# tdm_demux_1x8

==> src/rtl/demux_pkg.sv <==
// Shared types and defaults for the TDM serial-to-parallel demultiplexer.
package demux_pkg;

    localparam int N_SLOTS_DEF = 8;

    function automatic int clog2(input int value);
        int result;
        result = 0;
        while ((1 << result) < value) begin
            result = result + 1;
        end
        return result;
    endfunction

    localparam int SEL_W_DEF = clog2(N_SLOTS_DEF);

    typedef enum logic {
        HUNT = 1'b0,
        RECV = 1'b1
    } state_t;

endpackage

==> src/rtl/demux_1x8_dec.sv <==
// One-hot slot decoder driving the assembly-register write enables.
module demux_1x8_dec
    import demux_pkg::*;
#(
    parameter int N_SLOTS = N_SLOTS_DEF,
    parameter int SEL_W   = SEL_W_DEF
) (
    input  logic [SEL_W-1:0]   slot,
    input  logic               enable,
    output logic [N_SLOTS-1:0] write_en
);

    always_comb begin
        write_en = '0;
        if (enable) begin
            write_en[slot] = 1'b1;
        end
    end

endmodule

==> src/rtl/tdm_demux_1x8.sv <==
// Serial-to-parallel TDM demultiplexer: assembles slot-ordered bits into a
// word and presents it on a registered valid/ready output.
module tdm_demux_1x8
    import demux_pkg::*;
#(
    parameter int N_SLOTS = N_SLOTS_DEF,
    parameter int SEL_W   = clog2(N_SLOTS)
) (
    input  logic               clk,
    input  logic               rst,
    input  logic               din,
    input  logic               din_valid,
    input  logic               frame_sync,
    output logic [N_SLOTS-1:0] Y,
    output logic               y_valid,
    input  logic               y_ready,
    output logic [SEL_W-1:0]   slot,
    output logic               overrun,
    output logic               sync_err
);

    state_t             state_q, state_d;
    logic [SEL_W-1:0]   slot_q, slot_d, wr_idx;
    logic [N_SLOTS-1:0] asm_q, asm_d, asm_base, asm_merged, write_en;
    logic [N_SLOTS-1:0] y_q, y_d;
    logic               yv_q, yv_d, ovr_q, ovr_d, serr_q, serr_d;
    logic               take, resync, complete;

    demux_1x8_dec #(
        .N_SLOTS (N_SLOTS),
        .SEL_W   (SEL_W)
    ) u_dec (
        .slot     (wr_idx),
        .enable   (take),
        .write_en (write_en)
    );

    // A sync mid-frame restarts the word at slot 0 instead of realigning later.
    always_comb begin
        take       = din_valid && ((state_q == RECV) || frame_sync);
        resync     = din_valid && (state_q == RECV) && frame_sync && (slot_q != '0);
        wr_idx     = resync ? '0 : slot_q;
        asm_base   = resync ? '0 : asm_q;
        asm_merged = (asm_base & ~write_en) | ({N_SLOTS{din}} & write_en);
        complete   = take && (wr_idx == SEL_W'(N_SLOTS - 1));

        state_d = state_q;
        slot_d  = slot_q;
        asm_d   = asm_q;
        y_d     = y_q;
        yv_d    = yv_q;
        ovr_d   = 1'b0;
        serr_d  = resync;

        if (take) begin
            state_d = RECV;
            slot_d  = wr_idx + SEL_W'(1);
            asm_d   = complete ? '0 : asm_merged;
        end

        if (complete) begin
            y_d   = asm_merged;
            yv_d  = 1'b1;
            ovr_d = yv_q && !y_ready;
        end else if (yv_q && y_ready) begin
            yv_d = 1'b0;
        end
    end

    always_ff @(posedge clk) begin
        if (rst) begin
            state_q <= HUNT;
            slot_q  <= '0;
            asm_q   <= '0;
            y_q     <= '0;
            yv_q    <= 1'b0;
            ovr_q   <= 1'b0;
            serr_q  <= 1'b0;
        end else begin
            state_q <= state_d;
            slot_q  <= slot_d;
            asm_q   <= asm_d;
            y_q     <= y_d;
            yv_q    <= yv_d;
            ovr_q   <= ovr_d;
            serr_q  <= serr_d;
        end
    end

    assign Y        = y_q;
    assign y_valid  = yv_q;
    assign slot     = slot_q;
    assign overrun  = ovr_q;
    assign sync_err = serr_q;

endmodule

==> config.mk <==
export PLATFORM = sky130hd
export DESIGN_NAME = tdm_demux_1x8
export DESIGN_NICKNAME = d
export VERILOG_FILES = /design/src/rtl/demux_pkg.sv /design/src/rtl/demux_1x8_dec.sv /design/src/rtl/tdm_demux_1x8.sv
export SDC_FILE = /design/constraint.sdc
export NUM_CORES = 1
export LEC_CHECK = 0
export CORE_AREA = 2 2 70 59
export CTS_BUF_LIST = sky130_fd_sc_hd__clkbuf_4
export DETAILED_ROUTE_END_ITERATION = 6
export DIE_AREA = 0 0 72 61
export GPL_TIMING_DRIVEN = 0
export PLACE_DENSITY = 0.51
export SLEW_MARGIN = 20
export SYNTH_ARGS = -nofsm -noshare
export SYNTH_HDL_FRONTEND = slang
export SYNTH_SLANG_ARGS = --single-unit
export TNS_END_PERCENT = 1
==> constraint.sdc <==
create_clock -name clk -period 2.5 [get_ports clk]
set_input_delay 0.25 -clock clk [delete_from_list [all_inputs] [get_ports clk]]
set_output_delay 0.25 -clock clk [all_outputs]
set_load 0.01 [all_outputs]
# decode_out_packer

==> src/rtl/decode_out_packer.sv <==
// decode_out_packer: drops the traceback flush bits of each burst, packs the rest MSB-first into a FWFT FIFO.
// Optional `DESCRAMBLE_EN` XORs packed bits with an x^7+x^6+1 LFSR key stream.
module decode_out_packer #(
   parameter int WORD_W     = 8,
   parameter int FIFO_DEPTH = 4,
   parameter int SKIP_BITS  = 20
) (
   input  logic              CLOCK,
   input  logic              Reset,
   input  logic              Active,
   input  logic              BitStrobe,
   input  logic              DecodeOut,
   output logic [WORD_W-1:0] OutData,
   output logic              OutValid,
   input  logic              OutReady,
   output logic              Overflow,
   output logic [15:0]       WordCount
);
   localparam int AW = $clog2(FIFO_DEPTH);
   localparam int BW = $clog2(WORD_W);
   localparam int SW = SKIP_BITS < 2 ? 1 : $clog2(SKIP_BITS);
   localparam logic [SW-1:0] SKIP_LAST = SW'(SKIP_BITS > 0 ? SKIP_BITS - 1 : 0);
   localparam logic [BW-1:0] BIT_LAST = BW'(WORD_W - 1);
   localparam logic [1:0] IDLE = 2'd0, SKIP = 2'd1, PACK = 2'd2;

   logic [1:0]        state_q, state_d;
   logic [SW-1:0]     skip_q, skip_d;
   logic [BW-1:0]     bit_q, bit_d;
   logic [WORD_W-2:0] shreg_q, shreg_d;
   logic [WORD_W-1:0] word;
   logic              bit_in, push;
   logic [AW:0]       wr_q, rd_q;
   logic [WORD_W-1:0] mem_q [FIFO_DEPTH];
   logic              empty, full, pop, wr_en, drop;
   logic              overflow_q;
   logic [15:0]       count_q;

`ifdef DESCRAMBLE_EN
   logic [6:0] lfsr_q, lfsr_d;
   logic       key;
   assign key    = lfsr_q[6] ^ lfsr_q[5];
   assign bit_in = DecodeOut ^ key;
   // Reseed on every entry to PACK so each burst starts from the same key stream.
   assign lfsr_d = (state_q != PACK && state_d == PACK) ? 7'h7F :
                   (state_q == PACK && Active && BitStrobe) ? {lfsr_q[5:0], key} : lfsr_q;
   always_ff @(posedge CLOCK)
      if (!Reset) lfsr_q <= 7'h7F;
      else lfsr_q <= lfsr_d;
`else
   assign bit_in = DecodeOut;
`endif

   assign word = {shreg_q, bit_in};

   always_comb begin
      state_d = state_q;
      skip_d  = skip_q;
      bit_d   = bit_q;
      shreg_d = shreg_q;
      push    = 1'b0;
      if (state_q == IDLE || !Active) begin
         skip_d  = '0;
         bit_d   = '0;
         shreg_d = '0;
         state_d = !Active ? IDLE : (SKIP_BITS == 0) ? PACK : SKIP;
      end else if (BitStrobe && state_q == SKIP) begin
         skip_d  = skip_q == SKIP_LAST ? '0 : skip_q + 1'b1;
         state_d = skip_q == SKIP_LAST ? PACK : SKIP;
      end else if (BitStrobe && state_q == PACK) begin
         shreg_d = word[WORD_W-2:0];
         push    = bit_q == BIT_LAST;
         bit_d   = push ? '0 : bit_q + 1'b1;
      end
   end

   // Extra pointer MSB distinguishes full from empty.
   assign empty = wr_q == rd_q;
   assign full  = (wr_q[AW] != rd_q[AW]) && (wr_q[AW-1:0] == rd_q[AW-1:0]);
   assign pop   = !empty && OutReady;
   assign wr_en = push && (!full || pop);
   assign drop  = push && full && !pop;

   always_ff @(posedge CLOCK)
      if (!Reset) begin
         state_q    <= IDLE;
         skip_q     <= '0;
         bit_q      <= '0;
         shreg_q    <= '0;
         wr_q       <= '0;
         rd_q       <= '0;
         overflow_q <= 1'b0;
         count_q    <= '0;
      end else begin
         state_q <= state_d;
         skip_q  <= skip_d;
         bit_q   <= bit_d;
         shreg_q <= shreg_d;
         if (wr_en) wr_q <= wr_q + 1'b1;
         if (pop) rd_q <= rd_q + 1'b1;
         if (drop) overflow_q <= 1'b1;
         if (wr_en) count_q <= count_q + 16'd1;
      end

   always_ff @(posedge CLOCK)
      if (wr_en) mem_q[wr_q[AW-1:0]] <= word;

   assign OutData   = mem_q[rd_q[AW-1:0]];
   assign OutValid  = !empty;
   assign Overflow  = overflow_q;
   assign WordCount = count_q;
endmodule

==> config.mk <==
export PLATFORM = sky130hd
export DESIGN_NAME = decode_out_packer
export DESIGN_NICKNAME = d
export VERILOG_FILES = /design/src/rtl/decode_out_packer.sv
export SDC_FILE = /design/constraint.sdc
export NUM_CORES = 1
export LEC_CHECK = 0
export CORE_MARGIN = 2
export CORE_UTILIZATION = 25
export CTS_CLUSTER_DIAMETER = 40
export DETAILED_ROUTE_END_ITERATION = 8
export PLACE_DENSITY = 0.44
export SETUP_SLACK_MARGIN = 0.5
export SYNTH_ARGS = -nofsm -noshare
export SYNTH_HDL_FRONTEND = slang
export SYNTH_SLANG_ARGS = --single-unit
==> constraint.sdc <==
create_clock -name CLOCK -period 3.71 [get_ports CLOCK]
set_input_delay 1.113 -clock CLOCK [delete_from_list [all_inputs] [get_ports CLOCK]]
set_output_delay 1.113 -clock CLOCK [all_outputs]
set_load 0.01 [all_outputs]
# mem_word_transfer_unit

File: config.mk
export PLATFORM = sky130hd
export DESIGN_NAME = mem_word_transfer_unit
export DESIGN_NICKNAME = d
export VERILOG_FILES = /design/src/rtl/mem_word_transfer_unit.sv
export SDC_FILE = /design/constraint.sdc
export NUM_CORES = 1
export LEC_CHECK = 0
export CAP_MARGIN = 40
export CORE_MARGIN = 2
export CORE_UTILIZATION = 55
export DETAILED_ROUTE_END_ITERATION = 6
export GPL_TIMING_DRIVEN = 0
export PLACE_DENSITY = 0.94
export SLEW_MARGIN = 20
export SYNTH_ARGS = -nofsm -noshare
export SYNTH_HDL_FRONTEND = slang
export SYNTH_SLANG_ARGS = --single-unit
File: constraint.sdc
create_clock -name Clock -period 7 [get_ports Clock]
set_input_delay 1.4 -clock Clock [delete_from_list [all_inputs] [get_ports Clock]]
set_output_delay 1.4 -clock Clock [all_outputs]
set_load 0.1 [all_outputs]
File: src/rtl/mem_word_transfer_unit.sv
// Sequences one multi-byte word transfer per Start over a byte-wide memory port.
// Writes serialise lanes to consecutive addresses; reads assemble lanes and zero/sign-extend.
module mem_word_transfer_unit #(
  parameter int DATA_W     = 32,
  parameter int MEM_W      = 8,
  parameter int ADDR_W     = 16,
  parameter int BIG_ENDIAN = 0,
  localparam int BEATS     = DATA_W / MEM_W,
  localparam int SZ_W      = $clog2(BEATS)
) (
  input  logic              Clock,
  input  logic              Reset,
  input  logic              Start,
  input  logic              Dir,
  input  logic [SZ_W-1:0]   Size,
  input  logic              SignExt,
  input  logic [ADDR_W-1:0] Addr,
  input  logic [DATA_W-1:0] WData,
  output logic [DATA_W-1:0] RData,
  output logic              Busy,
  output logic              Done,
  output logic [ADDR_W-1:0] Mem_Address,
  output logic [MEM_W-1:0]  Mem_Data,
  input  logic [MEM_W-1:0]  Mem_In,
  output logic              Mem_WR,
  output logic              Mem_CS
);

  typedef enum logic [1:0] {
    IDLE = 2'd0,
    XFER = 2'd1,
    DONE = 2'd2
  } state_t;

  state_t            state;
  state_t            next_state;
  logic [ADDR_W-1:0] addr_q;
  logic [DATA_W-1:0] wdata_q;
  logic [DATA_W-1:0] asm_q;
  logic [DATA_W-1:0] asm_next;
  logic [DATA_W-1:0] ext_word;
  logic              dir_q;
  logic              sext_q;
  logic [SZ_W-1:0]   size_q;
  logic [SZ_W-1:0]   beat;
  logic [SZ_W-1:0]   lane;
  logic [MEM_W-1:0]  lane_byte;
  logic              sign_bit;
  logic              last_beat;
  logic              in_xfer;

  // State register
  always_ff @(posedge Clock or posedge Reset) begin
    if (Reset) begin
      state <= IDLE;
    end else begin
      state <= next_state;
    end
  end

  // Next-state decode
  always_comb begin
    next_state = state;
    case (state)
      IDLE: begin
        if (Start) next_state = XFER;
        else       next_state = IDLE;
      end
      XFER: begin
        if (last_beat) next_state = DONE;
        else           next_state = XFER;
      end
      DONE:    next_state = IDLE;
      default: next_state = IDLE;
    endcase
  end

  assign in_xfer   = (state == XFER);
  assign last_beat = (beat == size_q);
  assign lane      = (BIG_ENDIAN != 0) ? (size_q - beat) : beat;

  // Lane steering: write byte select, read assembly and extension of the finished word
  always_comb begin
    asm_next  = asm_q;
    lane_byte = '0;
    sign_bit  = 1'b0;
    ext_word  = '0;
    for (int i = 0; i < BEATS; i++) begin
      asm_next[i*MEM_W +: MEM_W] = (SZ_W'(i) == lane) ? Mem_In : asm_q[i*MEM_W +: MEM_W];
      lane_byte = lane_byte | ((SZ_W'(i) == lane) ? wdata_q[i*MEM_W +: MEM_W] : {MEM_W{1'b0}});
    end
    // The top used lane supplies the sign when extension is requested
    for (int i = 0; i < BEATS; i++) begin
      sign_bit = sign_bit | ((SZ_W'(i) == size_q) ? (sext_q & asm_next[i*MEM_W + MEM_W - 1]) : 1'b0);
    end
    for (int i = 0; i < BEATS; i++) begin
      ext_word[i*MEM_W +: MEM_W] = (SZ_W'(i) <= size_q) ? asm_next[i*MEM_W +: MEM_W]
                                                          : {MEM_W{sign_bit}};
    end
  end

  // Request capture, beat counting, read assembly and RData update on the final beat
  always_ff @(posedge Clock or posedge Reset) begin
    if (Reset) begin
      addr_q  <= '0;
      wdata_q <= '0;
      dir_q   <= 1'b0;
      sext_q  <= 1'b0;
      size_q  <= '0;
      beat    <= '0;
      asm_q   <= '0;
      RData   <= '0;
    end else begin
      case (state)
        IDLE: begin
          if (Start) begin
            addr_q  <= Addr;
            wdata_q <= WData;
            dir_q   <= Dir;
            sext_q  <= SignExt;
            size_q  <= Size;
            beat    <= '0;
            asm_q   <= '0;
          end
        end
        XFER: begin
          if (!dir_q) asm_q <= asm_next;
          if (last_beat) begin
            if (!dir_q) RData <= ext_word;
          end else begin
            beat <= beat + SZ_W'(1);
          end
        end
        default: ;
      endcase
    end
  end

  // Memory side is decoded purely from registered state, so Start never reaches it directly
  assign Mem_CS      = ~in_xfer;
  assign Mem_WR      = in_xfer & dir_q;
  assign Mem_Address = in_xfer ? (addr_q + ADDR_W'(beat)) : {ADDR_W{1'b0}};
  assign Mem_Data    = (in_xfer && dir_q) ? lane_byte : {MEM_W{1'b0}};
  assign Busy        = (state != IDLE);
  assign Done        = (state == DONE);

endmodule

### Wires at chosen ports, followed through buffers, mem_word_transfer_unit

Bar = 20 um.
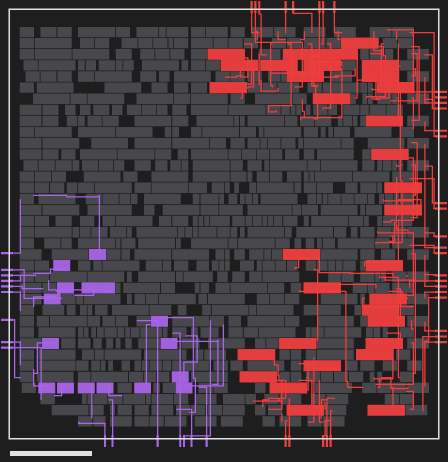
`RData` -> red  # bits 32, direction output, edge 19 right, 8 top, 5 bottom, end cells 32, wire 1320 um
`Addr` -> purple  # bits 16, direction input, edge 9 left, 7 bottom, end cells 16, wire 470 um

### Gate-type map, mem_word_transfer_unit

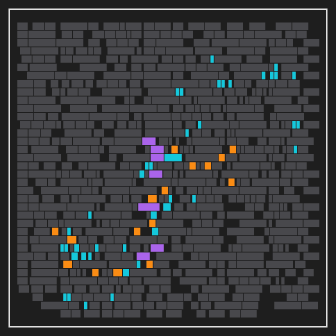
NOR gates -> cyan  # cells 41, where spread over the die
AND and OR gates -> orange  # cells 16
adder and majority cells -> purple  # cells 7, where middle

==> results.json, mem_word_transfer_unit <==
{
  "die_x_um": 104.7,
  "cts_tree": "built",
  "cts-root-buf": "clkbuf_8",
  "grtUsageTotal": 0.3130,
  "warnings": 29,
  "final_util": 0.8620,
  "hp-class": "reg2reg",
  "chipArea_sq_um": 10960,
  "mux_area_frac": 0.1701,
  "reg2reg_depth": 7,
  "finalWorstSetupSlack_ns": 2.200,
  "rrSetupSlack_ns": 4.50,
  "cp_max_fo": 10,
  "h-tree-depth": 4,
  "diodes": 0,
  "ys_types": 41,
  "port_buffers": 122,
  "top_logic_kind": "multiplexers",
  "dr_total_vias": 4729,
  "fmax_mhz": 208.3,
  "outcome": "finished, final reports clean",
  "r2r_end": "RData[9]$_DFFE_PP0P_",
  "drtIter0Drc": 233,
  "cts.repair.resized": 0,
  "antenna_left": 0,
  "worstHoldStart": "RData[6]$_DFFE_PP0P_",
  "skew_ns": 0.007945,
  "fin_cells": 813,
  "grt_pass1_wl_mm": 26.70,
  "dp.cells": 781,
  "setup_violations": 0,
  "worstMarginPinSlew_ns": 0.7309,
  "wl_met3_um": 968,
  "ys_sh_xor": 0.02043,
  "cts_setup_buffers": 0,
  "placed_area_sq_um": 7895,
  "maxSlewViolCount": 0,
  "rows": 36,
  "clk_path_buf_depth": 2,
  "hold_path_depth": 2,
  "clk_pin_slew_worst_paths_ns": 0.06,
  "grt_max_degree": 63,
  "avgSynthCellArea_sq_um": 11.99,
  "worstPathRequired_ns": 5.60
}
[mem_word_transfer_unit: registers in the layout, indices dropped and copies added (netlist names)]
register  cells
asm_q        32
beat          2
wdata_q      32
state         2
addr_q       16
size_q        2
dir_q         1
RData        32
sext_q        1
[mem_word_transfer_unit: layout by cell type, fill, tap and decap left out, types with 5 or more instances in the layout]
master / n
mux2_2: 62
buf_2: 13
a22oi_1: 16
dfrtp_1: 120
clkdlybuf4s50_1: 122
nor2_1: 32
a21oi_1: 12
clkbuf_1: 17
o32a_1: 8
xor2_1: 8
xnor2_1: 5
a22o_1: 23
ha_1: 6
o2bb2ai_1: 9
a31oi_1: 8
nand2_1: 27
nand3_1: 5
clkbuf_16: 16
buf_8: 60
o21ai_0: 9
a211oi_1: 8
mux2i_1: 25
a21o_1: 8
[mem_word_transfer_unit: final cells by class]
type / count / area (sq um)
clock inverter: 13 / 147.6
inverter: 5 / 23.77
fill: 507 / 1355
clock buffer: 19 / 421.7
timing repair buffer: 183 / 2150
buffer: 30 / 136.4
sequential: 120 / 3003
multi-input combinational: 310 / 2416
tap: 133 / 166.4
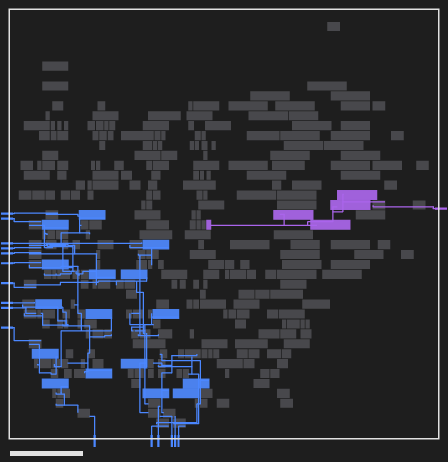
*Wires at chosen ports, followed through buffers, decode_out_packer*
Bar = 20 um.
`WordCount` -> blue  # bits 16, direction output, edge 10 left, 6 bottom, end cells 16, wire 789 um
`DecodeOut` -> purple  # bits 1, direction input, edge right, end cells 5, wire 84.0 um
Ports: 32
PortBufs: 31

==> results.json, decode_out_packer <==
{
  "worstSetupPathType": "reg2out",
  "met1_usage": 0.1312,
  "clk_path_buf_depth": 2,
  "final_util": 0.3175,
  "dp.cells": 469,
  "firstDrtPassIters": 4,
  "highest_layer": "met4",
  "nFillCells": 1261,
  "cts-root-buf": "clkbuf_16",
  "period_minus_slack_ns": 3.012,
  "ys_sh_xor": 0.02685,
  "maxSlewViolCount": 0,
  "yosysWarnings": 0,
  "fp_nets": 291,
  "period_used_share": 0.8117,
  "largest_reg_flops": 32,
  "wl_met3_um": 228,
  "outcome": "finished, final reports clean",
  "grtUsageMet3": 0.03161,
  "fp_util": 0.2558,
  "coreArea_sq_um": 12570,
  "setup_violations": 0,
  "wl_met1_mm": 3.225,
  "mux_area_frac": 0.09961,
  "avgSynthCellArea_sq_um": 11.65,
  "grtUsageTotal": 0.09633,
  "routed_wl_mm": 6.278,
  "maxCapViolations": 0,
  "hp-class": "reg2reg",
  "antenna_found_initial": 0,
  "syn_inst": 276,
  "fmax_mhz": 332.1,
  "grt_pass1_wl_mm": 10.61,
  "final-seq-area_sq_um": 1803,
  "holdWs_ns": 0.4631,
  "clock-sinks": 74,
  "place_ws_ns": 0.6956,
  "viasPerCell": 4.373,
  "finalWorstSetupSlack_ns": 0.6985
}
[decode_out_packer: layout make-up]
cell class              instances  share of cell area
well taps                     172             0.05394
clock buffers                   9             0.05644
repair buffers                 35             0.08529
multi-input cells             184              0.3340
clock inverters                 7             0.01474
flip-flops and latches         74              0.4519
inverters                       4            0.003763
[decode_out_packer: final timing paths]
path,start,endpoint,cells after the start
worst min-delay path,bit_q[1]$_SDFFE_PP0P_,bit_q[1]$_SDFFE_PP0P_,2
worst max-delay path,wr_q[1]$_SDFFE_PN0P_,OutValid,3
worst max register to register,bit_q[0]$_SDFFE_PP0P_,mem_q[0][1]$_DFFE_PP_,4
worst min register to register,bit_q[1]$_SDFFE_PP0P_,bit_q[1]$_SDFFE_PP0P_,2
[decode_out_packer: Yosys cell counts (6+ instances only)]
cell,count
nand3_1,10
nor2_1,14
clkbuf_1,7
dfxtp_1,42
mux4_2,8
ha_1,9
xor2_1,6
mux2i_1,14
edfxtp_1,32
nor4_1,7
nand2b_1,15
a21oi_1,17
o21ai_0,6
nand2_1,35
[decode_out_packer: critical path, stage by stage, from the launching register on]
cell and delay [ns]:
dfxtp_1 0.42, xor2_1 0.17, or3_2 0.49, clkdlybuf4s50_1 0.49
### Close-up of the layout, tdm_demux_1x8

Bar = 10 um. Region (6, 3) to (31, 28) um. Cells in gray, sequential cells in the stronger gray; small squares are vias.
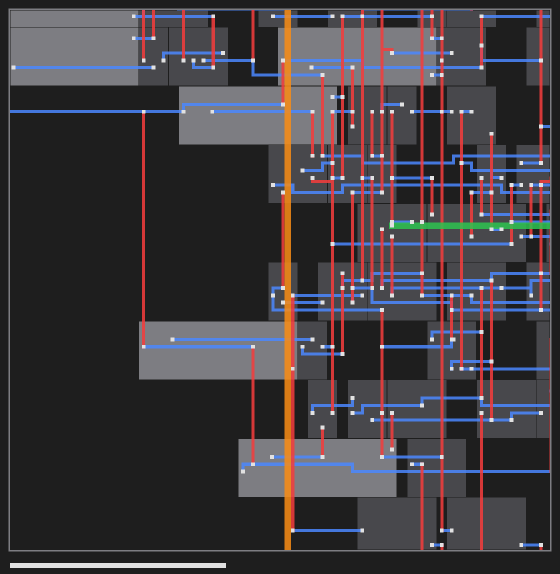
met1 -> blue
met3 -> green
met2 -> red
met4 -> orange
sequential cells in the window = 5
most frequent = dfxtp_1 (5), a21oi_1 (4), nand2_1 (4)
cells with their middle in the window = 31
netlist names of flops here include = `slot` (3)

==> results.json, tdm_demux_1x8 <==
{
  "cp-startpoint": "state_q$_SDFFE_PP0P_",
  "cts_buffers": 3,
  "reg2reg_depth": 6,
  "numSynthFlops": 23,
  "cts_tree": "built",
  "nNonClkBuffers": 22,
  "routed_wl_mm": 2.355,
  "fmax_mhz": 458.9,
  "route.detailed.drc": 0,
  "grtUsageMet3": 0.01993,
  "reg2reg_from": "state_q$_SDFFE_PP0P_",
  "logic_gates": 91,
  "outcome": "finished, final reports clean",
  "seq_cells": 23
}
-- tdm_demux_1x8: routing by layer --
metal,share of wire,vias up,wire length (um)
li1,-,479,-
met1,0.52,423,1226
met2,0.43,16,1013
met3,0.037,2,87
met4,0.011,0,27
met5,0,-,0
-- tdm_demux_1x8: synth_stat cells, drive strengths merged --
library cell  count  area [sq um]
dfxtp            23         460.4
nand2            18         67.56
o21ai            11         58.80
a22o              7         61.31
a22oi             7         52.55
nand3b            7         52.55
nor3              7         35.03
nor2              6         22.52
a21oi             5         25.02
buf               5         37.53
nand2b            4         25.02
a211oi            2         27.53
nand4b            2         17.52
a211o             1         17.52
a31oi             1         6.260
and3              1         6.260
ha                1         12.51
mux2i             1         10.01
nor2b             1         6.260
nor4              1         6.260
nor4b             1         8.760
o211ai            1         7.510
o21a              1         7.510
o22ai             1         6.260
or2               1         6.260
or2b              1         7.510
or3               1         6.260
xnor2             1         8.760
-- tdm_demux_1x8: state kept, by name, indices dropped and copies added (netlist names) --
signal and count:
overrun 1, asm_q 8, Y 8, state_q 1
y_valid 1, sync_err 1, slot 3

# irq_controller_flat

[config.mk]
export PLATFORM = sky130hd
export DESIGN_NAME = irq_controller_flat
export DESIGN_NICKNAME = d
export VERILOG_FILES = /design/src/rtl/irq_controller_if.sv /design/src/rtl/irq_controller.sv /design/src/flat_wrapper.sv
export SDC_FILE = /design/constraint.sdc
export NUM_CORES = 1
export LEC_CHECK = 0
export ABC_AREA = 1
export CAP_MARGIN = 20
export CORE_ASPECT_RATIO = 1.75
export CORE_MARGIN = 1.5
export CORE_UTILIZATION = 33
export CTS_CLUSTER_DIAMETER = 60
export CTS_CLUSTER_SIZE = 30
export DETAILED_ROUTE_END_ITERATION = 10
export PLACE_DENSITY = 0.77
export SLEW_MARGIN = 10
export SYNTH_ARGS = -nofsm -noshare
export SYNTH_HDL_FRONTEND = slang
export SYNTH_SLANG_ARGS = --single-unit
[constraint.sdc]
create_clock -name clk -period 1.4 [get_ports clk]
set_clock_uncertainty 0.15 [all_clocks]
set_input_delay 0.35 -clock clk [delete_from_list [all_inputs] [get_ports clk]]
set_output_delay 0.35 -clock clk [all_outputs]
set_load 0.02 [all_outputs]
[src/rtl/irq_controller_if.sv]
// CPU-side register bus for the interrupt controller: select/byte-enable/read
// strobe/word address in, combinational read data out.
interface irq_controller_if;
  logic        select;
  logic [3:0]  wr;
  logic        rd;
  logic [1:0]  addr;
  logic [31:0] data_in;
  logic [31:0] data_out;

  modport master (
    output select,
    output wr,
    output rd,
    output addr,
    output data_in,
    input  data_out
  );

  modport slave (
    input  select,
    input  wr,
    input  rd,
    input  addr,
    input  data_in,
    output data_out
  );
endinterface

[src/rtl/irq_controller.sv]
// Interrupt aggregator: per-source edge/level latching, masking, W1C acknowledge,
// lowest-index priority cause, and a registered global interrupt request.
module irq_controller #(
  parameter int          NSRC         = 8,
  parameter logic [15:0] EDGE_MASK    = 16'h0000,
  parameter logic [15:0] RESET_ENABLE = 16'h0000
) (
  input  logic            clk,
  input  logic            reset,
  irq_controller_if.slave bus,
  input  logic [NSRC-1:0] src,
  output logic            interrupt
);

  localparam logic [1:0] ADDR_RAW    = 2'd0;
  localparam logic [1:0] ADDR_PEND   = 2'd1;
  localparam logic [1:0] ADDR_ENABLE = 2'd2;
  localparam logic [1:0] ADDR_CAUSE  = 2'd3;

  logic [NSRC-1:0] src_q;
  logic [NSRC-1:0] pend;
  logic [NSRC-1:0] en;
  logic            gie;

  logic [NSRC-1:0] rise;
  logic [NSRC-1:0] pend_clr;
  logic [NSRC-1:0] pend_nxt;
  logic [NSRC-1:0] en_wmask;
  logic [NSRC-1:0] active;
  logic [31:0]     lane_mask;
  logic [31:0]     wdata;
  logic            wr_any;
  logic            wr_pend;
  logic            wr_enable;
  logic            cause_vld;
  logic [3:0]      cause_idx;
  logic            unused_bus;

  function automatic logic [31:0] expand_lanes(input logic [3:0] be);
    expand_lanes = {{8{be[3]}}, {8{be[2]}}, {8{be[1]}}, {8{be[0]}}};
  endfunction

  function automatic logic [31:0] zext_src(input logic [NSRC-1:0] v);
    zext_src = '0;
    zext_src[NSRC-1:0] = v;
  endfunction

  // Write decode: byte lanes gate data; bits at or above NSRC never reach state.
  assign wr_any    = bus.select & (|bus.wr);
  assign wr_pend   = wr_any & (bus.addr == ADDR_PEND);
  assign wr_enable = wr_any & (bus.addr == ADDR_ENABLE);
  assign lane_mask = expand_lanes(bus.wr);
  assign wdata     = bus.data_in & lane_mask;
  assign pend_clr  = wr_pend ? wdata[NSRC-1:0] : '0;
  assign en_wmask  = lane_mask[NSRC-1:0];

  assign rise   = src & ~src_q;
  assign active = pend & en;

  // Edge sources: set beats clear so an edge coincident with an ack is kept.
  // Level sources simply track the line; their ack lives in the peripheral.
  always_comb begin
    pend_nxt = '0;
    for (int i = 0; i < NSRC; i++) begin
      if (EDGE_MASK[i]) begin
        pend_nxt[i] = rise[i] | (pend[i] & ~pend_clr[i]);
      end else begin
        pend_nxt[i] = src[i];
      end
    end
  end

  // Stage boundary: source history, pending, enable and request registers.
  always_ff @(posedge clk or posedge reset) begin
    if (reset) begin
      src_q     <= '0;
      pend      <= '0;
      en        <= RESET_ENABLE[NSRC-1:0];
      gie       <= 1'b0;
      interrupt <= 1'b0;
    end else begin
      src_q     <= src;
      pend      <= pend_nxt;
      interrupt <= gie & (|active);
      if (wr_enable) begin
        en <= (en & ~en_wmask) | (wdata[NSRC-1:0] & en_wmask);
        if (bus.wr[3]) begin
          gie <= wdata[31];
        end
      end
    end
  end

  // Lowest index wins: scan downward so the last hit is the smallest index.
  always_comb begin
    cause_idx = '0;
    for (int i = NSRC - 1; i >= 0; i--) begin
      if (active[i]) begin
        cause_idx = 4'(i);
      end
    end
  end

  assign cause_vld = |active;

  always_comb begin
    bus.data_out = '0;
    case (bus.addr)
      ADDR_RAW:    bus.data_out = zext_src(src);
      ADDR_PEND:   bus.data_out = zext_src(pend);
      ADDR_ENABLE: begin
        bus.data_out     = zext_src(en);
        bus.data_out[31] = gie;
      end
      ADDR_CAUSE:  bus.data_out = {cause_vld, 27'd0, cause_idx};
      default:     bus.data_out = '0;
    endcase
  end

  // Read strobe has no side effects; upper write-data bits are don't-care.
  assign unused_bus = &{1'b0, bus.rd, wdata, lane_mask};

endmodule

[src/flat_wrapper.sv]
// flat-port wrapper written by rule: the top's interface ports become plain ports
module irq_controller_flat 
#(
  parameter int          NSRC         = 8,
  parameter logic [15:0] EDGE_MASK    = 16'h0000,
  parameter logic [15:0] RESET_ENABLE = 16'h0000
)
  (clk, reset, src, interrupt, bus_select, bus_wr, bus_rd, bus_addr, bus_data_in, bus_data_out);
  irq_controller_if bus_i ();
  input  logic clk;
  input  logic reset;
  input  logic [NSRC-1:0] src;
  output logic interrupt;
  input wire logic [$bits(bus_i.select)-1:0] bus_select;
  input wire logic [$bits(bus_i.wr)-1:0] bus_wr;
  input wire logic [$bits(bus_i.rd)-1:0] bus_rd;
  input wire logic [$bits(bus_i.addr)-1:0] bus_addr;
  input wire logic [$bits(bus_i.data_in)-1:0] bus_data_in;
  output wire logic [$bits(bus_i.data_out)-1:0] bus_data_out;
  assign bus_i.select = bus_select;
  assign bus_i.wr = bus_wr;
  assign bus_i.rd = bus_rd;
  assign bus_i.addr = bus_addr;
  assign bus_i.data_in = bus_data_in;
  assign bus_data_out = bus_i.data_out;
  irq_controller #(.NSRC(NSRC), .EDGE_MASK(EDGE_MASK), .RESET_ENABLE(RESET_ENABLE)) u_core (.clk(clk), .reset(reset), .bus(bus_i), .src(src), .interrupt(interrupt));
endmodule
# mem_arbiter

**config.mk**
```make
export PLATFORM = sky130hd
export DESIGN_NAME = mem_arbiter
export DESIGN_NICKNAME = d
export VERILOG_FILES = /design/src/rtl/mem_arbiter.sv
export SDC_FILE = /design/constraint.sdc
export NUM_CORES = 1
export LEC_CHECK = 0
export CAP_MARGIN = 20
export CORE_MARGIN = 5
export CORE_UTILIZATION = 30
export CTS_BUF_LIST = sky130_fd_sc_hd__clkbuf_16
export DETAILED_ROUTE_END_ITERATION = 6
export PLACE_DENSITY_LB_ADDON = 0.15
export SYNTH_ARGS = -nofsm -noshare
export SYNTH_HDL_FRONTEND = slang
export SYNTH_SLANG_ARGS = --single-unit
export TNS_END_PERCENT = 1
```
**constraint.sdc**
```tcl
create_clock -name clk -period 4.31 [get_ports clk]
set_clock_uncertainty 0.2 [all_clocks]
set_input_delay 1.0775 -clock clk [delete_from_list [all_inputs] [get_ports clk]]
set_output_delay 1.0775 -clock clk [all_outputs]
set_load 0.1 [all_outputs]
```
**src/rtl/mem_arbiter.sv**
```systemverilog
// mem_arbiter: shares one memory port between an I-cache and a D-cache.
// Read misses fetch an 8-word block. D-side writes store a single word.
// Build option ARB_ROUND_ROBIN_EN: simultaneous requests alternate between
// the two requesters. Without it the D-cache always wins a contested grant.

module mem_arbiter #(
  parameter int MEM_LAT     = 4,
  parameter int BLOCK_WORDS = 8
) (
  input  logic        clk,
  input  logic        rst,
  input  logic        icache_req,
  input  logic [15:0] icache_addr,
  input  logic        dcache_req,
  input  logic [15:0] dcache_addr,
  input  logic        dcache_wr,
  input  logic [15:0] dcache_wdata,
  input  logic [15:0] mem_rdata,
  input  logic        mem_rvalid,
  output logic [15:0] mem_addr,
  output logic        mem_enable,
  output logic        mem_wr,
  output logic [15:0] mem_wdata,
  output logic [15:0] fill_data,
  output logic [2:0]  fill_word,
  output logic        ifill_we,
  output logic        dfill_we,
  output logic        idone,
  output logic        ddone,
  output logic        busy
);

  typedef enum logic [2:0] {IDLE, ISSUE, DRAIN, WRITE, DONE} state_t;

  localparam logic [2:0] LAST_WORD = 3'(BLOCK_WORDS - 1);

  // The block counters are 3 bits wide, so only 8-word blocks work.
  // Read data is tracked by mem_rvalid alone, so the latency must only be positive.
  if (MEM_LAT < 1 || BLOCK_WORDS != 8) begin : g_bad_config
    $error("mem_arbiter: unsupported MEM_LAT/BLOCK_WORDS");
  end

  state_t      state_q, state_d;
  logic [15:0] addr_q, addr_d;
  logic        owner_q, owner_d;
  logic [2:0]  issue_cnt_q, issue_cnt_d;
  logic [2:0]  rv_cnt_q, rv_cnt_d;
  logic        grant_d;
  logic        rv_take;
`ifdef ARB_ROUND_ROBIN_EN
  logic        last_d_q, last_d_d;
`endif

  // A read word counts only while a fill is in progress.
  // This also ignores stray strobes that arrive after the 8th word.
  assign rv_take = mem_rvalid && (state_q == ISSUE || state_q == DRAIN);

  // State register. Reset abandons any transaction that is in flight.
  always_ff @(posedge clk) begin
    if (rst) begin
      state_q     <= IDLE;
      addr_q      <= '0;
      owner_q     <= 1'b0;
      issue_cnt_q <= '0;
      rv_cnt_q    <= '0;
`ifdef ARB_ROUND_ROBIN_EN
      last_d_q    <= 1'b0;
`endif
    end else begin
      state_q     <= state_d;
      addr_q      <= addr_d;
      owner_q     <= owner_d;
      issue_cnt_q <= issue_cnt_d;
      rv_cnt_q    <= rv_cnt_d;
`ifdef ARB_ROUND_ROBIN_EN
      last_d_q    <= last_d_d;
`endif
    end
  end

  // Arbitration, transaction sequencing, and the word counters.
  always_comb begin
    state_d     = state_q;
    addr_d      = addr_q;
    owner_d     = owner_q;
    issue_cnt_d = issue_cnt_q;
    rv_cnt_d    = rv_cnt_q;
    grant_d     = 1'b0;
`ifdef ARB_ROUND_ROBIN_EN
    last_d_d    = last_d_q;
    if (icache_req && dcache_req) grant_d = !last_d_q;
    else                          grant_d = dcache_req;
`else
    grant_d     = dcache_req;
`endif
    case (state_q)
      IDLE: begin
        if (icache_req || dcache_req) begin
          owner_d     = grant_d;
          addr_d      = grant_d ? dcache_addr : icache_addr;
          issue_cnt_d = '0;
          rv_cnt_d    = '0;
          state_d     = (grant_d && dcache_wr) ? WRITE : ISSUE;
`ifdef ARB_ROUND_ROBIN_EN
          last_d_d    = grant_d;
`endif
        end
      end
      ISSUE: begin
        issue_cnt_d = issue_cnt_q + 3'd1;
        if (rv_take) rv_cnt_d = rv_cnt_q + 3'd1;
        if (rv_take && rv_cnt_q == LAST_WORD)  state_d = DONE;
        else if (issue_cnt_q == LAST_WORD)     state_d = DRAIN;
      end
      DRAIN: begin
        if (rv_take) begin
          rv_cnt_d = rv_cnt_q + 3'd1;
          if (rv_cnt_q == LAST_WORD) state_d = DONE;
        end
      end
      WRITE:   state_d = DONE;
      DONE:    state_d = IDLE;
      default: state_d = IDLE;
    endcase
  end

  // Memory command, fill port, and done strobes. All of them are held at 0 while reset is asserted.
  always_comb begin
    mem_addr   = '0;
    mem_enable = 1'b0;
    mem_wr     = 1'b0;
    mem_wdata  = '0;
    fill_data  = '0;
    fill_word  = '0;
    ifill_we   = 1'b0;
    dfill_we   = 1'b0;
    idone      = 1'b0;
    ddone      = 1'b0;
    busy       = 1'b0;
    if (!rst) begin
      busy = (state_q != IDLE);
      case (state_q)
        ISSUE: begin
          mem_enable = 1'b1;
          mem_addr   = (addr_q & 16'hFFF0) + {12'd0, issue_cnt_q, 1'b0};
        end
        WRITE: begin
          mem_enable = 1'b1;
          mem_wr     = 1'b1;
          mem_addr   = addr_q & 16'hFFFE;
          mem_wdata  = dcache_wdata;
        end
        DONE: begin
          idone = !owner_q;
          ddone = owner_q;
        end
        default: ;
      endcase
      if (rv_take) begin
        fill_data = mem_rdata;
        fill_word = rv_cnt_q;
        ifill_we  = !owner_q;
        dfill_we  = owner_q;
      end
    end
  end

endmodule

```
# video_frame_fifo_flat

## config.mk

```make
export PLATFORM = sky130hd
export DESIGN_NAME = video_frame_fifo_flat
export DESIGN_NICKNAME = d
export VERILOG_FILES = /design/src/rtl/vga_pkg.sv /design/src/rtl/video_frame_fifo_if.sv /design/src/rtl/video_fifo_mem.sv /design/src/rtl/video_frame_fifo.sv /design/src/flat_wrapper.sv
export SDC_FILE = /design/constraint.sdc
export NUM_CORES = 1
export LEC_CHECK = 0
export ABC_AREA = 1
export CORE_ASPECT_RATIO = 1.1
export CORE_MARGIN = 2
export CORE_UTILIZATION = 35
export CTS_CLUSTER_DIAMETER = 150
export DETAILED_ROUTE_END_ITERATION = 10
export GPL_ROUTABILITY_DRIVEN = 0
export PLACE_DENSITY = 0.59
export SLEW_MARGIN = 20
export SYNTH_ARGS = -nofsm -noshare
export SYNTH_HDL_FRONTEND = slang
export SYNTH_HIERARCHICAL = 1
export SYNTH_SLANG_ARGS = --single-unit
```

## constraint.sdc

```tcl
create_clock -name clk -period 8.3 [get_ports clk]
set_input_delay 1.245 -clock clk [delete_from_list [all_inputs] [get_ports clk]]
set_output_delay 1.245 -clock clk [all_outputs]
set_load 0.01 [all_outputs]
```

## src/rtl/vga_pkg.sv

```systemverilog
// Shared pixel type and frame-FIFO state encoding for the video output chain.
package vga_pkg;

  localparam int H_SIZE = 10;
  localparam int V_SIZE = 10;
  localparam int R_SIZE = 8;
  localparam int G_SIZE = 8;
  localparam int B_SIZE = 8;

  typedef struct packed {
    logic [H_SIZE-1:0] hc;
    logic [V_SIZE-1:0] vc;
    logic              start;
    logic [R_SIZE-1:0] r;
    logic [G_SIZE-1:0] g;
    logic [B_SIZE-1:0] b;
  } vga_frame_t;

  typedef enum logic [1:0] {
    SEEK     = 2'd0,
    WAIT_SOF = 2'd1,
    RUN      = 2'd2
  } fifo_state_t;

  // Black pixel that keeps the head's coordinates so the sink can still track position.
  function automatic vga_frame_t filler_of(input vga_frame_t head, input logic head_valid);
    vga_frame_t f;
    f = '0;
    if (head_valid) begin
      f.hc    = head.hc;
      f.vc    = head.vc;
      f.start = head.start;
    end
    return f;
  endfunction

endpackage

```

## src/rtl/video_frame_fifo_if.sv

```systemverilog
// Pixel stream in from the last video core and pixel pull out to the VGA sync block.
interface video_frame_fifo_if;
  // source_vld pushes source_frame every cycle it is high (no ready; stall_out is the
  // registered back-pressure upstream must honour). sink_req pulls one pixel per cycle,
  // and sink_vld/sink_frame answer it on the following cycle.
  logic                 source_vld;
  vga_pkg::vga_frame_t  source_frame;
  logic                 stall_out;
  logic                 sink_req;
  logic                 sink_sof;
  logic                 sink_vld;
  vga_pkg::vga_frame_t  sink_frame;

  modport master (
    output source_vld, source_frame, sink_req, sink_sof,
    input  stall_out, sink_vld, sink_frame
  );

  modport slave (
    input  source_vld, source_frame, sink_req, sink_sof,
    output stall_out, sink_vld, sink_frame
  );
endinterface

```

## src/rtl/video_fifo_mem.sv

```systemverilog
// Simple dual-port pixel storage: synchronous write, combinational read of the head entry.
module video_fifo_mem
  import vga_pkg::*;
#(
  parameter int DEPTH = 16,
  localparam int AW = $clog2(DEPTH)
) (
  input  logic          clk,
  input  logic          we,
  input  logic [AW-1:0] waddr,
  input  vga_frame_t    wdata,
  input  logic [AW-1:0] raddr,
  output vga_frame_t    rdata
);

  vga_frame_t mem [DEPTH];

  always_ff @(posedge clk) begin
    if (we) mem[waddr] <= wdata;
  end

  assign rdata = mem[raddr];

endmodule

```

## src/rtl/video_frame_fifo.sv

```systemverilog
// Frame-aligned output FIFO between the last video core and the VGA sync block.
module video_frame_fifo
  import vga_pkg::*;
#(
  parameter int DEPTH = 16,
  parameter int AFULL = 12,
  localparam int AW = $clog2(DEPTH),
  localparam int LW = AW + 1
) (
  input  logic                clk,
  input  logic                rst,
  video_frame_fifo_if.slave   bus,
  output logic                overflow,
  output logic                underflow,
  output logic [LW-1:0]       level,
  output fifo_state_t         fsm_state
);

  localparam logic [LW-1:0] FULL_LVL  = LW'(DEPTH);
  localparam logic [LW-1:0] AFULL_LVL = LW'(AFULL);

  logic [AW-1:0] wr_ptr;
  logic [AW-1:0] rd_ptr;
  vga_frame_t    head;
  logic          head_valid;
  logic          wr_en;
  logic          pop;
  logic [LW-1:0] level_nxt;
  fifo_state_t   state;
  logic          stall_q;
  logic          sink_vld_q;
  vga_frame_t    sink_frame_q;

  video_fifo_mem #(.DEPTH(DEPTH)) u_mem (
    .clk   (clk),
    .we    (wr_en),
    .waddr (wr_ptr),
    .wdata (bus.source_frame),
    .raddr (rd_ptr),
    .rdata (head)
  );

  assign head_valid = (level != '0);
  // A pop in the same cycle does not free a slot for this write: full stays full one cycle.
  assign wr_en      = bus.source_vld && (level < FULL_LVL);

  always_comb begin
    pop = 1'b0;
    case (state)
      SEEK:     pop = head_valid && !head.start;
      WAIT_SOF: pop = bus.sink_req && bus.sink_sof && head_valid;
      RUN:      pop = bus.sink_req && head_valid &&
                      !(bus.sink_sof && !head.start) &&
                      !(!bus.sink_sof && head.start);
      default:  pop = 1'b0;
    endcase
  end

  always_comb begin
    level_nxt = level;
    if (wr_en && !pop)      level_nxt = level + LW'(1);
    else if (!wr_en && pop) level_nxt = level - LW'(1);
  end

  always_ff @(posedge clk) begin
    if (rst) begin
      wr_ptr       <= '0;
      rd_ptr       <= '0;
      level        <= '0;
      state        <= SEEK;
      stall_q      <= 1'b0;
      sink_vld_q   <= 1'b0;
      sink_frame_q <= '0;
      overflow     <= 1'b0;
      underflow    <= 1'b0;
    end else begin
      if (wr_en) wr_ptr <= wr_ptr + AW'(1);
      if (pop)   rd_ptr <= rd_ptr + AW'(1);
      level   <= level_nxt;
      stall_q <= (level_nxt >= AFULL_LVL);
      if (bus.source_vld && (level == FULL_LVL)) overflow <= 1'b1;
      if ((state == RUN) && bus.sink_req && !head_valid) underflow <= 1'b1;

      // Pops in SEEK are discards, so only WAIT_SOF/RUN pops reach the display.
      sink_vld_q <= 1'b0;
      if (bus.sink_req) begin
        sink_vld_q   <= pop && (state != SEEK);
        sink_frame_q <= (pop && (state != SEEK)) ? head : filler_of(head, head_valid);
      end

      case (state)
        SEEK: begin
          if (head_valid && head.start) state <= WAIT_SOF;
        end
        WAIT_SOF: begin
          if (bus.sink_req && bus.sink_sof && head_valid) state <= RUN;
        end
        RUN: begin
          if (bus.sink_req && head_valid) begin
            if (bus.sink_sof && !head.start)      state <= SEEK;
            else if (!bus.sink_sof && head.start) state <= WAIT_SOF;
          end
        end
        default: state <= SEEK;
      endcase
    end
  end

  assign bus.stall_out  = stall_q;
  assign bus.sink_vld   = sink_vld_q;
  assign bus.sink_frame = sink_frame_q;
  assign fsm_state      = state;

endmodule

```

## src/flat_wrapper.sv

```systemverilog
// flat-port wrapper written by rule: the top's interface ports become plain ports
module video_frame_fifo_flat import vga_pkg::*;
#(
  parameter int DEPTH = 16,
  parameter int AFULL = 12,
  localparam int AW = $clog2(DEPTH),
  localparam int LW = AW + 1
)
  (clk, rst, overflow, underflow, level, fsm_state, bus_source_vld, bus_source_frame, bus_sink_req, bus_sink_sof, bus_stall_out, bus_sink_vld, bus_sink_frame);
  video_frame_fifo_if bus_i ();
  input  logic clk;
  input  logic rst;
  output logic overflow;
  output logic underflow;
  output logic [LW-1:0] level;
  output fifo_state_t fsm_state;
  input wire logic [$bits(bus_i.source_vld)-1:0] bus_source_vld;
  input wire logic [$bits(bus_i.source_frame)-1:0] bus_source_frame;
  input wire logic [$bits(bus_i.sink_req)-1:0] bus_sink_req;
  input wire logic [$bits(bus_i.sink_sof)-1:0] bus_sink_sof;
  output wire logic [$bits(bus_i.stall_out)-1:0] bus_stall_out;
  output wire logic [$bits(bus_i.sink_vld)-1:0] bus_sink_vld;
  output wire logic [$bits(bus_i.sink_frame)-1:0] bus_sink_frame;
  assign bus_i.source_vld = bus_source_vld;
  assign bus_i.source_frame = bus_source_frame;
  assign bus_i.sink_req = bus_sink_req;
  assign bus_i.sink_sof = bus_sink_sof;
  assign bus_stall_out = bus_i.stall_out;
  assign bus_sink_vld = bus_i.sink_vld;
  assign bus_sink_frame = bus_i.sink_frame;
  video_frame_fifo #(.DEPTH(DEPTH), .AFULL(AFULL)) u_core (.clk(clk), .rst(rst), .bus(bus_i), .overflow(overflow), .underflow(underflow), .level(level), .fsm_state(fsm_state));
endmodule
```

# led_chase_sequencer_flat

--- src/rtl/led_chase_sequencer_if.sv ---
// Handshake bundle between the switch front-end and the LED chase sequencer.
// Defining SEQ_PAUSE_EN adds the pause input.
interface led_chase_sequencer_if #(
    parameter int N_STAGES = 4,
    parameter int CNT_W    = 24
);
    logic                start;
    logic                stop;
    logic                mode;
    logic                dir;
    logic [CNT_W-1:0]    len;
`ifdef SEQ_PAUSE_EN
    logic                pause;
`endif
    logic [N_STAGES-1:0] stage_out;
    logic                step_one;
    logic                done;
    logic                busy;

`ifdef SEQ_PAUSE_EN
    modport master (
        output start, stop, mode, dir, len, pause,
        input  stage_out, step_one, done, busy
    );
    modport slave (
        input  start, stop, mode, dir, len, pause,
        output stage_out, step_one, done, busy
    );
`else
    modport master (
        output start, stop, mode, dir, len,
        input  stage_out, step_one, done, busy
    );
    modport slave (
        input  start, stop, mode, dir, len,
        output stage_out, step_one, done, busy
    );
`endif
endinterface

--- src/rtl/led_chase_sequencer.sv ---
// Central LED chase sequencer: one stage index, one step-length down-counter, IDLE/RUN FSM.
// Optional SEQ_PAUSE_EN adds a pause input that freezes the running sequence.
module led_chase_sequencer #(
    parameter int N_STAGES = 4,
    parameter int CNT_W    = 24
) (
    input  logic                   clk,
    input  logic                   r_n,
    led_chase_sequencer_if.slave   bus
);

    localparam int IDX_W = (N_STAGES > 1) ? $clog2(N_STAGES) : 1;
    localparam logic [IDX_W-1:0]    IDX_ONE  = 1;
    localparam logic [IDX_W-1:0]    IDX_LAST = IDX_W'(N_STAGES - 1);
    localparam logic [CNT_W-1:0]    CNT_ONE  = 1;
    localparam logic [N_STAGES-1:0] STAGE_ONE = 1;

    typedef enum logic {IDLE, RUN} state_t;

    state_t              state, state_next;
    logic [IDX_W-1:0]    idx, idx_next;
    logic [CNT_W-1:0]    cnt, cnt_next;
    logic [N_STAGES-1:0] stage_out_q, stage_out_next;
    logic                step_one_q, step_one_next;
    logic                done_q, done_next;
    logic                busy_q, busy_next;

    logic                load_first;
    logic                advance;
    logic                finish;
    logic                pause_active;
    logic [CNT_W-1:0]    len_eff;
    logic [IDX_W-1:0]    first_idx;
    logic [IDX_W-1:0]    last_idx;

`ifdef SEQ_PAUSE_EN
    assign pause_active = bus.pause;
`else
    assign pause_active = 1'b0;
`endif

    // A zero length still has to show each stage for one cycle.
    assign len_eff   = (bus.len == '0) ? CNT_ONE : bus.len;
    assign first_idx = bus.dir ? IDX_LAST : '0;
    assign last_idx  = bus.dir ? '0 : IDX_LAST;

    always_ff @(posedge clk) begin
        if (!r_n) begin
            state       <= IDLE;
            idx         <= '0;
            cnt         <= '0;
            stage_out_q <= '0;
            step_one_q  <= 1'b0;
            done_q      <= 1'b0;
            busy_q      <= 1'b0;
        end else begin
            state       <= state_next;
            idx         <= idx_next;
            cnt         <= cnt_next;
            stage_out_q <= stage_out_next;
            step_one_q  <= step_one_next;
            done_q      <= done_next;
            busy_q      <= busy_next;
        end
    end

    // Priority in RUN: stop, retrigger, pause, count down, stage end.
    always_comb begin
        state_next = state;
        idx_next   = idx;
        cnt_next   = cnt;
        load_first = 1'b0;
        advance    = 1'b0;
        finish     = 1'b0;
        unique case (state)
            IDLE: begin
                if (bus.start && !bus.stop) begin
                    state_next = RUN;
                    idx_next   = first_idx;
                    cnt_next   = len_eff;
                    load_first = 1'b1;
                end
            end
            RUN: begin
                if (bus.stop) begin
                    state_next = IDLE;
                    idx_next   = '0;
                    cnt_next   = '0;
                end else if (bus.start) begin
                    idx_next   = first_idx;
                    cnt_next   = len_eff;
                    load_first = 1'b1;
                end else if (pause_active) begin
                    idx_next   = idx;
                    cnt_next   = cnt;
                end else if (cnt > CNT_ONE) begin
                    cnt_next   = cnt - CNT_ONE;
                end else if (bus.mode && (idx == last_idx)) begin
                    state_next = IDLE;
                    idx_next   = '0;
                    cnt_next   = '0;
                    finish     = 1'b1;
                end else begin
                    if (bus.dir)
                        idx_next = (idx == '0) ? IDX_LAST : idx - IDX_ONE;
                    else
                        idx_next = (idx == IDX_LAST) ? '0 : idx + IDX_ONE;
                    cnt_next   = len_eff;
                    advance    = 1'b1;
                end
            end
            default: begin
                state_next = IDLE;
            end
        endcase
    end

    always_comb begin
        busy_next      = (state_next == RUN);
        stage_out_next = busy_next ? (STAGE_ONE << idx_next) : '0;
        step_one_next  = load_first | advance;
        done_next      = finish;
    end

    assign bus.stage_out = stage_out_q;
    assign bus.step_one  = step_one_q;
    assign bus.done      = done_q;
    assign bus.busy      = busy_q;

endmodule

--- src/flat_wrapper.sv ---
// flat-port wrapper written by rule: the top's interface ports become plain ports
module led_chase_sequencer_flat 
#(
    parameter int N_STAGES = 4,
    parameter int CNT_W    = 24
)
  (clk, r_n, bus_start, bus_stop, bus_mode, bus_dir, bus_len, bus_stage_out, bus_step_one, bus_done, bus_busy);
  led_chase_sequencer_if #(.N_STAGES(N_STAGES), .CNT_W(CNT_W)) bus_i ();
  input  logic clk;
  input  logic r_n;
  input wire logic [$bits(bus_i.start)-1:0] bus_start;
  input wire logic [$bits(bus_i.stop)-1:0] bus_stop;
  input wire logic [$bits(bus_i.mode)-1:0] bus_mode;
  input wire logic [$bits(bus_i.dir)-1:0] bus_dir;
  input wire logic [$bits(bus_i.len)-1:0] bus_len;
  output wire logic [$bits(bus_i.stage_out)-1:0] bus_stage_out;
  output wire logic [$bits(bus_i.step_one)-1:0] bus_step_one;
  output wire logic [$bits(bus_i.done)-1:0] bus_done;
  output wire logic [$bits(bus_i.busy)-1:0] bus_busy;
  assign bus_i.start = bus_start;
  assign bus_i.stop = bus_stop;
  assign bus_i.mode = bus_mode;
  assign bus_i.dir = bus_dir;
  assign bus_i.len = bus_len;
  assign bus_stage_out = bus_i.stage_out;
  assign bus_step_one = bus_i.step_one;
  assign bus_done = bus_i.done;
  assign bus_busy = bus_i.busy;
  led_chase_sequencer #(.N_STAGES(N_STAGES), .CNT_W(CNT_W)) u_core (.clk(clk), .r_n(r_n), .bus(bus_i));
endmodule
--- config.mk ---
export PLATFORM = sky130hd
export DESIGN_NAME = led_chase_sequencer_flat
export DESIGN_NICKNAME = d
export VERILOG_FILES = /design/src/rtl/led_chase_sequencer_if.sv /design/src/rtl/led_chase_sequencer.sv /design/src/flat_wrapper.sv
export SDC_FILE = /design/constraint.sdc
export NUM_CORES = 1
export LEC_CHECK = 0
export CAP_MARGIN = 20
export CORE_MARGIN = 2
export CORE_UTILIZATION = 35
export CTS_BUF_LIST = sky130_fd_sc_hd__clkbuf_8 sky130_fd_sc_hd__clkbuf_16
export DETAILED_ROUTE_END_ITERATION = 8
export GPL_ROUTABILITY_DRIVEN = 0
export PLACE_DENSITY_LB_ADDON = 0.15
export SYNTH_ARGS = -nofsm -noshare
export SYNTH_HDL_FRONTEND = slang
export SYNTH_SLANG_ARGS = --single-unit
--- constraint.sdc ---
create_clock -name clk -period 3 [get_ports clk]
set_input_delay 0.3 -clock clk [delete_from_list [all_inputs] [get_ports clk]]
set_output_delay 0.3 -clock clk [all_outputs]
set_load 0.01 [all_outputs]
### Sequential cells grouped by signal name, led_chase_sequencer_flat

Bar = 20 um. Other sequential cells in the stronger gray, the rest of the logic in the fainter gray.
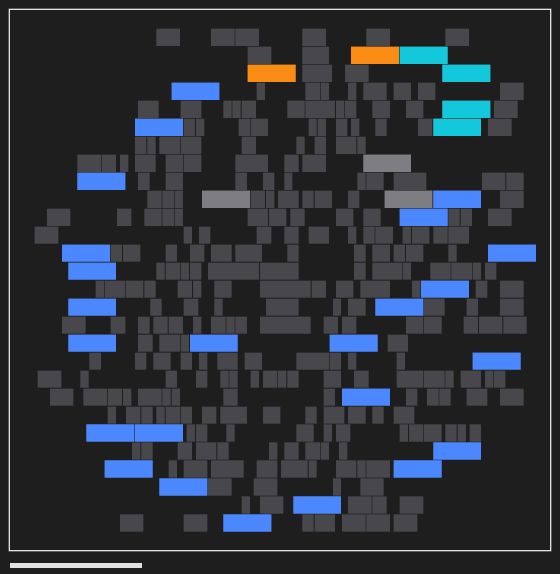
`u_core.cnt` -> blue  # placed flops 24
`u_core.bus.stage_out` -> cyan  # placed flops 4, where top right
`u_core.idx` -> orange  # placed flops 2
not colored = 3
Flop area: 660.6 sq um
Post-Route Utilization: 0.4547
sequential cell area share: 0.2468
Seq power: 0.000491 W

### Close-up of the layout, led_chase_sequencer_flat

Bar = 10 um. Region (8, 8) to (33, 33) um. Cells in gray, sequential cells in the stronger gray; small squares are vias.
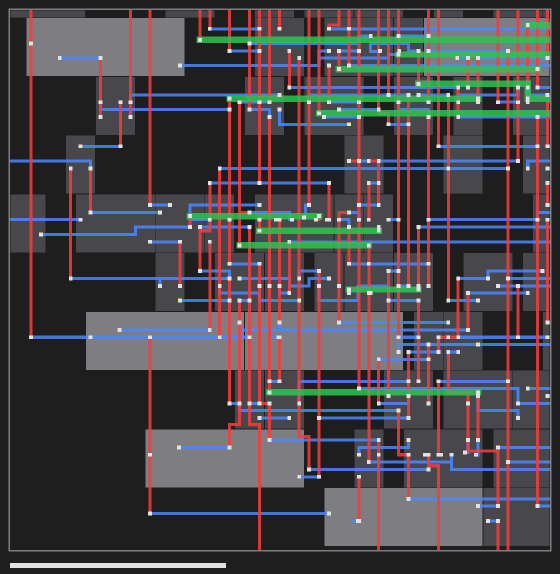
met1 -> blue
met2 -> red
met3 -> green
netlist names of flops here include = `u_core.cnt` (6)
cells with their middle in the window = 43
sequential cells in the window = 6
most frequent = nand2_1 (8), dfxtp_1 (6), nor2_1 (4)

==> results.json, led_chase_sequencer_flat <==
{
  "post_drt_wl_per_cell_um": 16.83,
  "worstSetupPathType": "reg2reg",
  "die_x_um": 81.66,
  "rows": 28,
  "skew_ns": 0.005820,
  "worstMarginPinSlew_ns": 0.7030,
  "worstPathCellList": "or4_4 -> or3_1 -> o31ai_4 -> o21ai_0 -> a221oi_1 -> nor2_1",
  "finalWorstSetupSlack_ns": 0.4013,
  "path_buffers": 0,
  "outcome": "finished, final reports clean",
  "p_switching_w": 0.0004183,
  "largest_reg_flops": 24,
  "pwr-share-seq": 0.410,
  "syn_inst": 266,
  "final.setup.tns_ns": 0,
  "layout-drive-gt1-share": 0.1286,
  "synthesis.area_sq_um": 2111,
  "cp_max_fo": 12,
  "avgSynthCellArea_sq_um": 7.935
}
[led_chase_sequencer_flat: logic make-up after synthesis]
kind of cell,Yosys count,share of synthesized area
buf+inv,20,0.05216
compound gates,78,0.2585
flops,33,0.3130
xor+xnor,10,0.04150
fa+ha+maj,4,0.02371
simple gates,121,0.3112
[led_chase_sequencer_flat: cell type report]
cell class / instances / share of cell area
Clock buffer: 5 / 0.02571
Clock inverter: 3 / 0.006545
Inverter: 6 / 0.008415
Multi-Input combinational cell: 213 / 0.5007
Sequential cell: 33 / 0.2468
Tap cell: 75 / 0.03506
Timing Repair Buffer: 51 / 0.1767
[led_chase_sequencer_flat: placed cells by master (no fill, tap or decap), types with 8 or more instances in the layout]
master and n:
xor2_1 8, dfxtp_1 33, nor2_1 35, buf_4 15, o21ai_0 20, nand2_1 23
nor3_1 9, nor4_1 15, clkdlybuf4s50_1 36, a21oi_1 15
[led_chase_sequencer_flat: worst reg2reg max path, cell delays in order, from the launching register on]
cell,delay (ns)
dfxtp_1,0.36
or4_4,0.58
or3_1,0.53
o31ai_4,0.50
o21ai_0,0.19
a221oi_1,0.27
nor2_1,0.06
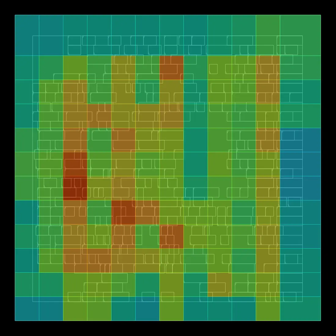
*Routing congestion, mem_arbiter*
average wire per standard cell: 14.98 um
GR Layer Usage met1: 0.1939
Global Route met2 Usage: 0.2329
GRT Max-Usage Layer: met2
Post-Route Utilization: 0.6284

==> results.json, mem_arbiter <==
{
  "worstMarginPinSlew_ns": 0.6146,
  "diodes": 0,
  "crit_family": "simple AND/OR/NAND/NOR gates",
  "gp_congestion": 0.8115,
  "routed_wl_mm": 5.902,
  "highest_layer": "met4",
  "lay_top_count": "clkdlybuf4s50_1",
  "hold_path_depth": 2,
  "rows": 28,
  "dr_total_vias": 1887,
  "clk_path_buf_depth": 2,
  "numSynthFlops": 25,
  "die_x_um": 87.55,
  "maxSlewViolCount": 0,
  "power_w": 0.0008494,
  "common_cells": "36 x and2_1, 25 x dfxtp_1, 22 x a21oi_1",
  "yosys-top-cells-area": "dfxtp_1 28%, and2_1 12%, mux2i_1 11%",
  "yosysWarnings": 0,
  "grt_pass1_vias": 1725,
  "power.density_nw_per_um2": 229.6,
  "max_slew_margin": 0.5897,
  "wl_met1_mm": 2.614,
  "synth_area_leader_cell": "dfxtp_1",
  "fa_ha_area_frac": 0.02774,
  "hpwlAfterDp_mm": 4.642,
  "r2r_end": "addr_q[4]$_SDFFE_PP0P_",
  "outcome": "finished, final reports clean",
  "coreArea_sq_um": 5886,
  "fp_nets": 280,
  "holdWs_ns": 0.2759,
  "insertion_delay_ns": 0.26,
  "top_logic_kind": "simple AND/OR/NAND/NOR gates",
  "drtIter0Drc": 64,
  "path_buffers": 2,
  "postCtsHoldBufs": 0,
  "period_used_share": 0.9268,
  "ys_sh_xor": 0.009709,
  "reg2reg_depth": 3,
  "io_pins": 128,
  "chipArea_sq_um": 7665
}
[mem_arbiter: report_power, final]
part	internal, W	total [W]	leakage (nW)	switching, W
registers	0.000254	0.000270	0.206	0.0000163
clock network	0.000124	0.000205	0.0423	0.0000813
logic	0.000163	0.000374	1.28	0.000211
total	0.000540	0.000849	1.53	0.000309
[mem_arbiter: final cells by class]
cell class	instances	area [sq um]	share of cell area
clock buffers	3	75.07	0.02030
clock inverters	1	3.754	0.001015
flip-flops and latches	25	500.5	0.1353
repair buffers	130	1857	0.5020
multi-input cells	156	1154	0.3119
inverters	4	15.01	0.004060
well taps	75	93.84	0.02537
[mem_arbiter: how the worst max path moves through the flow]
stage / from / endpoint / slack [ns] / cells after the start
detailed placement: mem_rvalid / ifill_we / 0.30 / 4
global placement: mem_rvalid / ifill_we / 0.31 / 4
finish: mem_rvalid / ifill_we / 0.32 / 4
floorplan: rst / mem_addr[1] / 0.16 / 4
CTS: mem_rvalid / ifill_we / 0.30 / 4
global route: rst / ifill_we / 0.21 / 5
[mem_arbiter: state kept, by name, indices dropped and copies added, names as in the netlist]
register,count
owner_q,1
issue_cnt_q,3
rv_cnt_q,3
addr_q,15
state_q,3
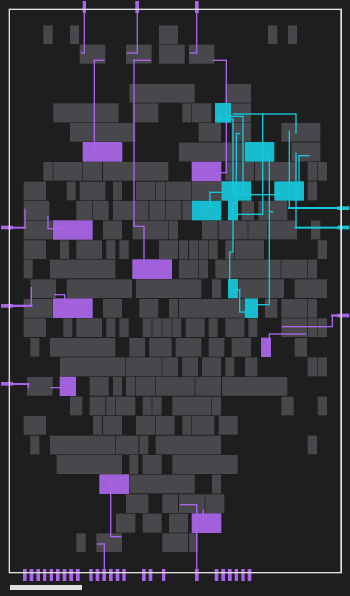
*Wires at chosen ports, followed through buffers, irq_controller_flat*
Bar = 10 um.
`bus_addr` -> cyan  # bits 2, direction input, edge right, end cells 8, wire 162 um
`bus_data_in` -> purple  # bits 32, direction input, edge 25 bottom, 3 top, 3 left, 1 right, end cells 9, wire 150 um

==> results.json, irq_controller_flat <==
{
  "violations": "setup timing",
  "top_cell": "nand2_1",
  "finalWorstSetupSlack_ns": -0.5136,
  "top_logic_kind": "simple AND/OR/NAND/NOR gates",
  "common_cells": "40 x nand2_1, 23 x buf_4, 18 x dfrtp_1",
  "ys_types": 21,
  "route.detailed.drc": 0,
  "coreArea_sq_um": 3108,
  "final_area_sq_um": 1744,
  "cp_max_fo": 2,
  "synth-edff-count": 0,
  "ir_worst_vdd_uv": 878.9,
  "fin_cells": 233,
  "final_util": 0.5612,
  "outcome": "finished with violations",
  "lay_top_cells": "31 x nand2_1, 26 x buf_4, 23 x conb_1",
  "ys_sh_xor": 0,
  "period_used_share": 1.367,
  "wl_met2_mm": 1.531,
  "grt_busiest_layer": "met2",
  "die_x_um": 45.99,
  "startpoint_type": "register",
  "grtUsageMet3": 0.02069,
  "antenna_found_initial": 0,
  "cts_buffers": 3,
  "setup_violations": 9,
  "rsz0062_at_grt": "yes",
  "nWellTaps": 43,
  "grt_pass1_wl_mm": 4.312,
  "wl_met1_um": 949,
  "seq_cells": 18,
  "hp-class": "in2reg",
  "power_w": 0.001659,
  "cts_tree": "built",
  "die-height_um": 78.23,
  "fp_util": 0.3434
}
irq_controller_flat: report_power, final:
group          switching (W)  internal, W
Combinational       0.000336     0.000328
Clock               0.000168     0.000191
Sequential         0.0000436     0.000592
irq_controller_flat: kinds of logic (layout without fill, tap and decap cells):
kind of cell           after synthesis  count (layout)
AND/OR/NAND/NOR                     59              59
buffers and inverters               33              73
flip-flops                          18              18
AND-OR/OR-AND                       12              12
multiplexers                         5               5
other                                1              23
irq_controller_flat: worst max-delay path, stage by stage (launching register included):
cell and delay [ns]:
dfrtp_1 0.39, nand2_2 0.09, buf_4 0.11, nand2_1 0.04
a31o_2 0.21, nand3_2 0.05, nand4_1 0.09, buf_4 0.18
irq_controller_flat: worst paths after layout:
path	cells past startpoint	to	from
worst max-delay path	7	bus_data_out[1]	u_core.pend[7]$_DFF_PP0_
worst min-delay path	1	u_core.pend[5]$_DFF_PP0_	src[5]
worst max register to register	6	u_core.interrupt$_DFF_PP0_	u_core.pend[6]$_DFF_PP0_
worst min register to register	2	register	register
max in group asynchronous	3	async pin	reset
min in group asynchronous	3	u_core.pend[1]$_DFF_PP0_	reset
### Sequential cells grouped by signal name, video_frame_fifo_flat

Bar = 100 um. Other sequential cells in the stronger gray, the rest of the logic in the fainter gray.
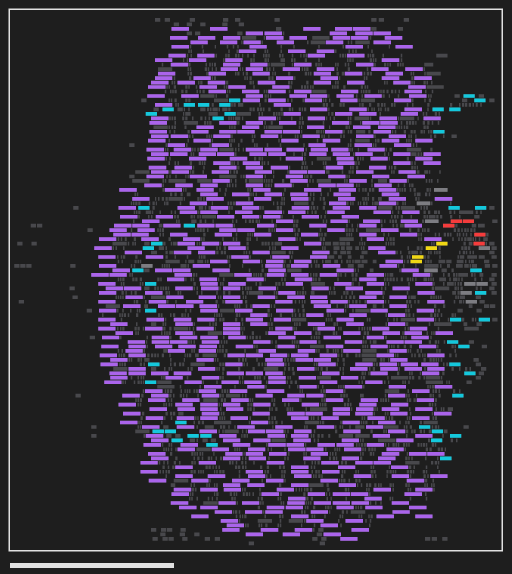
`u_core/u_mem/mem` -> purple  # placed flops 720
`u_core/bus.sink_frame` -> cyan  # placed flops 45, where spread over the die
`u_core/wr_ptr` -> yellow  # placed flops 4, where right middle
`u_core/level` -> red  # placed flops 5, where right middle
not colored = 10

==> results.json, video_frame_fifo_flat <==
{
  "cpMaxStageDelayCell": "buf_4",
  "period_used_share": 0.4982,
  "p_clk_w": 0.00366,
  "skew_ns": 0.01700,
  "p_switching_w": 0.003599,
  "yosys_cells": 3211,
  "fmax_mhz": 241.9,
  "die-height_um": 328.4,
  "met1_usage": 0.2279,
  "grt_pass1_wl_mm": 126.7,
  "lay_top_cells": "996 x nand2_1, 720 x edfxtp_1, 571 x nand3_1",
  "hp-class": "reg2reg",
  "route.detailed.drc": 0,
  "outcome": "finished, final reports clean",
  "cts_setup_buffers": 0,
  "clockPowerShare": 0.330,
  "wl_met1_mm": 36.44,
  "final-seq-area_sq_um": 22920,
  "highest_layer": "met5",
  "h-tree-depth": 3,
  "holdWs_ns": 0.4572
}
## video_frame_fifo_flat: logic make-up (layout without fill, tap and decap cells)
logic type | after synthesis | count (layout) | synth area share
and+or+nand+nor | 1611 | 1611 | 0.2046
xor gates and xnor gates | 4 | 4 | 0.001046
adders and majority gates | 7 | 7 | 0.002616
DFF | 784 | 784 | 0.6842
AOI/OAI and AO/OA | 70 | 70 | 0.01447
buffers and inverters | 735 | 851 | 0.09314
## video_frame_fifo_flat: layout make-up
| cell class | instances | area share |
|---|---|---|
| clock buffer | 98 | 0.05444 |
| inverter | 569 | 0.05644 |
| tap | 1260 | 0.04127 |
| sequential | 784 | 0.5999 |
| timing repair buffer | 138 | 0.03443 |
| clock inverter | 46 | 0.01520 |
| multi-input combinational | 1692 | 0.1983 |
## video_frame_fifo_flat: state kept, by name (all words and copies together), names as in the netlist
signal	flops
u_core/rd_ptr	4
u_core/level	5
u_core/fsm_state	2
u_core/wr_ptr	4
u_core/bus.sink_vld	1
u_core/bus.sink_frame	45
u_core/u_mem/mem	720
u_core/bus.stall_out	1
u_core/overflow	1
u_core/underflow	1


==> screenshots <==
Gate-type map.
image #1
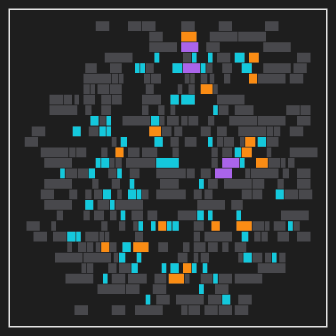
image #2
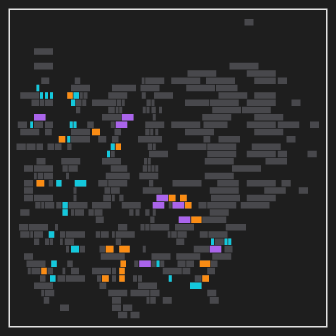
image #3
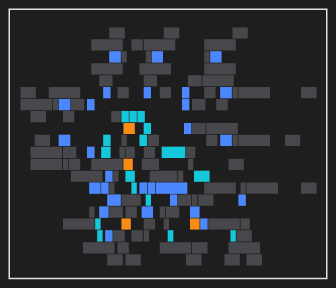
image #4
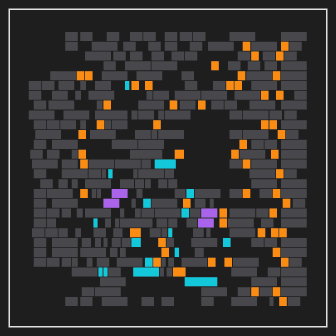
image #5
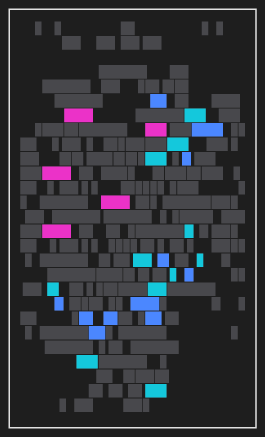
| picture | from |
|---|---|
| image #4 | mem_arbiter |
| image #2 | decode_out_packer |
| image #3 | tdm_demux_1x8 |
| image #5 | irq_controller_flat |
| image #1 | led_chase_sequencer_flat |


==> notes/layouts.md <==
Pictures saved along the way, in no particular order.

Wires at chosen ports, followed through buffers.
panel A
Bar = 20 um.
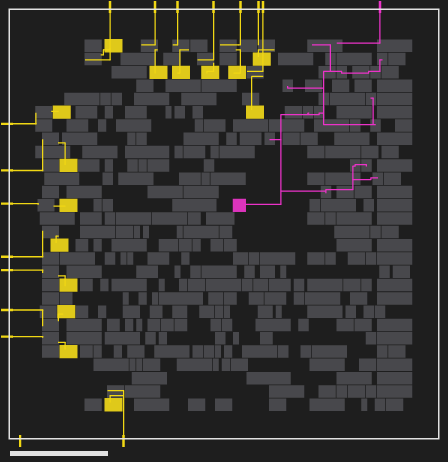
panel B
Bar = 20 um.
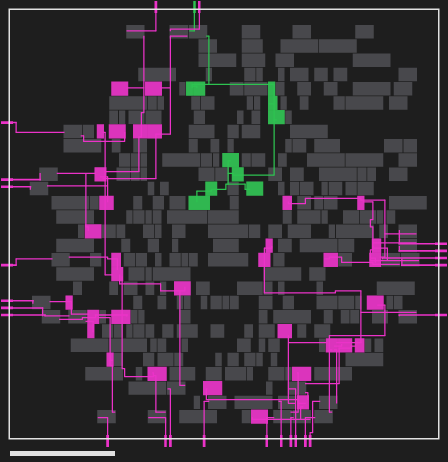
panel C
Bar = 20 um.
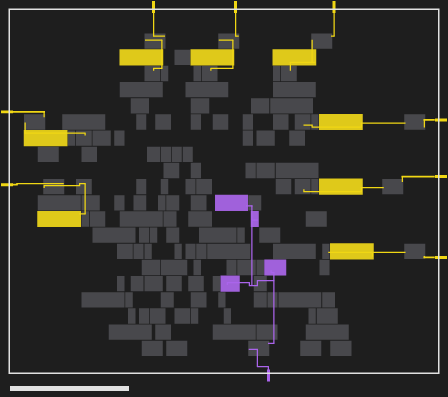
panel D
Bar = 100 um.
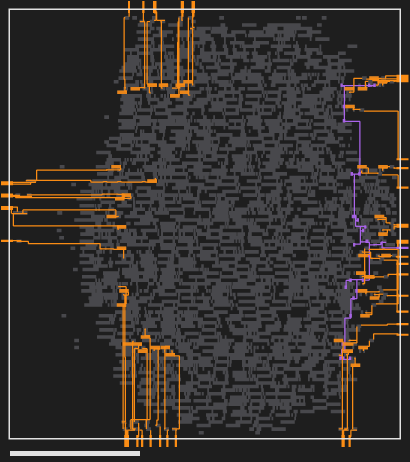
Panel D is video_frame_fifo_flat.
Panel C is tdm_demux_1x8.
Panel A is mem_arbiter.
Panel B is led_chase_sequencer_flat.

Power and IR drop assume default switching activity.
